######## design 1 ########
Design 1, routing congestion map:
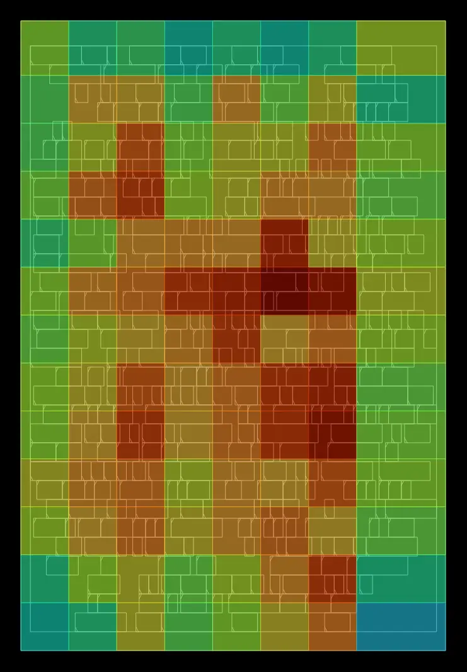

File: config.mk
export PLATFORM = sky130hd
export DESIGN_NAME = err_inject_ctrl
export DESIGN_NICKNAME = d
export VERILOG_FILES = /design/src/rtl/err_inj_pkg.sv /design/src/rtl/err_lfsr.sv /design/src/rtl/err_inject_ctrl.sv
export SDC_FILE = /design/constraint.sdc
export NUM_CORES = 1
export LEC_CHECK = 0
export ABC_AREA = 0
export CAP_MARGIN = 30
export CORE_ASPECT_RATIO = 1.5
export CORE_UTILIZATION = 56
export DETAILED_ROUTE_END_ITERATION = 10
export HOLD_SLACK_MARGIN = 0.06
export PLACE_DENSITY = 0.8
export SYNTH_ARGS = -nofsm -noshare
export SYNTH_HDL_FRONTEND = slang
export SYNTH_HIERARCHICAL = 1
export SYNTH_SLANG_ARGS = --single-unit
File: constraint.sdc
create_clock -name clk -period 4.1 [get_ports clk]
set_input_delay 1.23 -clock clk [delete_from_list [all_inputs] [get_ports clk]]
set_output_delay 1.23 -clock clk [all_outputs]
set_load 0.01 [all_outputs]
File: src/rtl/err_inj_pkg.sv
// Shared encodings and constants for the error-injection controller.
package err_inj_pkg;

    localparam int         WORD_W_DEF = 7;
    localparam int         LFSR_W     = 7;
    localparam logic [6:0] LFSR_SEED  = 7'h01;

    typedef enum logic [1:0] {
        MODE_NONE   = 2'd0,
        MODE_SINGLE = 2'd1,
        MODE_DOUBLE = 2'd2,
        MODE_RANDOM = 2'd3
    } mode_t;

    typedef enum logic [1:0] {
        ST_IDLE = 2'd0,
        ST_RUN  = 2'd1,
        ST_DONE = 2'd2
    } state_t;

endpackage

File: src/rtl/err_lfsr.sv
// 7-bit Fibonacci LFSR, polynomial x^7+x^6+1, advancing only when i_step is high.
module err_lfsr
    import err_inj_pkg::*;
(
    input  logic              clk,
    input  logic              rst,
    input  logic              i_step,
    output logic [LFSR_W-1:0] o_state
);

    logic [LFSR_W-1:0] r_state;

    always_ff @(posedge clk) begin
        if (!rst) begin
            r_state <= LFSR_SEED;
        end else if (i_step) begin
            r_state <= {r_state[5:0], r_state[6] ^ r_state[5]};
        end
    end

    assign o_state = r_state;

endmodule

File: src/rtl/err_inject_ctrl.sv
// Error-mask generator for a link test campaign; one mask per received word.
// Define ERR_INJ_LFSR_EN to build the LFSR used by RANDOM mode (otherwise mode 3 acts as NONE).
module err_inject_ctrl
    import err_inj_pkg::*;
#(
    parameter int WORD_W = WORD_W_DEF,
    parameter int CNT_W  = 8
) (
    input  logic              clk,
    input  logic              rst,
    input  logic              start,
    input  logic [1:0]        mode,
    input  logic [3:0]        period,
    input  logic [CNT_W-1:0]  num_words,
    input  logic              word_done,
    output logic [WORD_W-1:0] mask,
    output logic              busy,
    output logic              done,
    output logic [CNT_W-1:0]  inj_count,
    output logic [1:0]        o_dbg_state
);

    localparam int                P_W     = $clog2(WORD_W + 1);
    localparam logic [P_W-1:0]    P_ONE   = P_W'(1);
    localparam logic [P_W-1:0]    P_MAX   = P_W'(WORD_W);
    localparam logic [WORD_W-1:0] MSB_ONE = WORD_W'(1) << (WORD_W - 1);

    state_t             r_state, w_next_state;
    mode_t              r_mode, w_sel_mode;
    logic [3:0]         r_period, r_phase;
    logic [CNT_W-1:0]   r_num_words, r_word_cnt, r_inj_count, w_inj_base;
    logic [P_W-1:0]     r_p, w_p_cur, w_p_nxt;
    logic [WORD_W-1:0]  r_mask, w_pat, w_next_mask;
    logic [3:0]         w_sel_per, w_per_eff, w_cur_phase, w_nxt_phase;
    logic               w_accept, w_wd_run, w_last, w_load, w_inj_word, w_pos_mode;

`ifdef ERR_INJ_LFSR_EN
    logic [LFSR_W-1:0]  w_lfsr;
    logic               w_lfsr_step;

    assign w_lfsr_step = w_load && w_inj_word && (w_sel_mode == MODE_RANDOM);

    err_lfsr u_lfsr (
        .clk     (clk),
        .rst     (rst),
        .i_step  (w_lfsr_step),
        .o_state (w_lfsr)
    );
`endif

    always_ff @(posedge clk) begin
        if (!rst) begin
            r_state <= ST_IDLE;
        end else begin
            r_state <= w_next_state;
        end
    end

    always_comb begin
        w_next_state = r_state;
        case (r_state)
            ST_IDLE: if (start) w_next_state = (num_words == '0) ? ST_DONE : ST_RUN;
            ST_RUN:  if (word_done && w_last) w_next_state = ST_DONE;
            ST_DONE: w_next_state = ST_IDLE;
            default: w_next_state = ST_IDLE;
        endcase
    end

    always_comb begin
        busy = 1'b0;
        done = 1'b0;
        case (r_state)
            ST_RUN:  busy = 1'b1;
            ST_DONE: done = 1'b1;
            default: ;
        endcase
    end

    // On the accepting start, word 0 is computed from the live inputs rather than the latches.
    always_comb begin
        w_accept    = (r_state == ST_IDLE) && start;
        w_wd_run    = (r_state == ST_RUN) && word_done;
        w_last      = (r_word_cnt + CNT_W'(1)) == r_num_words;
        w_load      = (w_accept && (num_words != '0)) || (w_wd_run && !w_last);
        w_sel_mode  = w_accept ? mode_t'(mode) : r_mode;
        w_sel_per   = w_accept ? period : r_period;
        w_per_eff   = (w_sel_per == 4'd0) ? 4'd1 : w_sel_per;
        w_cur_phase = w_accept ? 4'd0 : r_phase;
        w_nxt_phase = (w_cur_phase == w_per_eff - 4'd1) ? 4'd0 : w_cur_phase + 4'd1;
        w_p_cur     = w_accept ? P_ONE : r_p;
        w_p_nxt     = (w_p_cur == P_MAX) ? P_ONE : w_p_cur + P_ONE;
        w_inj_word  = (w_cur_phase == 4'd0);
        w_inj_base  = w_accept ? '0 : r_inj_count;
        w_pat       = '0;
        w_pos_mode  = 1'b0;
        case (w_sel_mode)
            MODE_SINGLE: begin
                w_pat      = MSB_ONE >> (w_p_cur - P_ONE);
                w_pos_mode = 1'b1;
            end
            MODE_DOUBLE: begin
                w_pat      = (MSB_ONE >> (w_p_cur - P_ONE)) | (MSB_ONE >> (w_p_nxt - P_ONE));
                w_pos_mode = 1'b1;
            end
`ifdef ERR_INJ_LFSR_EN
            MODE_RANDOM: w_pat = WORD_W'(w_lfsr);
`endif
            default: w_pat = '0;
        endcase
        w_next_mask = w_inj_word ? w_pat : '0;
    end

    always_ff @(posedge clk) begin
        if (!rst) begin
            r_mode      <= MODE_NONE;
            r_period    <= 4'd0;
            r_num_words <= '0;
            r_word_cnt  <= '0;
            r_phase     <= 4'd0;
            r_p         <= P_ONE;
            r_mask      <= '0;
            r_inj_count <= '0;
        end else begin
            if (w_accept) begin
                r_mode      <= mode_t'(mode);
                r_period    <= period;
                r_num_words <= num_words;
                r_word_cnt  <= '0;
                r_phase     <= 4'd0;
                r_p         <= P_ONE;
                r_inj_count <= '0;
            end
            if (w_wd_run) begin
                r_word_cnt <= r_word_cnt + CNT_W'(1);
            end
            if (w_load) begin
                r_mask  <= w_next_mask;
                r_phase <= w_nxt_phase;
                if (w_inj_word && w_pos_mode) begin
                    r_p <= w_p_nxt;
                end
                if ((|w_next_mask) && (w_inj_base != '1)) begin
                    r_inj_count <= w_inj_base + CNT_W'(1);
                end
            end else if (w_wd_run) begin
                r_mask <= '0;
            end
        end
    end

    assign mask        = r_mask;
    assign inj_count   = r_inj_count;
    assign o_dbg_state = r_state;

endmodule

######## design 2 ########
[src/rtl/de1_blinker_blink_divider.sv]
// -----------------------------------------------------------------------------
// de1_blinker_blink_divider
// Divides the clock down to an LED toggle with half-period BLINK_DIV clocks.
// Ports:
//   i_clock  in  system clock
//   i_reset  in  synchronous active-high reset
//   i_clr    in  synchronous clear of counter and LED (highest priority)
//   i_solid  in  force LED steady on, counter held at zero
//   i_en     in  count enable; LED toggles after BLINK_DIV enabled clocks
//   o_led    out registered LED
// -----------------------------------------------------------------------------
module de1_blinker_blink_divider #(
    parameter int BLINK_DIV = 25_000_000
) (
    input  logic i_clock,
    input  logic i_reset,
    input  logic i_clr,
    input  logic i_solid,
    input  logic i_en,
    output logic o_led
);

    localparam int CNT_W = $clog2(BLINK_DIV + 1);
    localparam logic [CNT_W-1:0] CNT_LAST = CNT_W'(BLINK_DIV - 1);

    logic [CNT_W-1:0] r_cnt;
    logic             r_led;

    // Half-period counter and LED toggle flop; counter wraps to zero on toggle.
    always_ff @(posedge i_clock) begin
        if (i_reset || i_clr) begin
            r_cnt <= '0;
            r_led <= 1'b0;
        end else if (i_solid) begin
            r_cnt <= '0;
            r_led <= 1'b1;
        end else if (i_en) begin
            if (r_cnt == CNT_LAST) begin
                r_cnt <= '0;
                r_led <= ~r_led;
            end else begin
                r_cnt <= r_cnt + {{(CNT_W-1){1'b0}}, 1'b1};
            end
        end
    end

    assign o_led = r_led;

endmodule

[config.mk]
export PLATFORM = sky130hd
export DESIGN_NAME = de1_blinker_blink_divider
export DESIGN_NICKNAME = d
export VERILOG_FILES = /design/src/rtl/de1_blinker_blink_divider.sv
export SDC_FILE = /design/constraint.sdc
export NUM_CORES = 1
export LEC_CHECK = 0
export ABC_AREA = 1
export CAP_MARGIN = 20
export CELL_PAD_IN_SITES_DETAIL_PLACEMENT = 2
export CELL_PAD_IN_SITES_GLOBAL_PLACEMENT = 2
export CORE_ASPECT_RATIO = 0.75
export CORE_UTILIZATION = 34
export DETAILED_ROUTE_END_ITERATION = 10
export PLACE_DENSITY = 0.73
export SLEW_MARGIN = 20
export SYNTH_ARGS = -nofsm -noshare
export SYNTH_HDL_FRONTEND = slang
export SYNTH_SLANG_ARGS = --single-unit
[constraint.sdc]
create_clock -name i_clock -period 1.6 [get_ports i_clock]
set_clock_uncertainty 0.05 [all_clocks]
set_input_delay 0.16 -clock i_clock [delete_from_list [all_inputs] [get_ports i_clock]]
set_output_delay 0.16 -clock i_clock [all_outputs]
set_load 0.1 [all_outputs]
######## design 3 ########
$ cat config.mk
export PLATFORM = sky130hd
export DESIGN_NAME = uart_tx_feeder
export DESIGN_NICKNAME = d
export VERILOG_FILES = /design/src/rtl/uart_tx_feeder.sv
export SDC_FILE = /design/constraint.sdc
export NUM_CORES = 1
export LEC_CHECK = 0
export CAP_MARGIN = 20
export CORE_ASPECT_RATIO = 0.5
export CORE_MARGIN = 3
export CORE_UTILIZATION = 57
export CTS_CLUSTER_DIAMETER = 80
export DETAILED_ROUTE_END_ITERATION = 8
export GPL_ROUTABILITY_DRIVEN = 0
export PLACE_DENSITY = 0.79
export SLEW_MARGIN = 20
export SYNTH_ARGS = -nofsm -noshare
export SYNTH_HDL_FRONTEND = slang
export SYNTH_SLANG_ARGS = --single-unit
$ cat constraint.sdc
create_clock -name CLK -period 3.1 [get_ports CLK]
set_clock_uncertainty 0.05 [all_clocks]
set_input_delay 0.93 -clock CLK [delete_from_list [all_inputs] [get_ports CLK]]
set_output_delay 0.93 -clock CLK [all_outputs]
set_load 0.1 [all_outputs]
$ cat src/rtl/uart_tx_feeder.sv
// Byte FIFO feeding a UART transmitter: one-cycle DATA_VALID strobes paced on the
// transmitter's BUSY, with a watchdog for a transmitter that never acknowledges.
module uart_tx_feeder #(
    parameter int DEPTH       = 8,
    parameter int ADDR_W      = 3,
    parameter int ACK_TIMEOUT = 4
) (
    input  logic              CLK,
    input  logic              RST,
    input  logic              WR_EN,
    input  logic [7:0]        WR_DATA,
    output logic              FULL,
    output logic              EMPTY,
    output logic [ADDR_W:0]   COUNT,
    output logic              OVERFLOW,
    input  logic              TX_BUSY,
    output logic              TX_DATA_VALID,
    output logic [7:0]        TX_P_DATA,
    output logic              ACK_ERR
);

    localparam int CNT_W = ADDR_W + 1;
    localparam int WD_W  = (ACK_TIMEOUT > 2) ? $clog2(ACK_TIMEOUT) : 1;
    localparam logic [CNT_W-1:0] CNT_FULL = CNT_W'(DEPTH);
    localparam logic [CNT_W-1:0] CNT_ONE  = CNT_W'(1);
    // Last watchdog value before the timeout edge; the pulse lands ACK_TIMEOUT-1 cycles after the strobe.
    localparam logic [WD_W-1:0]  WD_LAST  = WD_W'(ACK_TIMEOUT - 2);
    localparam logic [WD_W-1:0]  WD_ONE   = WD_W'(1);
    localparam logic [ADDR_W-1:0] PTR_ONE = ADDR_W'(1);

    typedef enum logic [1:0] {
        IDLE      = 2'd0,
        WAIT_ACK  = 2'd1,
        WAIT_DONE = 2'd2
    } state_t;

    state_t             state_r;
    state_t             state_next_s;
    logic [7:0]         mem_r [DEPTH];
    logic [ADDR_W-1:0]  wr_ptr_r;
    logic [ADDR_W-1:0]  rd_ptr_r;
    logic [CNT_W-1:0]   count_r;
    logic [CNT_W-1:0]   count_next_s;
    logic               full_r;
    logic               empty_r;
    logic               overflow_r;
    logic               tx_valid_r;
    logic [7:0]         tx_data_r;
    logic               ack_err_r;
    logic               ack_err_next_s;
    logic [WD_W-1:0]    wd_r;
    logic [WD_W-1:0]    wd_next_s;
    logic               issue_s;
    logic               push_s;

    assign FULL          = full_r;
    assign EMPTY         = empty_r;
    assign COUNT         = count_r;
    assign OVERFLOW      = overflow_r;
    assign TX_DATA_VALID = tx_valid_r;
    assign TX_P_DATA     = tx_data_r;
    assign ACK_ERR       = ack_err_r;

    // Push acceptance and next occupancy; FULL is judged on the pre-edge count.
    always_comb begin
        push_s       = 1'b0;
        count_next_s = count_r;
        if (WR_EN && !full_r) begin
            push_s = 1'b1;
        end else begin
            push_s = 1'b0;
        end
        case ({push_s, issue_s})
            2'b10:   count_next_s = count_r + CNT_ONE;
            2'b01:   count_next_s = count_r - CNT_ONE;
            default: count_next_s = count_r;
        endcase
    end

    // Issue FSM: next state, issue decision, watchdog and timeout pulse.
    always_comb begin
        state_next_s   = state_r;
        issue_s        = 1'b0;
        wd_next_s      = wd_r;
        ack_err_next_s = 1'b0;
        case (state_r)
            IDLE: begin
                if (!empty_r && !TX_BUSY) begin
                    issue_s      = 1'b1;
                    wd_next_s    = '0;
                    state_next_s = WAIT_ACK;
                end else begin
                    state_next_s = IDLE;
                end
            end
            WAIT_ACK: begin
                if (TX_BUSY) begin
                    state_next_s = WAIT_DONE;
                end else if (wd_r == WD_LAST) begin
                    wd_next_s      = wd_r + WD_ONE;
                    ack_err_next_s = 1'b1;
                    state_next_s   = IDLE;
                end else begin
                    wd_next_s    = wd_r + WD_ONE;
                    state_next_s = WAIT_ACK;
                end
            end
            WAIT_DONE: begin
                if (!TX_BUSY) begin
                    state_next_s = IDLE;
                end else begin
                    state_next_s = WAIT_DONE;
                end
            end
            default: begin
                state_next_s = IDLE;
            end
        endcase
    end

    // Control, pointer, occupancy and output registers.
    always_ff @(posedge CLK) begin
        if (RST) begin
            state_r    <= IDLE;
            wr_ptr_r   <= '0;
            rd_ptr_r   <= '0;
            count_r    <= '0;
            full_r     <= 1'b0;
            empty_r    <= 1'b1;
            overflow_r <= 1'b0;
            tx_valid_r <= 1'b0;
            tx_data_r  <= 8'h00;
            ack_err_r  <= 1'b0;
            wd_r       <= '0;
        end else begin
            state_r    <= state_next_s;
            wd_r       <= wd_next_s;
            tx_valid_r <= issue_s;
            ack_err_r  <= ack_err_next_s;
            count_r    <= count_next_s;
            full_r     <= (count_next_s == CNT_FULL);
            empty_r    <= (count_next_s == '0);
            if (issue_s) begin
                tx_data_r <= mem_r[rd_ptr_r];
                rd_ptr_r  <= rd_ptr_r + PTR_ONE;
            end
            if (push_s) begin
                wr_ptr_r <= wr_ptr_r + PTR_ONE;
            end
            if (WR_EN && full_r) begin
                overflow_r <= 1'b1;
            end
        end
    end

    // FIFO storage; contents are meaningless once the pointers reset, so no reset here.
    always_ff @(posedge CLK) begin
        if (push_s) begin
            mem_r[wr_ptr_r] <= WR_DATA;
        end
    end

endmodule

######## design 4 ########
==> config.mk <==
export PLATFORM = sky130hd
export DESIGN_NAME = fetch_stage
export DESIGN_NICKNAME = d
export VERILOG_FILES = /design/src/rtl/fetch_stage.sv
export SDC_FILE = /design/constraint.sdc
export NUM_CORES = 1
export LEC_CHECK = 0
export CAP_MARGIN = 20
export CORE_ASPECT_RATIO = 0.75
export CORE_MARGIN = 1
export CORE_UTILIZATION = 59
export DETAILED_ROUTE_END_ITERATION = 16
export PLACE_DENSITY = 0.79
export SYNTH_ARGS = -nofsm -noshare
export SYNTH_HDL_FRONTEND = slang
export SYNTH_SLANG_ARGS = --single-unit
==> constraint.sdc <==
create_clock -name clk -period 4.51 [get_ports clk]
set_input_delay 0.902 -clock clk [delete_from_list [all_inputs] [get_ports clk]]
set_output_delay 0.902 -clock clk [all_outputs]
set_load 0.005 [all_outputs]
==> src/rtl/fetch_stage.sv <==
// Fetch stage: sits between pre-fetch and decode. Holds at most one
// outstanding ICache request in a wait register and remembers whether a
// flushed request still has an orphan response on its way. Returned
// instruction groups go into a circular, in-order instruction queue, and
// decode drains up to two entries per cycle.
module fetch_stage #(
    parameter int QDEPTH = 8
) (
    input  logic        clk,
    input  logic        reset,
    input  logic        flush,
    input  logic        pfs_to_valid,
    input  logic        pfs_slot0_valid,
    input  logic [31:0] pfs_pc,
    input  logic        pfs_ex,
    input  logic [4:0]  pfs_exccode,
    output logic        fs_allowin,
    input  logic        icache_data_ok,
    input  logic [63:0] icache_rdata,
    input  logic        ds_allowin,
    output logic        fs_to_ds_valid0,
    output logic        fs_to_ds_valid1,
    output logic [31:0] fs_to_ds_pc0,
    output logic [31:0] fs_to_ds_pc1,
    output logic [31:0] fs_to_ds_inst0,
    output logic [31:0] fs_to_ds_inst1,
    output logic        fs_to_ds_ex0,
    output logic        fs_to_ds_ex1,
    output logic [4:0]  fs_to_ds_exccode0,
    output logic [4:0]  fs_to_ds_exccode1
);

    localparam int PTR_W = $clog2(QDEPTH);

    // S_WAIT means a request is outstanding (wait_valid); S_CANCEL means a
    // flushed request's response must still be swallowed (cancel).
    typedef enum logic [1:0] {S_IDLE, S_WAIT, S_CANCEL} state_t;

    state_t             state;
    state_t             state_next;

    logic [31:3]        wait_pc;
    logic               wait_slot0;

    logic [31:0]        q_pc      [QDEPTH];
    logic [31:0]        q_inst    [QDEPTH];
    logic               q_ex      [QDEPTH];
    logic [4:0]         q_exccode [QDEPTH];

    logic [PTR_W-1:0]   head;
    logic [PTR_W-1:0]   tail;
    logic [PTR_W-1:0]   head_p1;
    logic [PTR_W-1:0]   tail_p1;
    logic [PTR_W:0]     count;
    logic [PTR_W:0]     free_entries;

    logic               accept;
    logic               ex_push;
    logic               data_push;
    logic               push_any;
    logic               push_slot0;
    logic [31:3]        push_base;
    logic [31:0]        push_inst0;
    logic [31:0]        push_inst1;
    logic               push_ex;
    logic [4:0]         push_exccode;
    logic [1:0]         push_cnt;
    logic [1:0]         pop_cnt;

    // The group PC is 8-byte aligned; its low bits carry no information.
    logic               unused_pfs_pc_low;
    assign unused_pfs_pc_low = ^pfs_pc[2:0];

    // Request-tracking state register.
    always_ff @(posedge clk) begin
        if (reset) state <= S_IDLE;
        else       state <= state_next;
    end

    // Next request-tracking state: flush without data leaves an orphan to swallow.
    always_comb begin
        state_next = state;
        case (state)
            S_IDLE: begin
                if (accept && !pfs_ex) state_next = S_WAIT;
            end
            S_WAIT: begin
                if (flush && !icache_data_ok)     state_next = S_CANCEL;
                else if (flush || icache_data_ok) state_next = S_IDLE;
            end
            S_CANCEL: begin
                if (icache_data_ok) state_next = S_IDLE;
            end
            default: state_next = S_IDLE;
        endcase
    end

    // Handshake and push decisions derived from the tracking state.
    always_comb begin
        free_entries = (PTR_W+1)'(QDEPTH) - count;
        fs_allowin   = !reset && (state == S_IDLE) && (free_entries >= (PTR_W+1)'(2));
        accept       = pfs_to_valid && fs_allowin && !flush;
        ex_push      = accept && pfs_ex;
        data_push    = !reset && (state == S_WAIT) && icache_data_ok && !flush;
        push_any     = ex_push || data_push;
    end

    // Select what gets pushed: an exception group straight from pre-fetch, or ICache data.
    always_comb begin
        push_slot0   = wait_slot0;
        push_base    = wait_pc;
        push_inst0   = icache_rdata[31:0];
        push_inst1   = icache_rdata[63:32];
        push_ex      = 1'b0;
        push_exccode = 5'd0;
        if (ex_push) begin
            push_slot0   = pfs_slot0_valid;
            push_base    = pfs_pc[31:3];
            push_inst0   = 32'd0;
            push_inst1   = 32'd0;
            push_ex      = 1'b1;
            push_exccode = pfs_exccode;
        end
        push_cnt = push_any ? (push_slot0 ? 2'd2 : 2'd1) : 2'd0;
        pop_cnt  = !ds_allowin                 ? 2'd0 :
                   (count >= (PTR_W+1)'(2))    ? 2'd2 : {1'b0, count[0]};
    end

    // Wait register captures an accepted group that went out to the ICache.
    always_ff @(posedge clk) begin
        if (accept && !pfs_ex) begin
            wait_pc    <= pfs_pc[31:3];
            wait_slot0 <= pfs_slot0_valid;
        end
    end

    // Queue pointers and occupancy; flush empties the queue outright.
    always_ff @(posedge clk) begin
        if (reset || flush) begin
            head  <= '0;
            tail  <= '0;
            count <= '0;
        end else begin
            head  <= head + PTR_W'(pop_cnt);
            tail  <= tail + PTR_W'(push_cnt);
            count <= count + (PTR_W+1)'(push_cnt) - (PTR_W+1)'(pop_cnt);
        end
    end

    assign head_p1 = head + PTR_W'(1);
    assign tail_p1 = tail + PTR_W'(1);

    // Queue storage: slot0 is written ahead of slot1 so program order is kept.
    always_ff @(posedge clk) begin
        if (push_any) begin
            if (push_slot0) begin
                q_pc[tail]         <= {push_base, 3'b000};
                q_inst[tail]       <= push_inst0;
                q_ex[tail]         <= push_ex;
                q_exccode[tail]    <= push_exccode;
                q_pc[tail_p1]      <= {push_base, 3'b100};
                q_inst[tail_p1]    <= push_inst1;
                q_ex[tail_p1]      <= push_ex;
                q_exccode[tail_p1] <= push_exccode;
            end else begin
                q_pc[tail]         <= {push_base, 3'b100};
                q_inst[tail]       <= push_inst1;
                q_ex[tail]         <= push_ex;
                q_exccode[tail]    <= push_exccode;
            end
        end
    end

    // Present the two oldest entries to decode; nothing is offered during a flush.
    always_comb begin
        fs_to_ds_valid0   = !reset && !flush && (count != '0);
        fs_to_ds_valid1   = !reset && !flush && (count >= (PTR_W+1)'(2));
        fs_to_ds_pc0      = q_pc[head];
        fs_to_ds_pc1      = q_pc[head_p1];
        fs_to_ds_inst0    = q_inst[head];
        fs_to_ds_inst1    = q_inst[head_p1];
        fs_to_ds_ex0      = q_ex[head];
        fs_to_ds_ex1      = q_ex[head_p1];
        fs_to_ds_exccode0 = q_exccode[head];
        fs_to_ds_exccode1 = q_exccode[head_p1];
    end

endmodule

######## design 5 ########
**config.mk**
```make
export PLATFORM = sky130hd
export DESIGN_NAME = vector_operand_loader
export DESIGN_NICKNAME = d
export VERILOG_FILES = /design/src/rtl/vector_operand_loader.sv
export SDC_FILE = /design/constraint.sdc
export NUM_CORES = 2
export LEC_CHECK = 0
export CAP_MARGIN = 20
export CORE_MARGIN = 3
export CORE_UTILIZATION = 50
export DETAILED_ROUTE_END_ITERATION = 10
export PLACE_DENSITY = 0.78
export SLEW_MARGIN = 20
export SYNTH_ARGS = -nofsm -noshare
export SYNTH_HDL_FRONTEND = slang
export SYNTH_SLANG_ARGS = --single-unit
```
**constraint.sdc**
```tcl
create_clock -name clk -period 2.4 [get_ports clk]
set_input_delay 0.24 -clock clk [delete_from_list [all_inputs] [get_ports clk]]
set_output_delay 0.24 -clock clk [all_outputs]
set_load 0.005 [all_outputs]
```
**src/rtl/vector_operand_loader.sv**
```systemverilog
// vector_operand_loader: packs fp32 operand beats into 8-lane vectors for the PE, zero-padding short tails,
// with a one-deep completed-vector bank so the input side never sees a combinational path from out_ready.
module vector_operand_loader #(
  parameter int LANES = 8
) (
  input  logic                  clk,
  input  logic                  rst,
  input  logic                  in_valid,
  output logic                  in_ready,
  input  logic [31:0]           in_a,
  input  logic [31:0]           in_b,
  input  logic                  in_last,
  output logic                  out_valid,
  input  logic                  out_ready,
  output logic [32*LANES-1:0]   out_a,
  output logic [32*LANES-1:0]   out_b,
  output logic                  out_first,
  output logic                  out_last,
  output logic [3:0]            out_lanes,
  output logic [15:0]           vec_count
);
  logic [2:0]          lane_cnt;
  logic                pend;
  logic                first_nxt;
  logic                bank_last;
  logic [3:0]          bank_lanes;
  logic [32*LANES-1:0] bank_a, bank_b, nb_a, nb_b;
  logic                accept, done, free;
  assign in_ready = !pend;
  assign accept   = in_valid && !pend;
  assign done     = accept && (lane_cnt == 3'd7 || in_last);
  assign free     = !out_valid || out_ready;
  // Next bank image: write the incoming lane, and on completion clear every lane above it so padded products are +0.0.
  for (genvar l = 0; l < LANES; l++) begin : g_lane
    assign nb_a[32*l +: 32] = (accept && lane_cnt == 3'(l)) ? in_a :
                              (done && 3'(l) > lane_cnt) ? 32'd0 : bank_a[32*l +: 32];
    assign nb_b[32*l +: 32] = (accept && lane_cnt == 3'(l)) ? in_b :
                              (done && 3'(l) > lane_cnt) ? 32'd0 : bank_b[32*l +: 32];
  end
  always_ff @(posedge clk or negedge rst) begin
    if (!rst) begin
      lane_cnt   <= '0;
      pend       <= 1'b0;
      first_nxt  <= 1'b1;
      bank_last  <= 1'b0;
      bank_lanes <= '0;
      bank_a     <= '0;
      bank_b     <= '0;
      out_valid  <= 1'b0;
      out_a      <= '0;
      out_b      <= '0;
      out_first  <= 1'b0;
      out_last   <= 1'b0;
      out_lanes  <= '0;
      vec_count  <= '0;
    end else begin
      bank_a <= nb_a;
      bank_b <= nb_b;
      if (accept) lane_cnt <= done ? 3'd0 : lane_cnt + 3'd1;
      if (done) begin
        bank_last  <= in_last;
        bank_lanes <= {1'b0, lane_cnt} + 4'd1;
      end
      if (out_valid && out_ready) vec_count <= vec_count + 16'd1;
      if (done && free) begin
        out_a     <= nb_a;
        out_b     <= nb_b;
        out_last  <= in_last;
        out_lanes <= {1'b0, lane_cnt} + 4'd1;
        out_first <= first_nxt;
        first_nxt <= in_last;
        out_valid <= 1'b1;
      end else if (pend && out_ready) begin
        out_a     <= bank_a;
        out_b     <= bank_b;
        out_last  <= bank_last;
        out_lanes <= bank_lanes;
        out_first <= first_nxt;
        first_nxt <= bank_last;
        pend      <= 1'b0;
        out_valid <= 1'b1;
      end else begin
        if (done) pend <= 1'b1;
        if (out_ready) out_valid <= 1'b0;
      end
    end
  end
endmodule

```

## Gallery

Cell classes on the final placement.
image #1
Scale: 4 px per µm.
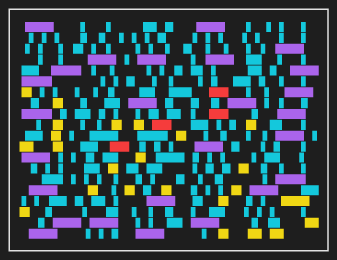
image #2
Scale: 1.5 px per µm.
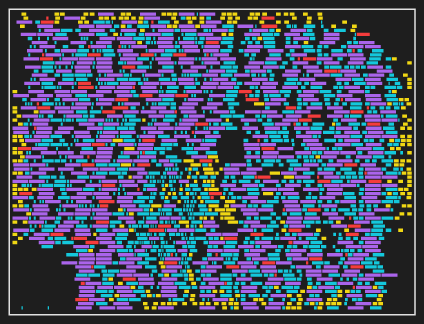
image #3
Scale: 1 px per µm.
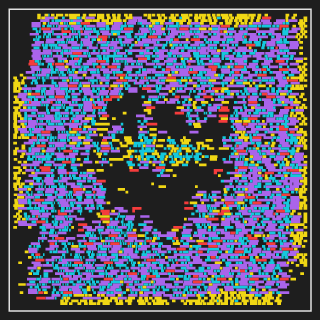
image #4
Scale: 4 px per µm.
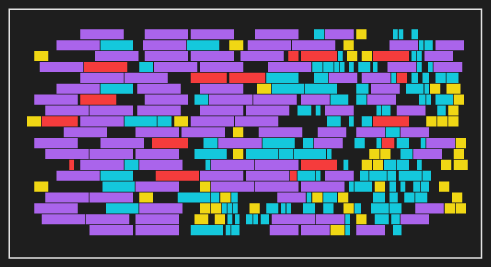
image #5
Scale: 4 px per µm.
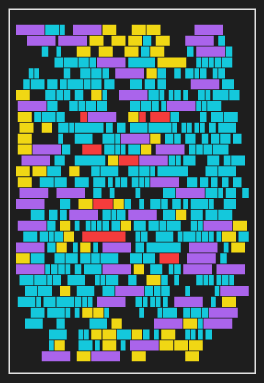
Of these, smallest die: image #1
Of these, fewest sequential cells: image #1
Image #5 is design 1.
Image #2 is design 4.
Image #4 is design 3.
Image #3 is design 5.
Image #1 is design 2.

Design 1, signal wires on met1:
Scale: 4 px per µm.
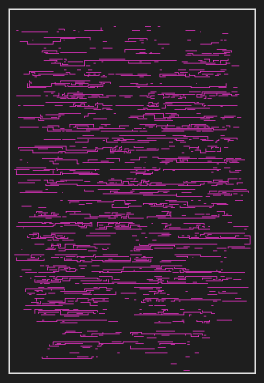
The layer holds 39% of the routed length. The layer carries 2950 µm of wire. 403 nets have wire on it. The wires run mostly horizontal.

Design 1, a small window of the routed layout:
Window x 3 to 28, y 55 to 80 µm. Cells in gray, sequential cells in the stronger gray; small squares are vias.
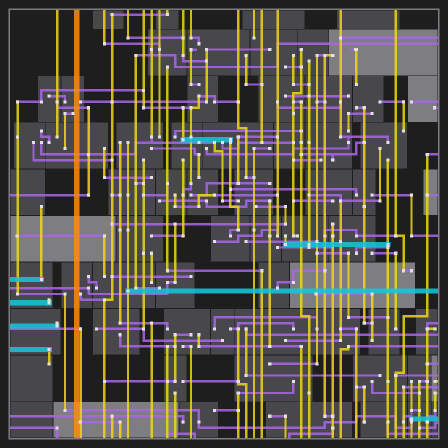
Key: cyan = M3; orange = M4; purple = M1; yellow = M2
Most frequent: nand3_1 (8), nand2_1 (7), clkdlybuf4s50_1 (5). Netlist names of flops here include inj_count (3), mask (1). 56 logic cells have their middle in the window. Sequential cells in the window: 4.

Notes on 'routing congestion map' of design 1 above:
WL/cell: 16.04 µm
GR Layer Usage met3: 0.03725
GRT Resource Usage Total: 0.2927
utilization after layout: 0.7257

==> flow_metrics.tcl, design 1 <==
# place-and-route summary
set metrics [dict create \
    worstReg2RegStart "o_dbg_state[0]" \
    ff2ff_setup_slack_ns 1.19 \
    maxPowerGroup "registers" \
    yosysWarnings 6 \
    seq_share 0.2576 \
    comb_cells 279 \
    cp.required_ns 4.29 \
    reg2reg_depth 10 \
    critPathMaxStageDelay_ns 0.48 \
    pin_count 37 \
    ff_type "dfxtp_1" \
    vias 2816 \
    antenna_found_initial 0 \
    taps 66 \
    ant_nets 0 \
    top_logic_kind "simple AND/OR/NAND/NOR gates" \
    setup_tns_ns 0 \
    final_cell_area_mm2 0.003575 \
    worst_slack_ns 0.2030 \
    numClockSinks 46 \
    cts_resized 0 \
    powerComb_uw 299 \
    fp.dieW_um 61.10 \
    yosysCellCount 357 \
    status "complete, no violations" \
    power.density_mw_per_mm2 315.4 \
    p_seq_uw 488 \
    postRouteWirelength_um 7537 \
    critPathMaxFanout 6 \
]
## design 1: cells in the mapped netlist (8+ instances only)
cell type,n
nor2_1,24
mux2i_1,10
inv_1,10
ha_1,14
nand3_1,16
o21ai_0,9
nor3_1,9
clkbuf_1,12
and2_1,8
dfxtp_1,46
a21oi_1,23
a32o_1,8
nand2_1,54
## design 1: metrics by stage
stage,utilization,total power (µW),hold slack (ns),cells
finish,0.7257,1128,0.4836,470
global route,0.7257,1179,0.5115,470
CTS,0.7257,1126,0.4861,470
detailed placement,0.7036,791.1,0.4586,462
global placement,0.7036,784.2,0.4564,462
floorplan,-,682.0,0.4478,357
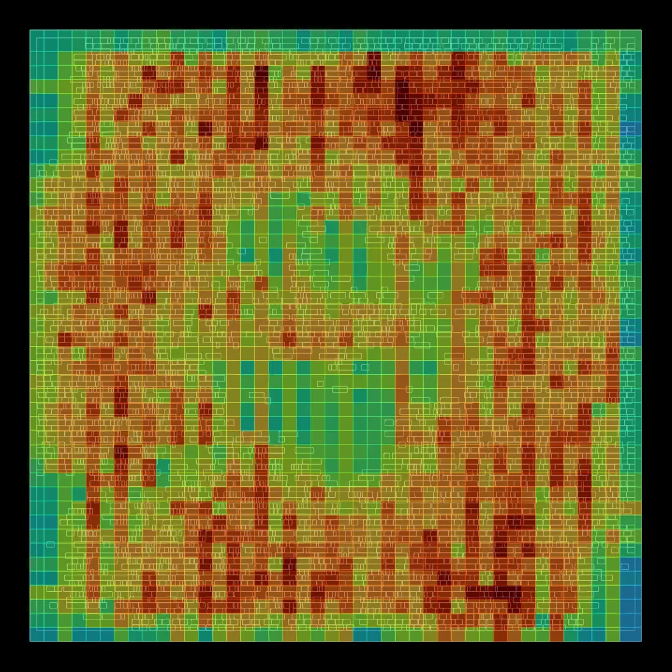
Design 5: routing congestion map
GR Layer Usage met3: 0.06867
WL/cell: 26.01 µm
met2 Usage GRT: 0.4785

Design 5, a small window of the routed layout:
Window x 63 to 88, y 213 to 238 µm. Cells in gray, sequential cells in the stronger gray; small squares are vias.
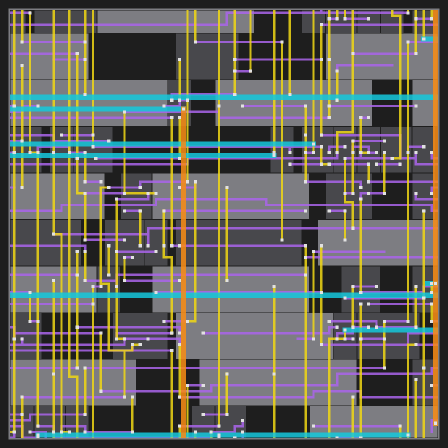
Key: yellow = M2; orange = M4; purple = M1; cyan = M3
Sequential cells in the window: 13. Netlist names of flops here include bank_a (8), out_a (5). 42 logic cells have their middle in the window. Most frequent: dfrtp_1 (13), nand2_1 (12).

==> flow_metrics.tcl, design 5 <==
# place-and-route summary
set metrics [dict create \
    dr.pass1.iters 8 \
    switching_share 0.2863 \
    finalClockPeriodUsage 0.9827 \
    slew_viol_final 0 \
    ff_type "dfrtp_1" \
    area_growth_pct 27.93 \
    cp_num_buf_inv 3 \
    clkPwrFrac 0.334 \
    intPower_uw 36010 \
    top_area_cell "dfrtp_1" \
    clock_buffers 156 \
    yosysSeqAreaShare 0.6106 \
    numCtsBuffers 105 \
    edf_count 0 \
    die_area_mm2 0.09021 \
    hold_ws_ns 0.07456 \
    cts-root-buf "clkbuf_16" \
    clk_pin_slew_ns 0.06 \
    n_all_buffers 825 \
    power.total_uw 50460 \
    preCtsSetupSlack_ns -0.05388 \
    grt_max_degree 132 \
    dpl.cell_count 5431 \
    final_layout_top_logic_cell "dfrtp_1" \
    cts_max_path_buffers 3 \
    fp-row-count 107 \
    hp-class "primary input to asynchronous set/reset pin" \
    buffer_area_frac 0.1574 \
    status "complete, no violations" \
]
design 5: state kept, by name, indices dropped and copies added, names as in the netlist:
signal and count:
first_nxt 1, out_last 1, bank_a 256, out_a 256
bank_last 1, bank_lanes 4, out_valid 1, out_first 1
out_lanes 4, pend 1, vec_count 16, lane_cnt 3
out_b 256, bank_b 256
design 5: final timing paths:
check / endpoint / cells after the start / startpoint
worst max-delay path: in_ready / 3 / pend
worst min register to register: out_b[224] / 2 / bank_b[224]
min in group clk: bank_last / 4 / in_last
worst min-delay path: bank_b[51] / 2 / rst
max in group asynchronous: bank_a[50] / 3 / rst
worst max register to register: out_first / 6 / lane_cnt[0]
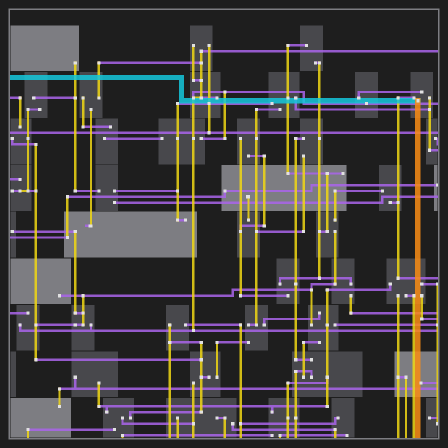
Design 2: a small window of the routed layout
Window x 7 to 32, y 33 to 58 µm. Cells in gray, sequential cells in the stronger gray; small squares are vias.
Key: cyan = M3; orange = M4; purple = M1; yellow = M2
38 logic cells have their middle in the window. Sequential cells in the window: 3. Most frequent: nand2_1 (9), nor2_1 (7). Netlist names of flops here include r_cnt (3).

==> flow_metrics.tcl, design 2 <==
# place-and-route summary
set metrics [dict create \
    cts_max_path_buffers 2 \
    dpl.cell_count 294 \
    hpwl_um 3873 \
    final_cell_area_mm2 0.001911 \
    postCtsSetupBuffers 0 \
    yosysCellCount 216 \
    ff2ff_setup_slack_ns 0.06 \
    status "complete, no violations" \
    top_layer "met4" \
    grt_use_total 0.2281 \
    nets 250 \
    met3_usage 0.04885 \
    drt_iter0_markers 24 \
    simple_gate_share 0.4988 \
    ys_area_mm2 0.001525 \
    fp-row-count 20 \
    cp_num_buf_inv 1 \
]
-- design 2: power by group --
| group | internal (µW) | leakage [µW] | switching, µW | total (µW) |
|---|---|---|---|---|
| combinational | 29.3 | 0.000591 | 39.0 | 68.3 |
| clock | 221 | 0.0000288 | 228 | 449 |
| sequential | 649 | 0.000212 | 2.37 | 651 |
| total | 899 | 0.000831 | 269 | 1170 |
-- design 2: final cells by class --
class | instances | area (µm²)
tap | 55 | 68.82
timing repair buffer | 24 | 202.7
multi-input combinational | 156 | 932.1
sequential | 26 | 525.5
fill | 505 | 2268
clock buffer | 4 | 55.05
inverter | 33 | 126.4
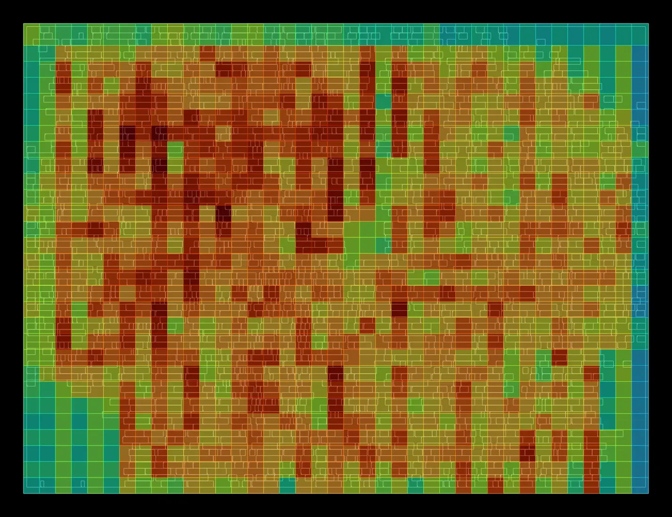
Design 4: routing congestion map
met1 GRT Util: 0.4213
met2 Usage GRT: 0.5295
Most Used Layer, Global Route: met2
utilization after layout: 0.6940
WL/cell: 30.03 µm

==> flow_metrics.tcl, design 4 <==
# place-and-route summary
set metrics [dict create \
    ys_top_cells_by_area "edfxtp_1, mux4_2, mux2i_1" \
    grt_pass1_vias 20917 \
    fp-row-count 73 \
    crit_cells 4 \
    met3_usage 0.06257 \
    numClockSinks 586 \
    status "complete, no violations" \
    sequentialPowerShare 0.475 \
    clkLatencyLatePin_ns 0.63 \
    ff_type "edfxtp_1" \
    setup_viol 0 \
    final_layout_top_logic_cell "edfxtp_1" \
    cp_num_buf_inv 2 \
    intPower_uw 9698 \
    cts_max_path_buffers 3 \
]
[design 4: registers in the layout, summed over array words and instances (netlist names)]
name / cells
count: 4
q_pc: 240
wait_pc: 29
q_ex: 8
wait_slot0: 1
state: 2
q_inst: 256
tail: 3
head: 3
q_exccode: 40
[design 4: final cells by class]
cell class	instances	share of cell area
Timing Repair Buffer	305	0.08637
Inverter	17	0.001736
Antenna cell	1	0.00006806
Tap cell	712	0.02423
Clock buffer	68	0.03934
Sequential cell	586	0.4735
Clock inverter	35	0.008644
Multi-Input combinational cell	1152	0.3661
Design 3, a small window of the routed layout:
Window x 17 to 42, y 34 to 59 µm. Cells in gray, sequential cells in the stronger gray; small squares are vias.
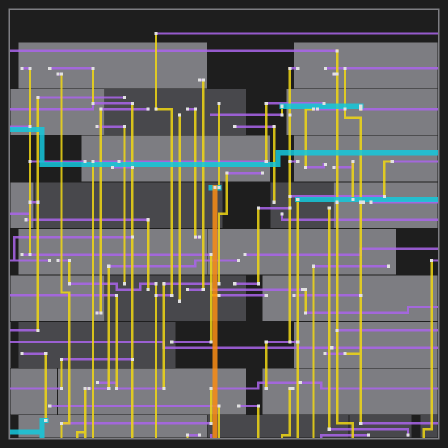
Key: yellow = M2; cyan = M3; purple = M1; orange = M4
Sequential cells in the window: 15. Netlist names of flops here include mem_r (15). 22 logic cells have their middle in the window. Most frequent: edfxtp_1 (15), mux4_2 (3), mux2i_1 (2).

Design 3, signal wires on met1:
Scale: 6 px per µm.
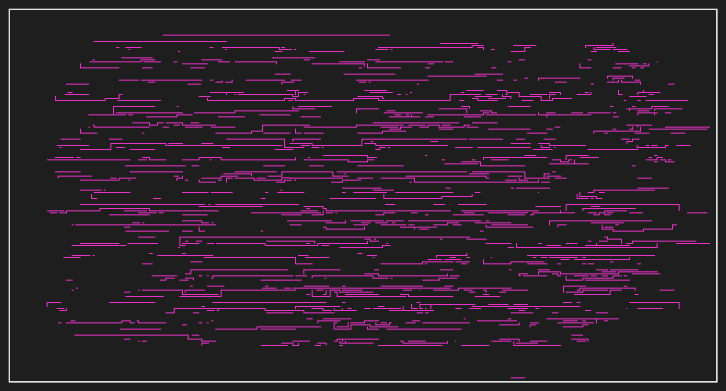
The layer holds 46% of the routed length. The wires run mostly horizontal. The longest straight run is 48.3 µm. 260 nets have wire on it. The layer carries 3030 µm of wire.
via count: 1988
met1 GRT Util: 0.2571
routed wire length: 6654 µm

==> flow_metrics.tcl, design 3 <==
# place-and-route summary
set metrics [dict create \
    fp.dieW_um 117.7 \
    crit_arrival_ns 3.10 \
    regMostFlops "mem_r" \
    top_logic_kind "multiplexers" \
    crit_cells 11 \
    cts_max_path_buffers 2 \
    cp-start-kind "primary input" \
    p_leak_uw 0.001495 \
    nets 284 \
    hold_start "OVERFLOW" \
    overflow 0 \
    top_layer "met4" \
    yosysWarnings 0 \
    dieHeight_um 61.84 \
    clk_pin_slew_ns 0.06 \
    netlist_top_cells_count "edfxtp_1, nor2_1, dfxtp_1" \
    preCtsSetupSlack_ns -0.2011 \
    power.total_uw 3356 \
    ys_sh_aoi 0.03731 \
    synth_nets 239 \
    synth.top_cell.area_share 0.5407 \
    drc 0 \
    drt_iter0_markers 171 \
    area_growth_pct 20.63 \
    syn-cell-area_mm2 0.003555 \
    cp_num_buf_inv 2 \
    status "complete, no violations" \
]
-- design 3: layout make-up --
| type | instances | area, µm² |
|---|---|---|
| Inverter | 3 | 11.26 |
| Timing Repair Buffer | 45 | 365.4 |
| Multi-Input combinational cell | 116 | 1026 |
| Tap cell | 84 | 105.1 |
| Sequential cell | 91 | 2462 |
| Clock buffer | 10 | 229.0 |
| Fill cell | 346 | 1465 |
| Clock inverter | 6 | 88.84 |
-- design 3: where the power goes --
part	total [µW]	leakage (µW)	internal, µW	switching [µW]
clock	1130	0.000149	707	428
combinational	772	0.000544	258	514
sequential	1450	0.000802	1380	64.4
total	3360	0.00149	2350	1010

######## design 6 ########
Design 6, cell sizes after repair:
Scale: 2 px per µm.
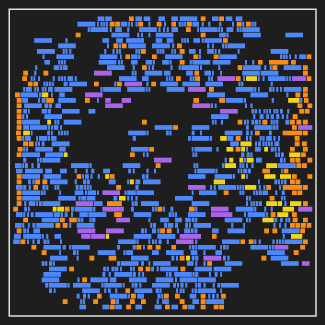

==> src/rtl/instr_fetch_if.sv <==
// Fetch-stage bus: PC/instruction-memory port, decode handshake, redirect and fault reporting.
// The fetch unit takes the master side; decode and memory take the slave side.
interface instr_fetch_if;
  logic        fetch_en;
  logic [31:0] imem_addr;
  logic [31:0] imem_rd;
  logic [31:0] instr;
  logic [31:0] instr_pc;
  logic [31:0] pc_plus4;
  logic        instr_valid;
  logic        instr_ready;
  logic        redirect;
  logic [31:0] redirect_pc;
  logic        fault;
  logic [31:0] fault_pc;
  logic [15:0] fetch_count;

  modport master (
    input  fetch_en, imem_rd, instr_ready, redirect, redirect_pc,
    output imem_addr, instr, instr_pc, pc_plus4, instr_valid, fault, fault_pc, fetch_count
  );

  modport slave (
    output fetch_en, imem_rd, instr_ready, redirect, redirect_pc,
    input  imem_addr, instr, instr_pc, pc_plus4, instr_valid, fault, fault_pc, fetch_count
  );
endinterface

==> src/rtl/instr_fetch.sv <==
// Fetch stage of the multi-cycle RISC-V core: owns the PC and captures the instruction word
// for decode. A redirect always wins over the current state.
//
// state | meaning
// IDLE  | waiting for fetch_en
// FETCH | PC on imem_addr; capture imem_rd, or fault on a bad address
// HOLD  | instr valid, waiting for decode to take it
// FAULT | bad fetch address reported; frozen until redirect
module instr_fetch #(
  parameter logic [31:0] RESET_PC   = 32'h0000_0000,
  parameter int unsigned IMEM_DEPTH = 128
) (
  input logic           clk,
  input logic           resetn,
  instr_fetch_if.master bus
);

  localparam logic [1:0] ST_IDLE  = 2'd0;
  localparam logic [1:0] ST_FETCH = 2'd1;
  localparam logic [1:0] ST_HOLD  = 2'd2;
  localparam logic [1:0] ST_FAULT = 2'd3;

  logic [1:0]  state_q, state_d;
  logic [31:0] pc_q, pc_d;
  logic [31:0] instr_q, instr_d;
  logic [31:0] instr_pc_q, instr_pc_d;
  logic        valid_q, valid_d;
  logic        fault_q, fault_d;
  logic [31:0] fault_pc_q, fault_pc_d;
  logic [15:0] count_q, count_d;
  logic        handshake;
  logic        bad_pc;

  assign handshake = valid_q && bus.instr_ready;
  assign bad_pc    = (pc_q[1:0] != 2'b00) || (pc_q >= IMEM_DEPTH);

  always_comb begin
    state_d    = state_q;
    pc_d       = pc_q;
    instr_d    = instr_q;
    instr_pc_d = instr_pc_q;
    valid_d    = valid_q;
    fault_d    = fault_q;
    fault_pc_d = fault_pc_q;
    // A handshake completing on a redirect edge still counts.
    count_d    = handshake ? count_q + 16'd1 : count_q;

    if (bus.redirect) begin
      pc_d    = bus.redirect_pc;
      fault_d = 1'b0;
      valid_d = 1'b0;
      state_d = bus.fetch_en ? ST_FETCH : ST_IDLE;
    end else begin
      case (state_q)
        ST_IDLE: begin
          if (bus.fetch_en) state_d = ST_FETCH;
        end
        ST_FETCH: begin
          if (bad_pc) begin
            fault_d    = 1'b1;
            fault_pc_d = pc_q;
            state_d    = ST_FAULT;
          end else begin
            instr_d    = bus.imem_rd;
            instr_pc_d = pc_q;
            pc_d       = pc_q + 32'd4;
            valid_d    = 1'b1;
            state_d    = ST_HOLD;
          end
        end
        ST_HOLD: begin
          if (bus.instr_ready) begin
            valid_d = 1'b0;
            state_d = bus.fetch_en ? ST_FETCH : ST_IDLE;
          end
        end
        ST_FAULT: begin
          valid_d = 1'b0;
        end
        default: state_d = ST_IDLE;
      endcase
    end
  end

  always_ff @(posedge clk or negedge resetn) begin
    if (!resetn) begin
      state_q    <= ST_IDLE;
      pc_q       <= RESET_PC;
      instr_q    <= 32'd0;
      instr_pc_q <= 32'd0;
      valid_q    <= 1'b0;
      fault_q    <= 1'b0;
      fault_pc_q <= 32'd0;
      count_q    <= 16'd0;
    end else begin
      state_q    <= state_d;
      pc_q       <= pc_d;
      instr_q    <= instr_d;
      instr_pc_q <= instr_pc_d;
      valid_q    <= valid_d;
      fault_q    <= fault_d;
      fault_pc_q <= fault_pc_d;
      count_q    <= count_d;
    end
  end

  assign bus.imem_addr   = pc_q;
  assign bus.instr       = instr_q;
  assign bus.instr_pc    = instr_pc_q;
  assign bus.pc_plus4    = instr_pc_q + 32'd4;
  assign bus.instr_valid = valid_q;
  assign bus.fault       = fault_q;
  assign bus.fault_pc    = fault_pc_q;
  assign bus.fetch_count = count_q;

endmodule

==> src/flat_wrapper.sv <==
// flat-port wrapper written by rule: the top's interface ports become plain ports
module instr_fetch_flat 
#(
  parameter logic [31:0] RESET_PC   = 32'h0000_0000,
  parameter int unsigned IMEM_DEPTH = 128
)
  (clk, resetn, bus_fetch_en, bus_imem_rd, bus_instr_ready, bus_redirect, bus_redirect_pc, bus_imem_addr, bus_instr, bus_instr_pc, bus_pc_plus4, bus_instr_valid, bus_fault, bus_fault_pc, bus_fetch_count);
  instr_fetch_if bus_i ();
  input logic clk;
  input logic resetn;
  input wire logic [$bits(bus_i.fetch_en)-1:0] bus_fetch_en;
  input wire logic [$bits(bus_i.imem_rd)-1:0] bus_imem_rd;
  input wire logic [$bits(bus_i.instr_ready)-1:0] bus_instr_ready;
  input wire logic [$bits(bus_i.redirect)-1:0] bus_redirect;
  input wire logic [$bits(bus_i.redirect_pc)-1:0] bus_redirect_pc;
  output wire logic [$bits(bus_i.imem_addr)-1:0] bus_imem_addr;
  output wire logic [$bits(bus_i.instr)-1:0] bus_instr;
  output wire logic [$bits(bus_i.instr_pc)-1:0] bus_instr_pc;
  output wire logic [$bits(bus_i.pc_plus4)-1:0] bus_pc_plus4;
  output wire logic [$bits(bus_i.instr_valid)-1:0] bus_instr_valid;
  output wire logic [$bits(bus_i.fault)-1:0] bus_fault;
  output wire logic [$bits(bus_i.fault_pc)-1:0] bus_fault_pc;
  output wire logic [$bits(bus_i.fetch_count)-1:0] bus_fetch_count;
  assign bus_i.fetch_en = bus_fetch_en;
  assign bus_i.imem_rd = bus_imem_rd;
  assign bus_i.instr_ready = bus_instr_ready;
  assign bus_i.redirect = bus_redirect;
  assign bus_i.redirect_pc = bus_redirect_pc;
  assign bus_imem_addr = bus_i.imem_addr;
  assign bus_instr = bus_i.instr;
  assign bus_instr_pc = bus_i.instr_pc;
  assign bus_pc_plus4 = bus_i.pc_plus4;
  assign bus_instr_valid = bus_i.instr_valid;
  assign bus_fault = bus_i.fault;
  assign bus_fault_pc = bus_i.fault_pc;
  assign bus_fetch_count = bus_i.fetch_count;
  instr_fetch #(.RESET_PC(RESET_PC), .IMEM_DEPTH(IMEM_DEPTH)) u_core (.clk(clk), .resetn(resetn), .bus(bus_i));
endmodule
==> config.mk <==
export PLATFORM = sky130hd
export DESIGN_NAME = instr_fetch_flat
export DESIGN_NICKNAME = d
export VERILOG_FILES = /design/src/rtl/instr_fetch_if.sv /design/src/rtl/instr_fetch.sv /design/src/flat_wrapper.sv
export SDC_FILE = /design/constraint.sdc
export NUM_CORES = 1
export LEC_CHECK = 0
export ABC_AREA = 1
export CAP_MARGIN = 0
export CORE_MARGIN = 1
export CORE_UTILIZATION = 30
export DETAILED_ROUTE_END_ITERATION = 10
export PLACE_DENSITY = 0.67
export SYNTH_ARGS = -nofsm -noshare
export SYNTH_HDL_FRONTEND = slang
export SYNTH_SLANG_ARGS = --single-unit
==> constraint.sdc <==
create_clock -name clk -period 3.3 [get_ports clk]
set_input_delay 0.66 -clock clk [delete_from_list [all_inputs] [get_ports clk]]
set_output_delay 0.66 -clock clk [all_outputs]
set_load 0.1 [all_outputs]
######## design 7 ########
**src/rtl/mac_pkg.sv**
```systemverilog
// Shared types and default sizing for the FIFO-fed multiply-accumulate consumer.
package mac_pkg;

    localparam int DEF_DATA_WIDTH = 8;
    localparam int DEF_ACC_WIDTH  = 24;
    localparam int DEF_COUNT      = 8;

    typedef enum logic [1:0] {
        IDLE    = 2'd0,
        FETCH   = 2'd1,
        CAPTURE = 2'd2,
        DONE    = 2'd3
    } state_e;

endpackage

```
**src/rtl/mac_fifo_consumer_if.sv**
```systemverilog
// Read-side handshake between the consumer and its two operand FIFOs.
interface mac_fifo_consumer_if
    import mac_pkg::*;
#(
    parameter int DATA_WIDTH = DEF_DATA_WIDTH
) ();

    logic                  a_empty;
    logic                  b_empty;
    logic [DATA_WIDTH-1:0] a_data;
    logic [DATA_WIDTH-1:0] b_data;
    logic                  a_rden;
    logic                  b_rden;

    modport master (
        output a_rden,
        output b_rden,
        input  a_empty,
        input  b_empty,
        input  a_data,
        input  b_data
    );

    modport slave (
        input  a_rden,
        input  b_rden,
        output a_empty,
        output b_empty,
        output a_data,
        output b_data
    );

endinterface

```
**src/rtl/mac_unit.sv**
```systemverilog
// Unsigned multiplier feeding a wrapping accumulator register with clear and enable.
module mac_unit
    import mac_pkg::*;
#(
    parameter int DATA_WIDTH = DEF_DATA_WIDTH,
    parameter int ACC_WIDTH  = DEF_ACC_WIDTH
) (
    input  logic                  clk,
    input  logic                  rst,
    input  logic                  clr,
    input  logic                  en,
    input  logic [DATA_WIDTH-1:0] a,
    input  logic [DATA_WIDTH-1:0] b,
    output logic [ACC_WIDTH-1:0]  acc
);

    localparam int PW = 2 * DATA_WIDTH;

    logic [PW-1:0]        prod_s;
    logic [ACC_WIDTH-1:0] prod_ext_s;
    logic [ACC_WIDTH-1:0] acc_d;
    logic [ACC_WIDTH-1:0] acc_q;

    assign prod_s = {{DATA_WIDTH{1'b0}}, a} * {{DATA_WIDTH{1'b0}}, b};

    // Fit the full-width product to the accumulator; narrower accumulators keep the low bits.
    generate
        if (ACC_WIDTH > PW) begin : g_zext
            assign prod_ext_s = {{(ACC_WIDTH-PW){1'b0}}, prod_s};
        end else if (ACC_WIDTH == PW) begin : g_same
            assign prod_ext_s = prod_s;
        end else begin : g_trunc
            assign prod_ext_s = prod_s[ACC_WIDTH-1:0];
        end
    endgenerate

    // Next accumulator value: clear wins over accumulate.
    always_comb begin
        acc_d = acc_q;
        if (clr) begin
            acc_d = {ACC_WIDTH{1'b0}};
        end else if (en) begin
            acc_d = acc_q + prod_ext_s;
        end else begin
            acc_d = acc_q;
        end
    end

    // Accumulator register.
    always_ff @(posedge clk) begin
        if (rst) begin
            acc_q <= {ACC_WIDTH{1'b0}};
        end else begin
            acc_q <= acc_d;
        end
    end

    assign acc = acc_q;

endmodule

```
**src/rtl/mac_fifo_consumer.sv**
```systemverilog
// Pops COUNT operand pairs from two FIFOs and accumulates their dot product.
module mac_fifo_consumer
    import mac_pkg::*;
#(
    parameter int DATA_WIDTH = DEF_DATA_WIDTH,
    parameter int ACC_WIDTH  = DEF_ACC_WIDTH,
    parameter int COUNT      = DEF_COUNT
) (
    input  logic                 clk,
    input  logic                 rst,
    input  logic                 start,
    mac_fifo_consumer_if.master  fifo,
    output logic [ACC_WIDTH-1:0] acc_out,
    output logic                 busy,
    output logic                 done
);

    localparam int CW = $clog2(COUNT + 1);
    localparam logic [CW-1:0] LAST_IDX = CW'(COUNT - 1);

    state_e        state_q;
    state_e        state_d;
    logic [CW-1:0] cnt_q;
    logic [CW-1:0] cnt_d;
    logic          busy_q;
    logic          busy_d;
    logic          done_q;
    logic          done_d;
    logic          pop_s;
    logic          acc_clr_s;
    logic          acc_en_s;

    // Next-state, counter and strobe decode; popped data is consumed one cycle later in CAPTURE.
    always_comb begin
        state_d   = state_q;
        cnt_d     = cnt_q;
        pop_s     = 1'b0;
        acc_clr_s = 1'b0;
        acc_en_s  = 1'b0;
        case (state_q)
            IDLE: begin
                if (start) begin
                    state_d   = FETCH;
                    cnt_d     = {CW{1'b0}};
                    acc_clr_s = 1'b1;
                end else begin
                    state_d = IDLE;
                end
            end
            FETCH: begin
                if (!fifo.a_empty && !fifo.b_empty) begin
                    pop_s   = 1'b1;
                    state_d = CAPTURE;
                end else begin
                    state_d = FETCH;
                end
            end
            CAPTURE: begin
                acc_en_s = 1'b1;
                if (cnt_q == LAST_IDX) begin
                    state_d = DONE;
                end else begin
                    cnt_d   = cnt_q + {{(CW-1){1'b0}}, 1'b1};
                    state_d = FETCH;
                end
            end
            DONE: begin
                state_d = IDLE;
            end
            default: begin
                state_d = IDLE;
                cnt_d   = {CW{1'b0}};
            end
        endcase
        busy_d = (state_d != IDLE);
        done_d = (state_d == DONE);
    end

    // State, counter and status registers.
    always_ff @(posedge clk) begin
        if (rst) begin
            state_q <= IDLE;
            cnt_q   <= {CW{1'b0}};
            busy_q  <= 1'b0;
            done_q  <= 1'b0;
        end else begin
            state_q <= state_d;
            cnt_q   <= cnt_d;
            busy_q  <= busy_d;
            done_q  <= done_d;
        end
    end

    mac_unit #(
        .DATA_WIDTH (DATA_WIDTH),
        .ACC_WIDTH  (ACC_WIDTH)
    ) u_mac_unit (
        .clk (clk),
        .rst (rst),
        .clr (acc_clr_s),
        .en  (acc_en_s),
        .a   (fifo.a_data),
        .b   (fifo.b_data),
        .acc (acc_out)
    );

    assign fifo.a_rden = pop_s;
    assign fifo.b_rden = pop_s;
    assign busy        = busy_q;
    assign done        = done_q;

endmodule

```
**src/flat_wrapper.sv**
```systemverilog
// flat-port wrapper written by rule: the top's interface ports become plain ports
module mac_fifo_consumer_flat import mac_pkg::*;
#(
    parameter int DATA_WIDTH = DEF_DATA_WIDTH,
    parameter int ACC_WIDTH  = DEF_ACC_WIDTH,
    parameter int COUNT      = DEF_COUNT
)
  (clk, rst, start, acc_out, busy, done, fifo_a_rden, fifo_b_rden, fifo_a_empty, fifo_b_empty, fifo_a_data, fifo_b_data);
  mac_fifo_consumer_if #(.DATA_WIDTH(DATA_WIDTH)) fifo_i ();
  input  logic clk;
  input  logic rst;
  input  logic start;
  output logic [ACC_WIDTH-1:0] acc_out;
  output logic busy;
  output logic done;
  output wire logic [$bits(fifo_i.a_rden)-1:0] fifo_a_rden;
  output wire logic [$bits(fifo_i.b_rden)-1:0] fifo_b_rden;
  input wire logic [$bits(fifo_i.a_empty)-1:0] fifo_a_empty;
  input wire logic [$bits(fifo_i.b_empty)-1:0] fifo_b_empty;
  input wire logic [$bits(fifo_i.a_data)-1:0] fifo_a_data;
  input wire logic [$bits(fifo_i.b_data)-1:0] fifo_b_data;
  assign fifo_a_rden = fifo_i.a_rden;
  assign fifo_b_rden = fifo_i.b_rden;
  assign fifo_i.a_empty = fifo_a_empty;
  assign fifo_i.b_empty = fifo_b_empty;
  assign fifo_i.a_data = fifo_a_data;
  assign fifo_i.b_data = fifo_b_data;
  mac_fifo_consumer #(.DATA_WIDTH(DATA_WIDTH), .ACC_WIDTH(ACC_WIDTH), .COUNT(COUNT)) u_core (.clk(clk), .rst(rst), .start(start), .fifo(fifo_i), .acc_out(acc_out), .busy(busy), .done(done));
endmodule
```
**config.mk**
```make
export PLATFORM = sky130hd
export DESIGN_NAME = mac_fifo_consumer_flat
export DESIGN_NICKNAME = d
export VERILOG_FILES = /design/src/rtl/mac_pkg.sv /design/src/rtl/mac_fifo_consumer_if.sv /design/src/rtl/mac_unit.sv /design/src/rtl/mac_fifo_consumer.sv /design/src/flat_wrapper.sv
export SDC_FILE = /design/constraint.sdc
export NUM_CORES = 1
export LEC_CHECK = 0
export ABC_AREA = 1
export CORE_MARGIN = 5
export CORE_UTILIZATION = 55
export DETAILED_ROUTE_END_ITERATION = 8
export PLACE_DENSITY = 0.78
export SYNTH_ARGS = -nofsm -noshare
export SYNTH_HDL_FRONTEND = slang
export SYNTH_SLANG_ARGS = --single-unit
```
**constraint.sdc**
```tcl
create_clock -name clk -period 5.7 [get_ports clk]
set_clock_uncertainty 0.1 [all_clocks]
set_input_delay 0.57 -clock clk [delete_from_list [all_inputs] [get_ports clk]]
set_output_delay 0.57 -clock clk [all_outputs]
set_load 0.01 [all_outputs]
```
Design 6, cell classes on the final placement:
Scale: 2 px per µm.
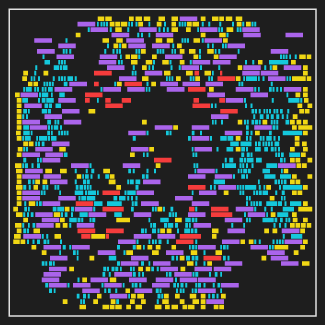
Key: red = clock drivers and dummy loads [cells 31, share of their area 6.4%]; cyan = remaining logic cells [cells 619, share of their area 32%]; yellow = remaining buffers and delay cells [cells 254, share of their area 23%]; purple = sequential cells [cells 148, share of their area 39%]
# rows: 54
Core Box Area: 0.02203 mm²
utilization after layout: 0.4496
post-route cell area: 0.009902 mm²
Seq area share: 0.3740

About 'cell sizes after repair' of design 6:
Key: orange = x3 and x4 [cells 195, share 19%, most used buf_4]; yellow = x2 [cells 36, share 3.4%, most used xor2_2]; blue = x1 and smaller [cells 791, share 75%, most used nand2_1]; purple = x6 and larger [cells 30, share 2.9%, most used clkbuf_16]
nonclk buf count: 254
area delta synth->final: 45.53%
setup ws final: 0.2711 ns

==> flow_metrics.tcl, design 6 <==
# place-and-route summary
set metrics [dict create \
    cap_violations 0 \
    syn-cell-area_mm2 0.006804 \
    place.gp.congestion 0.9445 \
    dr_wl_met3_um 1582 \
    clock_area_frac 0.06154 \
    buffer_area_frac 0.2175 \
    pin_count 247 \
    overflow 0 \
    worstSetupPathType "register to output port" \
    numClockSinks 148 \
    violations "DRC" \
    drc 20 \
    powerComb_uw 3510 \
    grt_pass1_wl_um 32780 \
    yosysWarnings 0 \
    status "finished with violations" \
    top_area_cell "dfrtp_1" \
    drive_above_1_share 0.2481 \
    clk-power_uw 2000 \
    p_leak_uw 0.004990 \
    io_buffers 246 \
    grt_max_degree 68 \
]
==> design 6: stage by stage <==
step                      std cells  power (µW)    util
after floorplan                 794        5075       -
after global placement         1301        5889  0.4217
after detailed placement       1301        5914  0.4217
after CTS                      1332        7961  0.4493
after global routing           1332        8200  0.4496
final                          1332        7859  0.4496
==> design 6: state kept, by name (all words and copies together) (netlist names) <==
signal / cells
u_core.state_q: 2
u_core.bus.instr: 32
u_core.bus.imem_addr: 32
u_core.bus.fault_pc: 32
u_core.bus.fault: 1
u_core.bus.instr_valid: 1
u_core.bus.instr_pc: 32
u_core.bus.fetch_count: 16
Design 7, a small window of the routed layout:
Window x 12 to 37, y 62 to 87 µm. Cells in gray, sequential cells in the stronger gray; small squares are vias.
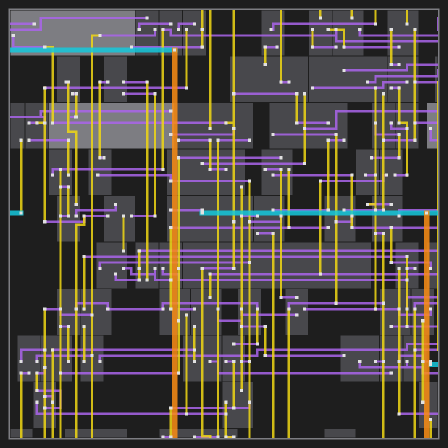
Key: orange = M4; purple = M1; cyan = M3; yellow = M2
Netlist names of flops here include u_core.u_mac_unit.acc (2). Sequential cells in the window: 2. 55 logic cells have their middle in the window. Most frequent: nand2_1 (14), nor2_1 (9), a21oi_1 (7).

==> flow_metrics.tcl, design 7 <==
# place-and-route summary
set metrics [dict create \
    ys_sh_aoi 0.06742 \
    worstReg2RegStart "u_core.u_mac_unit.acc[6]" \
    setup_viol 0 \
    cp.required_ns 5.79 \
    r2r_end "u_core.u_mac_unit.acc[20]" \
    sequentialPowerShare 0.190 \
    hp-class "register to register" \
    worstSetupPathType "primary input to register" \
    drc 0 \
    ys_top_cells_by_area "fa_1, inv_1, dfxtp_1" \
    openroad.warnings 26 \
    core_mm2 0.007687 \
    fp-row-count 32 \
    clk_pin_slew_ns 0.08 \
    hold_start "u_core.u_mac_unit.acc[2]" \
    crit_end "u_core.u_mac_unit.acc[15]" \
    final_hold_viol_count 0 \
    grt_pass1_vias 3822 \
    powerComb_uw 751 \
    min_to "u_core.u_mac_unit.acc[2]" \
    slew_headroom 0.5316 \
    final_cell_mix "inv_1, nand2_1, nor2_1" \
    postCtsSetupBuffers 0 \
    m1WireLength_um 4419 \
    cts_resized 0 \
    status "complete, no violations" \
    critPathMaxFanout 8 \
    cap_violations 0 \
    cp_num_buf_inv 5 \
    finalClockPeriodUsage 0.8566 \
]
design 7: cell type report:
cell class | instances | area [µm²] | share of cell area
inverters | 178 | 668.1 | 0.1348
well taps | 102 | 127.6 | 0.02575
repair buffers | 50 | 495.5 | 0.09997
clock buffers | 5 | 68.82 | 0.01389
flip-flops and latches | 32 | 640.6 | 0.1293
clock inverters | 3 | 42.54 | 0.008584
multi-input cells | 405 | 2913 | 0.5877
design 7: cells by family after synthesis:
group,Yosys count
flip-flops,32
buffers and inverters,201
adder cells (fa/ha/maj),92
AND/OR/NAND/NOR,251
AND-OR/OR-AND,55
XOR/XNOR,7

######## design 8 ########
Design 8, cell classes on the final placement:
Scale: 2 px per µm.
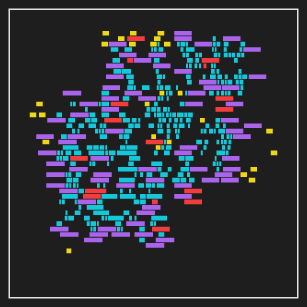

**src/rtl/mii_tx_pkg.sv**
```systemverilog
// mii_tx_pkg: shared types and constants for the MII transmit framer and
// the CRC-32 nibble engine.
//   tx_state_t   - framer FSM states
//   PREAMBLE_NIB - preamble nibble value (4'h5)
//   SFD_NIB      - start-of-frame delimiter nibble (4'hD)
//   CRC_INIT     - CRC-32 register seed
//   CRC_POLY_REF - reflected IEEE 802.3 polynomial
//   CRC_RESIDUE  - good-frame residue (bit-reversed register after data+FCS)
package mii_tx_pkg;

  typedef enum logic [2:0] {
    ST_IDLE,
    ST_PREAMBLE,
    ST_DATA,
    ST_PAD,
    ST_FCS,
    ST_IFG
  } tx_state_t;

  localparam logic [3:0]  PREAMBLE_NIB = 4'h5;
  localparam logic [3:0]  SFD_NIB      = 4'hD;
  localparam logic [31:0] CRC_INIT     = 32'hFFFFFFFF;
  localparam logic [31:0] CRC_POLY_REF = 32'hEDB88320;
  localparam logic [31:0] CRC_RESIDUE  = 32'hC704DD7B;

endpackage

```
**src/rtl/crc32_d4.sv**
```systemverilog
// crc32_d4: combinational next-state function of the reflected IEEE 802.3
// CRC-32 for one 4-bit data nibble (bit 0 is the first bit on the wire).
// Ports:
//   crc_in  - current CRC register
//   data    - nibble being transmitted/received
//   crc_out - CRC register after absorbing the nibble
module crc32_d4
  import mii_tx_pkg::*;
(
  input  logic [31:0] crc_in,
  input  logic [3:0]  data,
  output logic [31:0] crc_out
);

  logic [31:0] c;

  always_comb begin
    c = crc_in;
    for (int i = 0; i < 4; i++) begin
      if (c[0] ^ data[i]) c = (c >> 1) ^ CRC_POLY_REF;
      else                c = c >> 1;
    end
    crc_out = c;
  end

endmodule

```
**src/rtl/mii_tx_framer.sv**
```systemverilog
// mii_tx_framer: MII transmit framer. Takes client bytes on a valid/ready
// interface and drives TX_EN/TXD/TX_ER one nibble per clock: preamble + SFD,
// data (low nibble first), zero padding to MIN_FRAME, inverted CRC-32 FCS,
// then an inter-frame gap of 2*IFG_BYTES clocks.
// Ports:
//   phy_tx_clk   - MII TX clock, all logic on its rising edge
//   reset        - asynchronous active-low reset
//   tx_mac_data  - client byte, tx_mac_valid / tx_mac_last qualify it
//   tx_mac_ready - combinational accept strobe
//   phy_tx_en, phy_txd, phy_tx_err - registered MII pins
//   tx_busy      - high whenever the FSM is not idle
module mii_tx_framer
  import mii_tx_pkg::*;
#(
  parameter int IFG_BYTES = 12,
  parameter int MIN_FRAME = 60
) (
  input  logic       phy_tx_clk,
  input  logic       reset,
  input  logic [7:0] tx_mac_data,
  input  logic       tx_mac_valid,
  input  logic       tx_mac_last,
  output logic       tx_mac_ready,
  output logic       phy_tx_en,
  output logic [3:0] phy_txd,
  output logic       phy_tx_err,
  output logic       tx_busy
);

  localparam int IFG_CYCLES = 2 * IFG_BYTES;
  localparam int IFG_W = (IFG_CYCLES > 1) ? $clog2(IFG_CYCLES) : 1;
  localparam logic [IFG_W-1:0] IFG_LAST = IFG_W'(IFG_CYCLES - 1);
  localparam logic [10:0] MIN_CNT  = 11'(MIN_FRAME);
  localparam logic [10:0] PAD_LAST = 11'(MIN_FRAME - 1);

  tx_state_t        state, state_n;
  logic [3:0]       nib_cnt, nib_cnt_n;
  logic [10:0]      byte_cnt, byte_cnt_n, byte_cnt_inc;
  logic [IFG_W-1:0] ifg_cnt, ifg_cnt_n;
  logic [7:0]       byte_reg, byte_reg_n;
  logic             byte_last, byte_last_n;
  logic             nib_sel, nib_sel_n;
  logic             underrun, underrun_n;
  logic [31:0]      crc, crc_n, crc_calc, fcs;
  logic [3:0]       crc_nib;
  logic [3:0]       txd_n;
  logic             en_n, err_n;
  logic             accept;

  // The nibble fed to the CRC is exactly the one being sent in DATA/PAD;
  // it is derived outside the FSM block so the CRC path has no loop.
  assign crc_nib = (state == ST_PAD) ? 4'h0 : (nib_sel ? byte_reg[7:4] : byte_reg[3:0]);
  assign fcs     = ~crc;
  assign byte_cnt_inc = (byte_cnt == 11'h7FF) ? byte_cnt : byte_cnt + 11'd1;

  crc32_d4 u_crc (
    .crc_in  (crc),
    .data    (crc_nib),
    .crc_out (crc_calc)
  );

  // A new byte may only be taken while the high nibble of a non-last byte
  // is on the wire, so the byte register is reloaded just in time.
  assign tx_mac_ready = (state == ST_IDLE) ||
                        ((state == ST_DATA) && nib_sel && !byte_last && !underrun);
  assign accept  = tx_mac_valid && tx_mac_ready;
  assign tx_busy = (state != ST_IDLE);

  always_ff @(posedge phy_tx_clk or negedge reset) begin
    if (!reset) begin
      state      <= ST_IDLE;
      nib_cnt    <= 4'd0;
      byte_cnt   <= 11'd0;
      ifg_cnt    <= '0;
      byte_reg   <= 8'd0;
      byte_last  <= 1'b0;
      nib_sel    <= 1'b0;
      underrun   <= 1'b0;
      crc        <= CRC_INIT;
      phy_tx_en  <= 1'b0;
      phy_txd    <= 4'h0;
      phy_tx_err <= 1'b0;
    end else begin
      state      <= state_n;
      nib_cnt    <= nib_cnt_n;
      byte_cnt   <= byte_cnt_n;
      ifg_cnt    <= ifg_cnt_n;
      byte_reg   <= byte_reg_n;
      byte_last  <= byte_last_n;
      nib_sel    <= nib_sel_n;
      underrun   <= underrun_n;
      crc        <= crc_n;
      phy_tx_en  <= en_n;
      phy_txd    <= txd_n;
      phy_tx_err <= err_n;
    end
  end

  always_comb begin
    state_n     = state;
    nib_cnt_n   = nib_cnt;
    byte_cnt_n  = byte_cnt;
    ifg_cnt_n   = ifg_cnt;
    byte_reg_n  = byte_reg;
    byte_last_n = byte_last;
    nib_sel_n   = nib_sel;
    underrun_n  = underrun;
    crc_n       = crc;
    txd_n       = 4'h0;
    en_n        = 1'b0;
    err_n       = 1'b0;

    case (state)
      ST_IDLE: begin
        if (accept) begin
          byte_reg_n  = tx_mac_data;
          byte_last_n = tx_mac_last;
          byte_cnt_n  = 11'd1;
          nib_cnt_n   = 4'd0;
          nib_sel_n   = 1'b0;
          underrun_n  = 1'b0;
          crc_n       = CRC_INIT;
          state_n     = ST_PREAMBLE;
        end
      end

      ST_PREAMBLE: begin
        en_n      = 1'b1;
        txd_n     = (nib_cnt == 4'd15) ? SFD_NIB : PREAMBLE_NIB;
        nib_cnt_n = nib_cnt + 4'd1;
        if (nib_cnt == 4'd15) begin
          nib_sel_n = 1'b0;
          state_n   = ST_DATA;
        end
      end

      ST_DATA: begin
        en_n = 1'b1;
        if (underrun) begin
          // Client starved us: abort with a single TX_ER nibble, no FCS.
          err_n      = 1'b1;
          txd_n      = 4'h0;
          underrun_n = 1'b0;
          ifg_cnt_n  = '0;
          state_n    = ST_IFG;
        end else begin
          txd_n     = crc_nib;
          crc_n     = crc_calc;
          nib_sel_n = !nib_sel;
          if (nib_sel) begin
            if (byte_last) begin
              nib_cnt_n = 4'd0;
              state_n   = (byte_cnt < MIN_CNT) ? ST_PAD : ST_FCS;
            end else if (accept) begin
              byte_reg_n  = tx_mac_data;
              byte_last_n = tx_mac_last;
              byte_cnt_n  = byte_cnt_inc;
            end else begin
              underrun_n = 1'b1;
            end
          end
        end
      end

      ST_PAD: begin
        en_n      = 1'b1;
        txd_n     = 4'h0;
        crc_n     = crc_calc;
        nib_sel_n = !nib_sel;
        if (nib_sel) begin
          byte_cnt_n = byte_cnt_inc;
          if (byte_cnt >= PAD_LAST) begin
            nib_cnt_n = 4'd0;
            state_n   = ST_FCS;
          end
        end
      end

      ST_FCS: begin
        en_n      = 1'b1;
        txd_n     = fcs[{nib_cnt[2:0], 2'b00} +: 4];
        nib_cnt_n = nib_cnt + 4'd1;
        if (nib_cnt[2:0] == 3'd7) begin
          ifg_cnt_n = '0;
          state_n   = ST_IFG;
        end
      end

      ST_IFG: begin
        if (ifg_cnt == IFG_LAST) state_n = ST_IDLE;
        else                     ifg_cnt_n = ifg_cnt + 1'b1;
      end

      default: state_n = ST_IDLE;
    endcase
  end

endmodule

```
**config.mk**
```make
export PLATFORM = sky130hd
export DESIGN_NAME = mii_tx_framer
export DESIGN_NICKNAME = d
export VERILOG_FILES = /design/src/rtl/mii_tx_pkg.sv /design/src/rtl/crc32_d4.sv /design/src/rtl/mii_tx_framer.sv
export SDC_FILE = /design/constraint.sdc
export NUM_CORES = 1
export LEC_CHECK = 0
export ABC_AREA = 0
export CAP_MARGIN = 5
export CORE_MARGIN = 8
export CORE_UTILIZATION = 25
export CTS_CLUSTER_DIAMETER = 30
export CTS_CLUSTER_SIZE = 28
export DETAILED_ROUTE_END_ITERATION = 12
export PLACE_DENSITY = 0.48
export SLEW_MARGIN = 20
export SYNTH_ARGS = -nofsm -noshare
export SYNTH_HDL_FRONTEND = slang
export SYNTH_SLANG_ARGS = --single-unit
```
**constraint.sdc**
```tcl
create_clock -name phy_tx_clk -period 3.27 [get_ports phy_tx_clk]
set_input_delay 0.4905 -clock phy_tx_clk [delete_from_list [all_inputs] [get_ports phy_tx_clk]]
set_output_delay 0.4905 -clock phy_tx_clk [all_outputs]
set_load 0.02 [all_outputs]
```
######## design 9 ########
$ cat config.mk
export PLATFORM = sky130hd
export DESIGN_NAME = par2ser_msb
export DESIGN_NICKNAME = d
export VERILOG_FILES = /design/src/rtl/par2ser_msb.sv
export SDC_FILE = /design/constraint.sdc
export NUM_CORES = 1
export LEC_CHECK = 0
export CAP_MARGIN = 20
export CORE_MARGIN = 1.5
export CORE_UTILIZATION = 30
export DETAILED_ROUTE_END_ITERATION = 6
export PLACE_DENSITY = 0.57
export SYNTH_ARGS = -nofsm -noshare
export SYNTH_HDL_FRONTEND = slang
export SYNTH_SLANG_ARGS = --single-unit
export TNS_END_PERCENT = 5
$ cat constraint.sdc
create_clock -name clk -period 3.1 [get_ports clk]
set_clock_uncertainty 0.1 [all_clocks]
set_input_delay 0.93 -clock clk [delete_from_list [all_inputs] [get_ports clk]]
set_output_delay 0.93 -clock clk [all_outputs]
set_load 0.02 [all_outputs]
$ cat src/rtl/par2ser_msb.sv
// Parallel-to-serial feeder: valid/ready word intake, MSB-first serial out with sof/eof framing.
// Optional PAR2SER_PARITY_EN appends an even-parity bit to each frame and moves eof onto it.
module par2ser_msb #(
  parameter int unsigned DATA_W     = 8,
  parameter int unsigned GAP_CYCLES = 0
) (
  input  logic              clk,
  input  logic              rst,
  input  logic              in_valid,
  output logic              in_ready,
  input  logic [DATA_W-1:0] in_data,
  output logic              ser_dout,
  output logic              ser_valid,
  output logic              ser_sof,
  output logic              ser_eof,
  output logic              busy,
  output logic [15:0]       word_cnt
);

  localparam int unsigned        CNT_W    = $clog2(DATA_W);
  localparam logic [CNT_W-1:0]   CNT_LOAD = CNT_W'(DATA_W - 1);
  localparam logic [7:0]         GAP_INIT = 8'(GAP_CYCLES);

  typedef enum logic [1:0] {IDLE, SHIFT, GAP} state_t;

  state_t            state, state_d;
  logic [DATA_W-1:0] sreg;
  logic [CNT_W-1:0]  bit_cnt;
  logic [7:0]        gap_cnt;
  logic              rdy_en;
  logic              last;
  logic              accept;
`ifdef PAR2SER_PARITY_EN
  logic              par_bit;
  logic              par_phase;
`endif

  // rdy_en keeps in_ready low during reset even though state already reads IDLE
  always_ff @(posedge clk or posedge rst) begin
    if (rst) begin
      state  <= IDLE;
      rdy_en <= 1'b0;
    end else begin
      state  <= state_d;
      rdy_en <= 1'b1;
    end
  end

  always_comb begin
    state_d = state;
`ifdef PAR2SER_PARITY_EN
    last = (state == SHIFT) && par_phase;
`else
    last = (state == SHIFT) && (bit_cnt == '0);
`endif
    in_ready = rdy_en && ((state == IDLE) || (last && (GAP_CYCLES == 0)));
    accept   = in_valid && in_ready;
    busy     = (state != IDLE);
    case (state)
      IDLE:  if (accept) state_d = SHIFT;
      SHIFT: begin
        if (last) begin
          if (accept)              state_d = SHIFT;
          else if (GAP_CYCLES > 0) state_d = GAP;
          else                     state_d = IDLE;
        end
      end
      GAP:     if (gap_cnt <= 8'd1) state_d = IDLE;
      default: state_d = IDLE;
    endcase
  end

  always_ff @(posedge clk or posedge rst) begin
    if (rst) begin
      sreg      <= '0;
      bit_cnt   <= '0;
      gap_cnt   <= '0;
      ser_dout  <= 1'b0;
      ser_valid <= 1'b0;
      ser_sof   <= 1'b0;
      ser_eof   <= 1'b0;
      word_cnt  <= '0;
`ifdef PAR2SER_PARITY_EN
      par_bit   <= 1'b0;
      par_phase <= 1'b0;
`endif
    end else begin
      if (last) word_cnt <= word_cnt + 16'd1;

      if (last && !accept)    gap_cnt <= GAP_INIT;
      else if (state == GAP)  gap_cnt <= gap_cnt - 8'd1;

      if (accept) begin
        sreg      <= in_data;
        bit_cnt   <= CNT_LOAD;
        ser_dout  <= in_data[DATA_W-1];
        ser_valid <= 1'b1;
        ser_sof   <= 1'b1;
        ser_eof   <= 1'b0;
`ifdef PAR2SER_PARITY_EN
        par_bit   <= ^in_data;
        par_phase <= 1'b0;
`endif
      end else if ((state == SHIFT) && !last) begin
        ser_sof <= 1'b0;
`ifdef PAR2SER_PARITY_EN
        if (bit_cnt == '0) begin
          ser_dout  <= par_bit;
          ser_eof   <= 1'b1;
          par_phase <= 1'b1;
        end else begin
          sreg     <= sreg << 1;
          ser_dout <= sreg[DATA_W-2];
          bit_cnt  <= bit_cnt - 1'b1;
          ser_eof  <= 1'b0;
        end
`else
        sreg     <= sreg << 1;
        ser_dout <= sreg[DATA_W-2];
        bit_cnt  <= bit_cnt - 1'b1;
        ser_eof  <= (bit_cnt == CNT_W'(1));
`endif
      end else begin
        ser_dout  <= 1'b0;
        ser_valid <= 1'b0;
        ser_sof   <= 1'b0;
        ser_eof   <= 1'b0;
      end
    end
  end

endmodule
######## design 10 ########
## src/rtl/mem_arbiter.sv

```systemverilog
// Two-port (instruction fetch / data) arbiter in front of a single shared memory.
// Data requests win by default; a waiting fetch is guaranteed a slot after STARVE_MAX data grants.
`timescale 1ns/1ps
module mem_arbiter #(
    parameter int unsigned STARVE_MAX = 4,
    parameter int unsigned ADDR_W     = 32,
    parameter int unsigned DATA_W     = 32
) (
    input  logic              clk_i,
    input  logic              rst_i,

    input  logic              if_req_i,
    input  logic [ADDR_W-1:0] if_addr_i,
    output logic              if_ack_o,
    output logic [DATA_W-1:0] if_rdata_o,

    input  logic              dm_req_i,
    input  logic              dm_we_i,
    input  logic [ADDR_W-1:0] dm_addr_i,
    input  logic [DATA_W-1:0] dm_wdata_i,
    output logic              dm_ack_o,
    output logic [DATA_W-1:0] dm_rdata_o,

    output logic              mem_req_o,
    output logic              mem_we_o,
    output logic [ADDR_W-1:0] mem_addr_o,
    output logic [DATA_W-1:0] mem_wdata_o,
    input  logic              mem_ack_i,
    input  logic [DATA_W-1:0] mem_rdata_i,

    output logic              stall_o
);

    localparam int unsigned CNT_W = (STARVE_MAX < 1) ? 1 : $clog2(STARVE_MAX + 1);
    localparam logic [CNT_W-1:0] CNT_MAX = CNT_W'(STARVE_MAX);

    typedef enum logic [1:0] {
        IDLE    = 2'd0,
        BUSY_IF = 2'd1,
        BUSY_DM = 2'd2,
        RESP    = 2'd3
    } state_t;

    state_t              state_q;
    logic [CNT_W-1:0]    starve_cnt_q;
    logic [CNT_W-1:0]    starve_cnt_d;
    logic                grant_dm;
    logic                grant_if;

    logic                mem_req_q;
    logic                mem_we_q;
    logic [ADDR_W-1:0]   mem_addr_q;
    logic [DATA_W-1:0]   mem_wdata_q;
    logic                if_ack_q;
    logic                dm_ack_q;
    logic [DATA_W-1:0]   if_rdata_q;
    logic [DATA_W-1:0]   dm_rdata_q;

    // Arbitration decision, only meaningful in IDLE; also computes the starvation counter update.
    always_comb begin
        grant_dm     = 1'b0;
        grant_if     = 1'b0;
        starve_cnt_d = starve_cnt_q;
        if (state_q == IDLE) begin
            if (dm_req_i && (!if_req_i || (starve_cnt_q < CNT_MAX))) begin
                grant_dm = 1'b1;
                if (if_req_i) begin
                    starve_cnt_d = starve_cnt_q + CNT_W'(1);
                end
            end else if (if_req_i) begin
                grant_if     = 1'b1;
                starve_cnt_d = '0;
            end
        end
    end

    // Transaction FSM; every output comes straight from a register.
    always_ff @(posedge clk_i) begin
        if (rst_i) begin
            state_q      <= IDLE;
            starve_cnt_q <= '0;
            mem_req_q    <= 1'b0;
            mem_we_q     <= 1'b0;
            mem_addr_q   <= '0;
            mem_wdata_q  <= '0;
            if_ack_q     <= 1'b0;
            dm_ack_q     <= 1'b0;
            if_rdata_q   <= '0;
            dm_rdata_q   <= '0;
        end else begin
            starve_cnt_q <= starve_cnt_d;
            case (state_q)
                IDLE: begin
                    if (grant_dm) begin
                        mem_req_q   <= 1'b1;
                        mem_we_q    <= dm_we_i;
                        mem_addr_q  <= dm_addr_i;
                        mem_wdata_q <= dm_wdata_i;
                        state_q     <= BUSY_DM;
                    end else if (grant_if) begin
                        mem_req_q   <= 1'b1;
                        mem_we_q    <= 1'b0;
                        mem_addr_q  <= if_addr_i;
                        mem_wdata_q <= '0;
                        state_q     <= BUSY_IF;
                    end
                end
                BUSY_IF: begin
                    if (mem_ack_i) begin
                        mem_req_q  <= 1'b0;
                        if_ack_q   <= 1'b1;
                        if_rdata_q <= mem_rdata_i;
                        state_q    <= RESP;
                    end
                end
                BUSY_DM: begin
                    if (mem_ack_i) begin
                        mem_req_q  <= 1'b0;
                        dm_ack_q   <= 1'b1;
                        dm_rdata_q <= mem_we_q ? '0 : mem_rdata_i;
                        state_q    <= RESP;
                    end
                end
                RESP: begin
                    if_ack_q <= 1'b0;
                    dm_ack_q <= 1'b0;
                    state_q  <= IDLE;
                end
                default: state_q <= IDLE;
            endcase
        end
    end

    assign mem_req_o   = mem_req_q;
    assign mem_we_o    = mem_we_q;
    assign mem_addr_o  = mem_addr_q;
    assign mem_wdata_o = mem_wdata_q;
    assign if_ack_o    = if_ack_q;
    assign dm_ack_o    = dm_ack_q;
    assign if_rdata_o  = if_rdata_q;
    assign dm_rdata_o  = dm_rdata_q;

    // Pipeline stall is intentionally combinational so the core sees it in the request cycle.
    assign stall_o = (if_req_i & ~if_ack_q) | (dm_req_i & ~dm_ack_q);

endmodule

```

## config.mk

```make
export PLATFORM = sky130hd
export DESIGN_NAME = mem_arbiter
export DESIGN_NICKNAME = d
export VERILOG_FILES = /design/src/rtl/mem_arbiter.sv
export SDC_FILE = /design/constraint.sdc
export NUM_CORES = 1
export LEC_CHECK = 0
export ABC_CLOCK_PERIOD_IN_PS = 2400
export CAP_MARGIN = 10
export CORE_ASPECT_RATIO = 1.75
export CORE_MARGIN = 1.5
export CORE_UTILIZATION = 30
export DETAILED_ROUTE_END_ITERATION = 7
export PLACE_DENSITY = 0.66
export SLEW_MARGIN = 0
export SYNTH_ARGS = -nofsm -noshare
export SYNTH_HDL_FRONTEND = slang
export SYNTH_SLANG_ARGS = --single-unit
```

## constraint.sdc

```tcl
create_clock -name clk_i -period 2.4 [get_ports clk_i]
set_input_delay 0.48 -clock clk_i [delete_from_list [all_inputs] [get_ports clk_i]]
set_output_delay 0.48 -clock clk_i [all_outputs]
set_load 0.005 [all_outputs]
```


==> gallery <==
Cell sizes after repair.
picture 1
Scale: 2 px per µm.
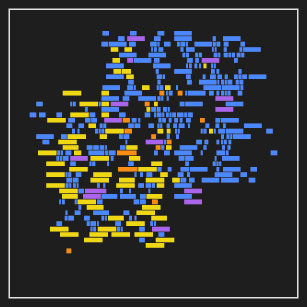
picture 2
Scale: 3 px per µm.
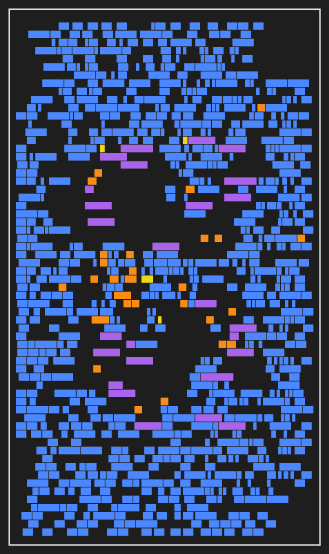
picture 3
Scale: 4 px per µm.
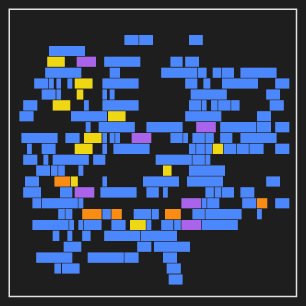
| from | picture |
|---|---|
| design 9 | picture 3 |
| design 10 | picture 2 |
| design 8 | picture 1 |

Key to picture 2:
Key: blue = x1 and smaller [cells 772, share 93%, most used clkdlybuf4s50_1]; purple = x6 and larger [cells 26, share 3.1%, most used clkbuf_16]; yellow = x2 [cells 4, share 0.48%, most used clkinv_2]; orange = x3 and x4 [cells 28, share 3.4%, most used buf_4]

Design 10, a small window of the routed layout:
Window x 13 to 38, y 121 to 146 µm. Cells in gray, sequential cells in the stronger gray; small squares are vias.
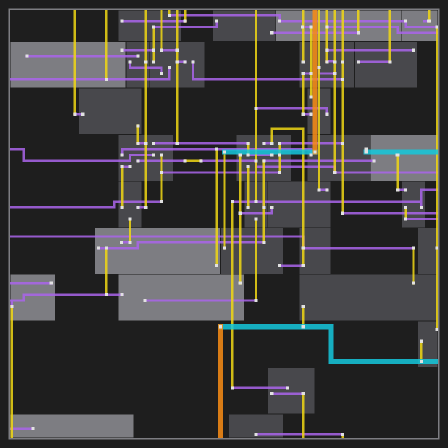
Key: cyan = M3; yellow = M2; orange = M4; purple = M1
Most frequent: clkdlybuf4s50_1 (7), dfxtp_1 (6), nor2_1 (5). 26 logic cells have their middle in the window. Sequential cells in the window: 6. Netlist names of flops here include mem_wdata_o (6).

==> flow_metrics.tcl, design 10 <==
# place-and-route summary
set metrics [dict create \
    final_layout_top_logic_cell "clkdlybuf4s50_1" \
    final_hold_viol_count 0 \
    p_seq_uw 2870 \
    dieHeight_um 178.1 \
    hold_ws_ns 0.4481 \
    buffer_area_frac 0.3251 \
    final_cell_mix "clkdlybuf4s50_1, dfxtp_1, nand2_1" \
    final_cell_area_mm2 0.008721 \
    status "complete, no violations" \
    grt_pass1_wl_um 27480 \
    worst_slack_ns 0.1754 \
    overflow 0 \
    ys_top_cells_by_area "dfxtp_1, nand2_1, a21oi_1" \
    r2r_end "mem_addr_o[6]" \
    worstSetupPathType "primary input to output port" \
]
-- design 10: tightest hold or removal path, cell delays in order (launching register included) --
cell	delay (ns)
dfxtp_1	0.30
nand2_1	0.05
a21oi_1	0.05
-- design 10: routing by layer --
| layer | routed length, µm | part of all wire | global-route usage | up-vias |
|---|---|---|---|---|
| met5 | 0 | 0 | 0 | - |
| met4 | 435 | 0.024 | 0.07995 | 0 |
| met3 | 743 | 0.041 | 0.04114 | 22 |
| met2 | 9844 | 0.54 | 0.3476 | 148 |
| met1 | 7118 | 0.39 | 0.2237 | 2442 |
| li1 | - | - | - | 2559 |
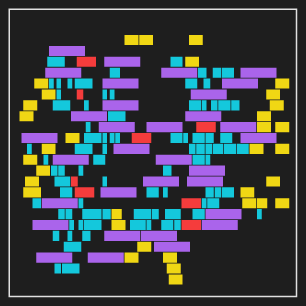
Design 9: cell classes on the final placement
Scale: 4 px per µm.
Key: purple = sequential cells [cells 32, share of their area 44%]; yellow = remaining buffers and delay cells [cells 34, share of their area 19%]; cyan = remaining logic cells [cells 84, share of their area 32%]; red = clock drivers and dummy loads [cells 8, share of their area 5.1%]

==> flow_metrics.tcl, design 9 <==
# place-and-route summary
set metrics [dict create \
    setup_viol 0 \
    crit_family "adder cells" \
    intPower_uw 941.8 \
    cp_num_buf_inv 2 \
    postCtsSetupBuffers 0 \
    buffer_area_frac 0.1806 \
    violations "DRC" \
    crit_path_top_delay_cell "dfrtp_1" \
    largest_reg_flops 16 \
    status "finished with violations" \
    openroad.warnings 27 \
    yosysCellCount 119 \
    syn_inst 119 \
    drc 4 \
    wire_per_inst_um 12.45 \
    fp-row-count 24 \
    cts_max_path_buffers 2 \
    nNonClkInverters 6 \
]
## design 9: metal layers
metal  wire length, µm  share of wire  global-route usage
met1              1247           0.48              0.1543
met5                 0              0                   0
met4                49          0.019             0.07051
met2              1151           0.44              0.1734
met3               167          0.064             0.04079
## design 9: cell usage after synthesis, drive strengths merged, types with 2 or more instances
master  number  share of area
dfrtp       32           0.57
o21ai        3          0.011
ha           4          0.036
a22oi        6          0.053
buf          3          0.021
inv          6          0.016
nor2         3          0.015
nand2       19          0.051
nand3        7          0.025
a21oi        2         0.0071
nand4        3          0.013
xnor2       14          0.087
and3         5          0.027
and2         2         0.0089
Design 8, a small window of the routed layout:
Window x 23 to 48, y 95 to 120 µm. Cells in gray, sequential cells in the stronger gray; small squares are vias.
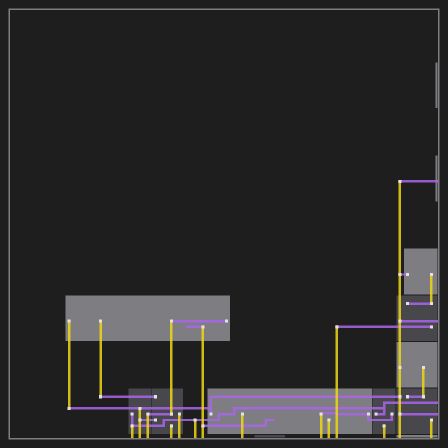
Key: purple = M1; yellow = M2
7 logic cells have their middle in the window. Most frequent: mux2_2 (2), nor2_1 (2), dfstp_2 (2). Sequential cells in the window: 2. Netlist names of flops here include crc (2).

Design 8, signal wires on met1:
Scale: 3 px per µm.
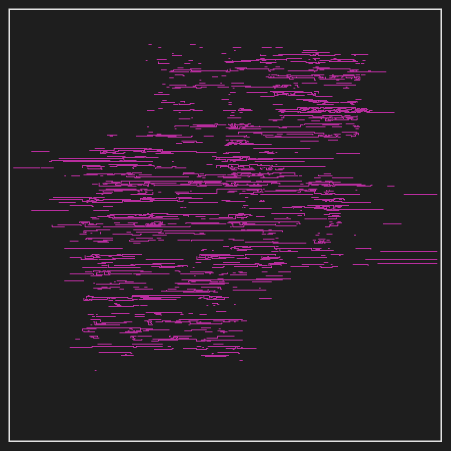
The layer carries 4640 µm of wire. The layer holds 47% of the routed length. 392 nets have wire on it. The wires run mostly horizontal.

Notes on 'cell classes on the final placement' of design 8 above:
Key: purple = sequential cells [cells 72, share of their area 40%]; red = clock drivers and dummy loads [cells 16, share of their area 7.7%]; cyan = remaining logic cells [cells 295, share of their area 47%]; yellow = remaining buffers and delay cells [cells 26, share of their area 5.3%]

==> flow_metrics.tcl, design 8 <==
# place-and-route summary
set metrics [dict create \
    grt_use_total 0.1043 \
    finalClockPeriodUsage 0.8400 \
    p_sw_uw 1921 \
    status "complete, no violations" \
    ys_top_cells_by_area "dfrtp_1, dfstp_2, a21oi_1" \
    vias 3038 \
    dpl.cell_count 609 \
    synthArstFlopShare 1.000 \
    fp.dieW_um 143.5 \
    maxPowerGroup "combinational cells" \
    min_period_ns 2.747 \
    edf_count 0 \
    syn_inst 389 \
    syn_area_per_cell_um2 10.45 \
    postPlaceCellArea_mm2 0.004488 \
]
-- design 8: final cells by class --
type,instances,share of cell area
multi-input combinational,288,0.4358
sequential,72,0.3805
clock buffer,12,0.06203
tap,216,0.05583
timing repair buffer,26,0.04963
clock inverter,4,0.01086
inverter,7,0.005428
-- design 8: per-layer routing --
metal  track usage  wire [µm]
met5             0          0
met4       0.04981        142
met3       0.02654        370
met2        0.1618       4755
met1        0.1330       4639

######## design 11 ########
**src/rtl/eq_lut_sequencer.sv**
```systemverilog
// Histogram-equalization LUT sequencer: walks the histogram, accumulates the CDF,
// handshakes each CDF value through the divider and writes the quotients to the LUT.
// Optional build macro EQ_LUT_SAT_EN: saturate quotients above 255 instead of truncating.
module eq_lut_sequencer #(
  parameter int NBINS  = 256,
  parameter int CDFMIN = 1
) (
  input  logic        i_clk,
  input  logic        i_reset,
  input  logic        i_start,
  output logic        o_hist_rd_en,
  output logic [7:0]  o_hist_addr,
  input  logic [31:0] i_hist_data,
  output logic [31:0] o_cdf_in,
  output logic        o_div_en,
  input  logic [31:0] i_g_out,
  input  logic        i_ready_g_out,
  output logic        o_lut_we,
  output logic [7:0]  o_lut_addr,
  output logic [7:0]  o_lut_data,
  output logic        o_busy,
  output logic        o_done
);

  typedef enum logic [2:0] {
    S_IDLE  = 3'd0,
    S_READ  = 3'd1,
    S_ACC   = 3'd2,
    S_LOAD  = 3'd3,
    S_DIV   = 3'd4,
    S_WRITE = 3'd5,
    S_DONE  = 3'd6
  } state_t;

  localparam logic [7:0]  LAST_BIN = 8'(NBINS - 1);
  localparam logic [31:0] CDF_MIN  = 32'(CDFMIN);

  state_t      r_state;
  logic [7:0]  r_bin;
  logic [31:0] r_cdf;
  logic        r_hist_rd_en;
  logic [7:0]  r_hist_addr;
  logic [31:0] r_cdf_in;
  logic        r_div_en;
  logic        r_lut_we;
  logic [7:0]  r_lut_addr;
  logic [7:0]  r_lut_data;
  logic        r_busy;
  logic        r_done;
  logic [31:0] w_nxt;

  assign w_nxt = r_cdf + i_hist_data;

`ifdef EQ_LUT_SAT_EN
  function automatic logic [7:0] quantize(input logic [31:0] g);
    quantize = (g > 32'd255) ? 8'd255 : g[7:0];
  endfunction
`else
  function automatic logic [7:0] quantize(input logic [31:0] g);
    quantize = g[7:0];
  endfunction
  logic w_unused_g_hi;
  assign w_unused_g_hi = ^i_g_out[31:8];
`endif

  // Sequencer FSM; every output is a register updated here.
  always_ff @(posedge i_clk) begin
    if (!i_reset) begin
      r_state      <= S_IDLE;
      r_bin        <= 8'd0;
      r_cdf        <= 32'd0;
      r_hist_rd_en <= 1'b0;
      r_hist_addr  <= 8'd0;
      r_cdf_in     <= 32'd0;
      r_div_en     <= 1'b0;
      r_lut_we     <= 1'b0;
      r_lut_addr   <= 8'd0;
      r_lut_data   <= 8'd0;
      r_busy       <= 1'b0;
      r_done       <= 1'b0;
    end else begin
      r_hist_rd_en <= 1'b0;
      r_lut_we     <= 1'b0;
      r_done       <= 1'b0;
      case (r_state)
        S_IDLE: begin
          if (i_start) begin
            r_bin        <= 8'd0;
            r_cdf        <= 32'd0;
            r_hist_addr  <= 8'd0;
            r_hist_rd_en <= 1'b1;
            r_busy       <= 1'b1;
            r_state      <= S_READ;
          end else begin
            r_state <= S_IDLE;
          end
        end
        S_READ: r_state <= S_ACC;
        S_ACC: begin
          r_cdf <= w_nxt;
          // Bins whose CDF is still below the divider minimum bypass division.
          if (w_nxt < CDF_MIN) begin
            r_lut_data <= 8'd0;
            r_lut_we   <= 1'b1;
            r_lut_addr <= r_bin;
            r_state    <= S_WRITE;
          end else begin
            r_cdf_in <= w_nxt;
            r_state  <= S_LOAD;
          end
        end
        S_LOAD: begin
          r_div_en <= 1'b1;
          r_state  <= S_DIV;
        end
        S_DIV: begin
          if (i_ready_g_out) begin
            r_lut_data <= quantize(i_g_out);
            r_div_en   <= 1'b0;
            r_lut_we   <= 1'b1;
            r_lut_addr <= r_bin;
            r_state    <= S_WRITE;
          end else begin
            r_state <= S_DIV;
          end
        end
        S_WRITE: begin
          if (r_bin == LAST_BIN) begin
            r_busy  <= 1'b0;
            r_done  <= 1'b1;
            r_state <= S_DONE;
          end else begin
            r_bin        <= r_bin + 8'd1;
            r_hist_addr  <= r_bin + 8'd1;
            r_hist_rd_en <= 1'b1;
            r_state      <= S_READ;
          end
        end
        S_DONE: r_state <= S_IDLE;
        default: begin
          r_busy   <= 1'b0;
          r_div_en <= 1'b0;
          r_state  <= S_IDLE;
        end
      endcase
    end
  end

  assign o_hist_rd_en = r_hist_rd_en;
  assign o_hist_addr  = r_hist_addr;
  assign o_cdf_in     = r_cdf_in;
  assign o_div_en     = r_div_en;
  assign o_lut_we     = r_lut_we;
  assign o_lut_addr   = r_lut_addr;
  assign o_lut_data   = r_lut_data;
  assign o_busy       = r_busy;
  assign o_done       = r_done;

endmodule

```
**config.mk**
```make
export PLATFORM = sky130hd
export DESIGN_NAME = eq_lut_sequencer
export DESIGN_NICKNAME = d
export VERILOG_FILES = /design/src/rtl/eq_lut_sequencer.sv
export SDC_FILE = /design/constraint.sdc
export NUM_CORES = 1
export LEC_CHECK = 0
export ABC_AREA = 1
export CAP_MARGIN = 30
export CORE_ASPECT_RATIO = 1.5
export CORE_MARGIN = 1.5
export CORE_UTILIZATION = 40
export DETAILED_ROUTE_END_ITERATION = 10
export GPL_TIMING_DRIVEN = 1
export HOLD_SLACK_MARGIN = 0.12
export PLACE_DENSITY = 0.65
export SLEW_MARGIN = 40
export SYNTH_ARGS = -nofsm -noshare
export SYNTH_HDL_FRONTEND = slang
export SYNTH_SLANG_ARGS = --single-unit
```
**constraint.sdc**
```tcl
create_clock -name i_clk -period 3.27 [get_ports i_clk]
set_input_delay 0.4905 -clock i_clk [delete_from_list [all_inputs] [get_ports i_clk]]
set_output_delay 0.4905 -clock i_clk [all_outputs]
set_load 0.1 [all_outputs]
```
######## design 12 ########
`config.mk`:
```
export PLATFORM = sky130hd
export DESIGN_NAME = pcs_tx_scheduler_flat
export DESIGN_NICKNAME = d
export VERILOG_FILES = /design/src/rtl/pcs_pkg.sv /design/src/rtl/pcs_tx_scheduler_if.sv /design/src/rtl/pcs_skp_timer.sv /design/src/rtl/pcs_tx_scheduler.sv /design/src/flat_wrapper.sv
export SDC_FILE = /design/constraint.sdc
export NUM_CORES = 1
export LEC_CHECK = 0
export ABC_CLOCK_PERIOD_IN_PS = 1600
export CORE_ASPECT_RATIO = 1.4
export CORE_MARGIN = 2
export CORE_UTILIZATION = 37
export CTS_BUF_LIST = sky130_fd_sc_hd__clkbuf_16
export DETAILED_ROUTE_END_ITERATION = 8
export PLACE_DENSITY = 0.82
export SLEW_MARGIN = 10
export SYNTH_ARGS = -nofsm -noshare
export SYNTH_HDL_FRONTEND = slang
export SYNTH_SLANG_ARGS = --single-unit
```
`constraint.sdc`:
```
create_clock -name PCLK -period 1.6 [get_ports PCLK]
set_clock_uncertainty 0.1 [all_clocks]
set_input_delay 0.16 -clock PCLK [delete_from_list [all_inputs] [get_ports PCLK]]
set_output_delay 0.16 -clock PCLK [all_outputs]
set_load 0.1 [all_outputs]
```
`src/rtl/pcs_pkg.sv`:
```
// pcs_pkg: shared state type and 8b/10b symbol constants for the PCS TX scheduler
package pcs_pkg;
    typedef enum logic [1:0] {ELEC_IDLE, IDLE, DATA, SKP} pcs_tx_sched_state_t;
    localparam logic [7:0] K28_5 = 8'hBC;
    localparam logic [7:0] K28_0 = 8'h1C;
    localparam logic [7:0] D0_0 = 8'h00;
    localparam logic [31:0] SKP_OS_WORD = {K28_0, K28_0, K28_0, K28_5};
    localparam logic [3:0] SKP_OS_K = 4'hF;
endpackage

```
`src/rtl/pcs_tx_scheduler_if.sv`:
```
// pcs_tx_scheduler_if: MAC-side handshake and scheduled-word bus of the TX scheduler
interface pcs_tx_scheduler_if;
    logic [31:0] MAC_TX_Data;
    logic [3:0] MAC_TX_Datak;
    logic MAC_Data_En;
    logic TxElecIdle;
    logic MAC_TX_Ready;
    logic [31:0] Sched_Data;
    logic [3:0] Sched_Datak;
    logic Sched_Valid;
    logic Sched_ElecIdle;
    logic SKP_Inserted;
    modport master (
        output MAC_TX_Data, MAC_TX_Datak, MAC_Data_En, TxElecIdle,
        input MAC_TX_Ready, Sched_Data, Sched_Datak, Sched_Valid, Sched_ElecIdle, SKP_Inserted
    );
    modport slave (
        input MAC_TX_Data, MAC_TX_Datak, MAC_Data_En, TxElecIdle,
        output MAC_TX_Ready, Sched_Data, Sched_Datak, Sched_Valid, Sched_ElecIdle, SKP_Inserted
    );
endinterface

```
`src/rtl/pcs_skp_timer.sv`:
```
// pcs_skp_timer: SKP interval counter raising a pending flag once per interval
module pcs_skp_timer #(
    parameter int unsigned SKP_INTERVAL = 295,
    parameter int unsigned CNT_W = 16
) (
    input logic clk,
    input logic rst,
    input logic clr,
    input logic consume,
    output logic pending
);
    logic [CNT_W-1:0] cnt;
    logic wrap;
    assign wrap = cnt == CNT_W'(SKP_INTERVAL - 1);
    always_ff @(posedge clk) begin
        if (rst || clr) begin
            cnt <= '0;
            pending <= 1'b0;
        end else begin
            cnt <= wrap ? '0 : cnt + 1'b1;
            pending <= wrap | (pending & ~consume);
        end
    end
endmodule

```
`src/rtl/pcs_tx_scheduler.sv`:
```
// pcs_tx_scheduler: picks MAC data, SKP ordered set, logical idle or electrical idle each PCLK
module pcs_tx_scheduler
    import pcs_pkg::*;
#(
    parameter int unsigned SKP_INTERVAL = 295,
    parameter int unsigned CNT_W = 16
) (
    input logic PCLK,
    input logic RST,
    pcs_tx_scheduler_if.slave bus
);
    pcs_tx_sched_state_t state, nxt;
    logic pending;
    assign bus.MAC_TX_Ready = (state != ELEC_IDLE) && !pending;
    // pending is always clear in ELEC_IDLE, so one priority chain covers every state
    always_comb begin
        nxt = bus.TxElecIdle ? ELEC_IDLE :
              pending ? SKP :
              (bus.MAC_Data_En && bus.MAC_TX_Ready) ? DATA : IDLE;
    end
    pcs_skp_timer #(.SKP_INTERVAL(SKP_INTERVAL), .CNT_W(CNT_W)) u_timer (
        .clk(PCLK),
        .rst(RST),
        .clr(nxt == ELEC_IDLE),
        .consume(nxt == SKP),
        .pending(pending)
    );
    always_ff @(posedge PCLK) begin
        if (RST) begin
            state <= ELEC_IDLE;
            bus.Sched_Data <= '0;
            bus.Sched_Datak <= '0;
            bus.Sched_Valid <= 1'b0;
            bus.Sched_ElecIdle <= 1'b1;
            bus.SKP_Inserted <= 1'b0;
        end else begin
            state <= nxt;
            bus.Sched_Data <= nxt == SKP ? SKP_OS_WORD : nxt == DATA ? bus.MAC_TX_Data : {4{D0_0}};
            bus.Sched_Datak <= nxt == SKP ? SKP_OS_K : nxt == DATA ? bus.MAC_TX_Datak : 4'h0;
            bus.Sched_Valid <= nxt != ELEC_IDLE;
            bus.Sched_ElecIdle <= nxt == ELEC_IDLE;
            bus.SKP_Inserted <= nxt == SKP;
        end
    end
endmodule

```
`src/flat_wrapper.sv`:
```
// flat-port wrapper written by rule: the top's interface ports become plain ports
module pcs_tx_scheduler_flat import pcs_pkg::*;
#(
    parameter int unsigned SKP_INTERVAL = 295,
    parameter int unsigned CNT_W = 16
)
  (PCLK, RST, bus_MAC_TX_Data, bus_MAC_TX_Datak, bus_MAC_Data_En, bus_TxElecIdle, bus_MAC_TX_Ready, bus_Sched_Data, bus_Sched_Datak, bus_Sched_Valid, bus_Sched_ElecIdle, bus_SKP_Inserted);
  pcs_tx_scheduler_if bus_i ();
  input logic PCLK;
  input logic RST;
  input wire logic [$bits(bus_i.MAC_TX_Data)-1:0] bus_MAC_TX_Data;
  input wire logic [$bits(bus_i.MAC_TX_Datak)-1:0] bus_MAC_TX_Datak;
  input wire logic [$bits(bus_i.MAC_Data_En)-1:0] bus_MAC_Data_En;
  input wire logic [$bits(bus_i.TxElecIdle)-1:0] bus_TxElecIdle;
  output wire logic [$bits(bus_i.MAC_TX_Ready)-1:0] bus_MAC_TX_Ready;
  output wire logic [$bits(bus_i.Sched_Data)-1:0] bus_Sched_Data;
  output wire logic [$bits(bus_i.Sched_Datak)-1:0] bus_Sched_Datak;
  output wire logic [$bits(bus_i.Sched_Valid)-1:0] bus_Sched_Valid;
  output wire logic [$bits(bus_i.Sched_ElecIdle)-1:0] bus_Sched_ElecIdle;
  output wire logic [$bits(bus_i.SKP_Inserted)-1:0] bus_SKP_Inserted;
  assign bus_i.MAC_TX_Data = bus_MAC_TX_Data;
  assign bus_i.MAC_TX_Datak = bus_MAC_TX_Datak;
  assign bus_i.MAC_Data_En = bus_MAC_Data_En;
  assign bus_i.TxElecIdle = bus_TxElecIdle;
  assign bus_MAC_TX_Ready = bus_i.MAC_TX_Ready;
  assign bus_Sched_Data = bus_i.Sched_Data;
  assign bus_Sched_Datak = bus_i.Sched_Datak;
  assign bus_Sched_Valid = bus_i.Sched_Valid;
  assign bus_Sched_ElecIdle = bus_i.Sched_ElecIdle;
  assign bus_SKP_Inserted = bus_i.SKP_Inserted;
  pcs_tx_scheduler #(.SKP_INTERVAL(SKP_INTERVAL), .CNT_W(CNT_W)) u_core (.PCLK(PCLK), .RST(RST), .bus(bus_i));
endmodule
```
######## design 13 ########
===== src/rtl/multi_hot_encoder.sv =====
// multi_hot_encoder: latches a multi-hot request vector and emits the binary
// index of every set bit, one index per output beat, flagging the final beat.
// An accepted all-zero vector is discarded and reported with drop_pulse.
//
// Build option: define MULTI_HOT_ENCODER_MSB_FIRST_EN to emit indices highest
// first (descending). The default build emits lowest first (ascending).
//
// Handshakes: a transfer happens on a rising clk edge where valid and ready
// are both high. out_valid, once raised, stays high with binary_out/out_last
// stable until out_ready takes the beat; in_ready never depends on in_valid.
module multi_hot_encoder #(
  parameter int IN_W  = 16,
  parameter int OUT_W = 4
) (
  input  logic             clk,
  input  logic             rst_n,
  input  logic             enable,
  input  logic             in_valid,
  output logic             in_ready,
  input  logic [IN_W-1:0]  encoder_in,
  output logic             out_valid,
  input  logic             out_ready,
  output logic [OUT_W-1:0] binary_out,
  output logic             out_last,
  output logic             drop_pulse
);

  // Reject parameter combinations the index width cannot represent.
  if (IN_W < 2 || IN_W > 256) begin : g_bad_in_w
    $error("multi_hot_encoder: IN_W must be within 2..256");
  end
  if (OUT_W != $clog2(IN_W)) begin : g_bad_out_w
    $error("multi_hot_encoder: OUT_W must equal ceil(log2(IN_W))");
  end

  typedef enum logic {
    ST_IDLE = 1'b0,
    ST_EMIT = 1'b1
  } state_t;

  state_t            r_state;
  state_t            w_state_nxt;
  logic [IN_W-1:0]   r_pending;
  logic [IN_W-1:0]   w_pending_nxt;
  logic              r_drop;
  logic              w_accept;
  logic              w_take;
  logic [OUT_W-1:0]  w_idx;
  logic [IN_W-1:0]   w_sel_mask;
  logic              w_single;

  assign in_ready   = rst_n & (r_state == ST_IDLE) & enable;
  assign w_accept   = in_valid & in_ready;
  assign out_valid  = (r_state == ST_EMIT);
  assign w_take     = out_valid & out_ready;
  assign binary_out = w_idx;
  assign out_last   = w_single;
  assign drop_pulse = r_drop;

  // Pick the next index from the pending bits; pending is zero outside EMIT,
  // so the index reads as zero there.
  always_comb begin
    w_idx = '0;
`ifdef MULTI_HOT_ENCODER_MSB_FIRST_EN
    for (int i = 0; i < IN_W; i++) begin
      if (r_pending[i]) w_idx = OUT_W'(i);
    end
`else
    for (int i = IN_W - 1; i >= 0; i--) begin
      if (r_pending[i]) w_idx = OUT_W'(i);
    end
`endif
  end

  assign w_sel_mask = IN_W'(1) << w_idx;
  // Exactly one pending bit left means the current beat is the final one.
  assign w_single   = (r_pending != '0) &&
                      ((r_pending & (r_pending - IN_W'(1))) == '0);

  // Next-state and next-pending selection.
  always_comb begin
    w_state_nxt   = r_state;
    w_pending_nxt = r_pending;
    case (r_state)
      ST_IDLE: begin
        if (w_accept && (encoder_in != '0)) begin
          w_pending_nxt = encoder_in;
          w_state_nxt   = ST_EMIT;
        end
      end
      ST_EMIT: begin
        if (w_take) begin
          w_pending_nxt = r_pending & ~w_sel_mask;
          if (w_single) w_state_nxt = ST_IDLE;
        end
      end
      default: begin
        w_state_nxt   = ST_IDLE;
        w_pending_nxt = '0;
      end
    endcase
  end

  // State and pending register; reset discards any in-flight vector.
  always_ff @(posedge clk or negedge rst_n) begin
    if (!rst_n) begin
      r_state   <= ST_IDLE;
      r_pending <= '0;
    end else begin
      r_state   <= w_state_nxt;
      r_pending <= w_pending_nxt;
    end
  end

  // One-cycle pulse after an all-zero vector is accepted.
  always_ff @(posedge clk or negedge rst_n) begin
    if (!rst_n) begin
      r_drop <= 1'b0;
    end else begin
      r_drop <= w_accept && (encoder_in == '0);
    end
  end

endmodule


===== config.mk =====
export PLATFORM = sky130hd
export DESIGN_NAME = multi_hot_encoder
export DESIGN_NICKNAME = d
export VERILOG_FILES = /design/src/rtl/multi_hot_encoder.sv
export SDC_FILE = /design/constraint.sdc
export NUM_CORES = 1
export LEC_CHECK = 0
export CAP_MARGIN = 20
export CORE_AREA = 4 4 66 68
export CTS_BUF_LIST = sky130_fd_sc_hd__clkbuf_16
export DETAILED_ROUTE_END_ITERATION = 10
export DIE_AREA = 0 0 70 72
export PLACE_DENSITY = 0.63
export SETUP_SLACK_MARGIN = 0.02
export SYNTH_ARGS = -nofsm -noshare
export SYNTH_HDL_FRONTEND = slang
export SYNTH_SLANG_ARGS = --single-unit

===== constraint.sdc =====
create_clock -name clk -period 4.29 [get_ports clk]
set_input_delay 0.858 -clock clk [delete_from_list [all_inputs] [get_ports clk]]
set_output_delay 0.858 -clock clk [all_outputs]
set_load 0.02 [all_outputs]

Design 12, signal wires on met1:
Scale: 6 px per µm.
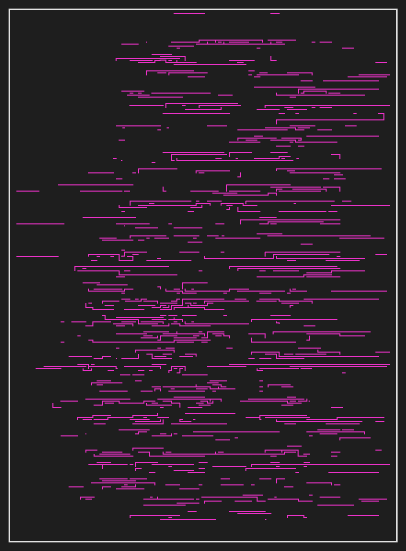
272 nets have wire on it. The longest straight run is 26.7 µm. The wires run mostly horizontal. The layer carries 2220 µm of wire.

==> flow_metrics.tcl, design 12 <==
# place-and-route summary
set metrics [dict create \
    yosysCellCount 174 \
    die_area_mm2 0.005695 \
    worst_slack_ns 0.03596 \
    postRouteWirelength_um 5634 \
    openroad.warnings 28 \
    maxPowerGroup "the clock network" \
    worstSetupPathType "register to register" \
    ys_top_cells_by_area "dfxtp_1, a21o_1, and2_1" \
    syn_inst 174 \
    grt_use_total 0.2025 \
    cp_num_buf_inv 0 \
    hp-class "primary input to register" \
    crit_family "simple AND/OR/NAND/NOR gates" \
    status "complete, no violations" \
    crit_chain "ha_2 > nand3_2 > or2_4 > or3_1 > a21oi_1" \
]
## design 12: routing by layer
metal / routed length (µm) / track usage / vias to the layer above
li1: - / - / 767
met3: 417 / 0.09160 / 7
met5: 0 / 0 / -
met1: 2224 / 0.2292 / 768
met4: 56 / 0.06383 / 0
met2: 2936 / 0.3428 / 69
## design 12: kinds of logic after synthesis
logic type	count (synthesis)	share of synthesized area
buffers and inverters	10	0.02255
XOR/XNOR	11	0.05106
adder cells (fa/ha/maj)	2	0.01326
AND/OR/NAND/NOR	68	0.2076
AND-OR/OR-AND	25	0.09018
flip-flops	58	0.6154
Design 11, a small window of the routed layout:
Window x 14 to 39, y 104 to 129 µm. Cells in gray, sequential cells in the stronger gray; small squares are vias.
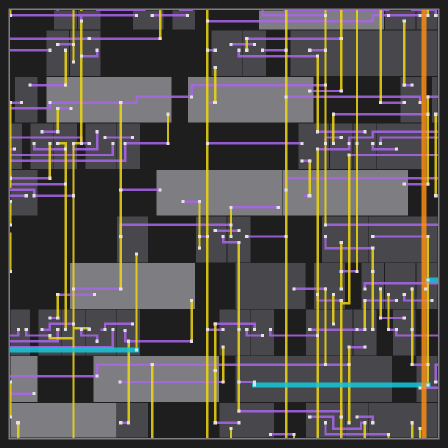
Key: yellow = M2; cyan = M3; purple = M1; orange = M4
50 logic cells have their middle in the window. Most frequent: nand2_1 (12), a21oi_1 (7), dfxtp_1 (7). Sequential cells in the window: 7. Netlist names of flops here include o_lut_data (3), o_cdf_in (2), r_cdf (2).

==> flow_metrics.tcl, design 11 <==
# place-and-route summary
set metrics [dict create \
    status "complete, no violations" \
    final_cell_area_mm2 0.007784 \
    p_leak_uw 0.004094 \
    seq_share 0.2469 \
    largestClassByArea "logic gates" \
    top_logic_kind "simple AND/OR/NAND/NOR gates" \
    yosysSeqAreaShare 0.3118 \
    preCtsSetupSlack_ns -0.1649 \
    met3_usage 0.03477 \
    cp.required_ns 3.55 \
    regArea_mm2 0.001922 \
    cts_tree "built" \
    adder_share 0.06820 \
    fp.dieW_um 104.4 \
    crit_end "o_cdf_in[5]" \
    buffer_area_frac 0.1479 \
    setup_tns_ns 0 \
    vdd_ir_drop_max_mv 0.2951 \
    ant_nets 0 \
    wire_per_inst_um 13.37 \
    die_area_mm2 0.01618 \
    yosysCellCount 1019 \
    hold_start "o_cdf_in[16]" \
    numClockSinks 96 \
    cap_violations 0 \
]
[design 11: worst max-delay path: stages]
cell and delay (ns):
clkdlybuf4s50_1 0.44, ha_1 0.24, fa_1 0.39, nand3_1 0.13
nand2_2 0.10, nand2_1 0.07, nand2_1 0.12, nand2_1 0.11
nand2_1 0.05, nand2_1 0.05, nand2_1 0.07, nor2_1 0.18
nand4_1 0.17, nor2_4 0.18, nand2_2 0.08, nand2_4 0.09
buf_12 0.16, nand2_1 0.06, a21oi_1 0.13
Design 13, cell classes on the final placement:
Scale: 4 px per µm.
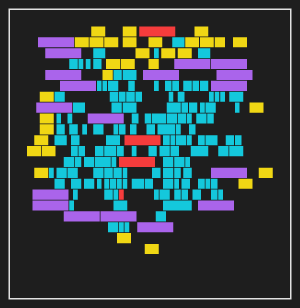
Key: cyan = remaining logic cells [cells 136, share of their area 50%]; purple = sequential cells [cells 18, share of their area 27%]; yellow = remaining buffers and delay cells [cells 31, share of their area 18%]; red = clock drivers and dummy loads [cells 4, share of their area 4.7%]
Core Box Area: 0.003856 mm²
Seq area share: 0.2607

Design 13, cell sizes after repair:
Scale: 4 px per µm.
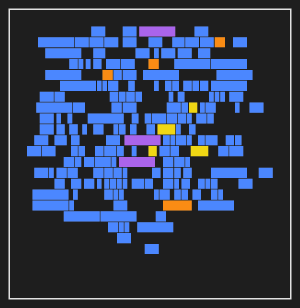
Key: orange = x3 and x4 [cells 4, share 2.1%, most used buf_4]; blue = x1 and smaller [cells 178, share 94%, most used clkdlybuf4s50_1]; yellow = x2 [cells 4, share 2.1%, most used nor4_2]; purple = x6 and larger [cells 3, share 1.6%, most used clkbuf_16]
setup ws final: 0.5060 ns
nonclk buf count: 31
area delta synth->final: 29.55%
post-route cell area: 0.001728 mm²

==> flow_metrics.tcl, design 13 <==
# place-and-route summary
set metrics [dict create \
    status "complete, no violations" \
    ant_nets 0 \
    r2r_end "r_pending[4]" \
    pin_count 29 \
    syn_area_per_cell_um2 8.133 \
    buffer_area_frac 0.1752 \
    worstSetupPathType "register to output port" \
    place.gp.congestion 1.052 \
    hp-class "register to register" \
    syn_inst 164 \
    fp-utilization 0.3459 \
    top_layer "met4" \
    finalClockPeriodUsage 0.8821 \
    ff_type "dfrtp_1" \
    postRouteWirelength_um 4191 \
    setup_tns_ns 0 \
    cts_hold_buf 0 \
    top_logic_kind "AND-OR/OR-AND gates" \
    worstMarginPinSlew_ns 0.9449 \
    cts_resized 0 \
    grt_pass1_wl_um 6865 \
    netlist_top_cells_count "nand2_1, dfrtp_1, nor2_1" \
    edf_count 0 \
    power.density_mw_per_mm2 670.0 \
    fill_cells 382 \
]
==> design 13: cells in the final DEF, fill, tap and decap left out, types with 2 or more instances in the layout <==
cell type	count
a22oi_1	7
nand3_1	5
or2_1	2
clkbuf_16	3
a31oi_1	4
nand2b_1	2
o21ai_0	4
o211ai_1	5
nand4_1	2
nor4_1	6
inv_1	4
nor4_2	2
a211oi_1	5
o21ai_1	3
nand2_1	19
o211a_1	2
buf_4	3
nor3_1	6
mux2i_1	2
a21boi_1	2
and3b_1	2
or3_1	3
nor2_1	15
dfrtp_1	18
a22o_1	2
clkdlybuf4s50_1	28
o21a_1	2
a21oi_1	10


==> gallery <==
Cell sizes after repair.
panel A
Scale: 1.5 px per µm.
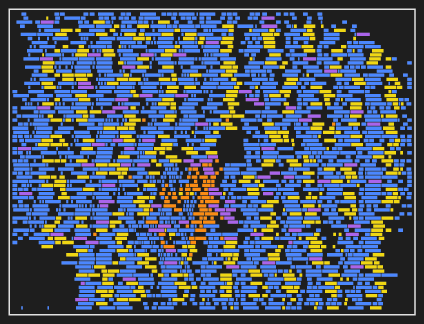
panel B
Scale: 2 px per µm.
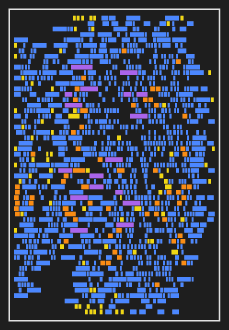
panel C
Scale: 4 px per µm.
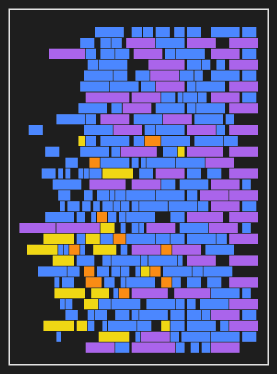
panel D
Scale: 4 px per µm.
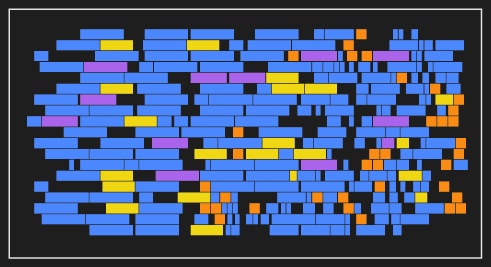
panel E
Scale: 4 px per µm.
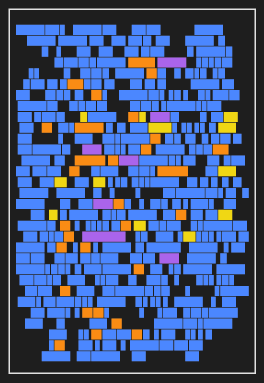
panel F
Scale: 4 px per µm.
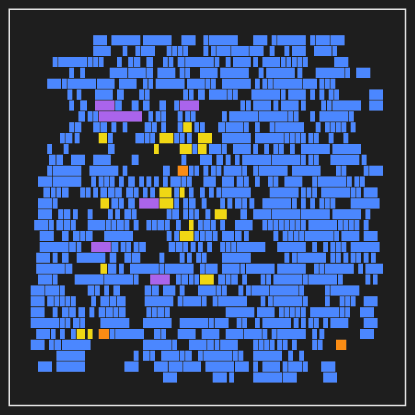
- design 11 = panel B
- design 1 = panel E
- design 7 = panel F
- design 3 = panel D
- design 12 = panel C
- design 4 = panel A
- largest die: panel A

Key to panel E:
Key: purple = x6 and larger [cells 7, share 1.7%, most used clkbuf_8]; blue = x1 and smaller [cells 356, share 88%, most used nand2_1]; yellow = x2 [cells 12, share 3.0%]; orange = x3 and x4 [cells 29, share 7.2%, most used buf_4]


==> notes/layouts.md <==
Pictures saved along the way, in no particular order.

Cell classes on the final placement.
(a)
Scale: 4 px per µm.
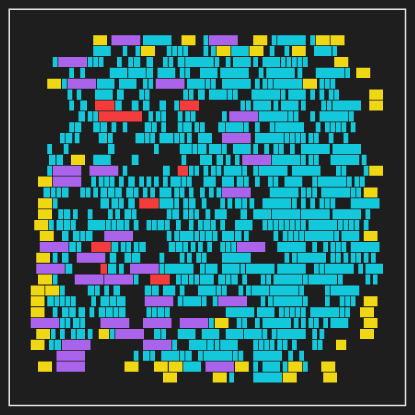
(b)
Scale: 3 px per µm.
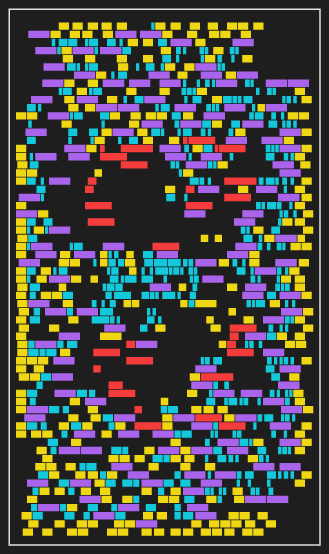
(c)
Scale: 4 px per µm.
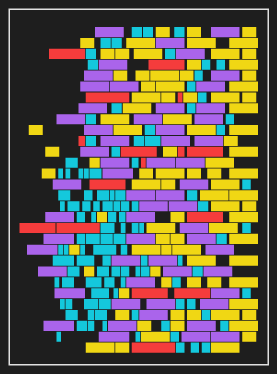
(d)
Scale: 2 px per µm.
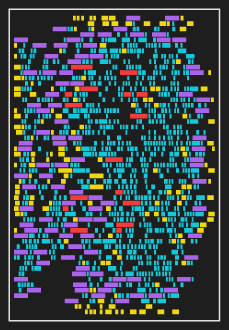
design 11 -> (d)
design 12 -> (c)
design 10 -> (b)
design 7 -> (a)
The one with the most cells is (d).
The one with the fewest sequential cells is (a).

Key to (a):
Key: cyan = remaining logic cells [cells 583, share of their area 74%]; red = clock drivers and dummy loads [cells 8, share of their area 2.3%]; purple = sequential cells [cells 32, share of their area 13%]; yellow = remaining buffers and delay cells [cells 50, share of their area 10%]

No activity file was given, so power comes from the tool's default toggle rates.
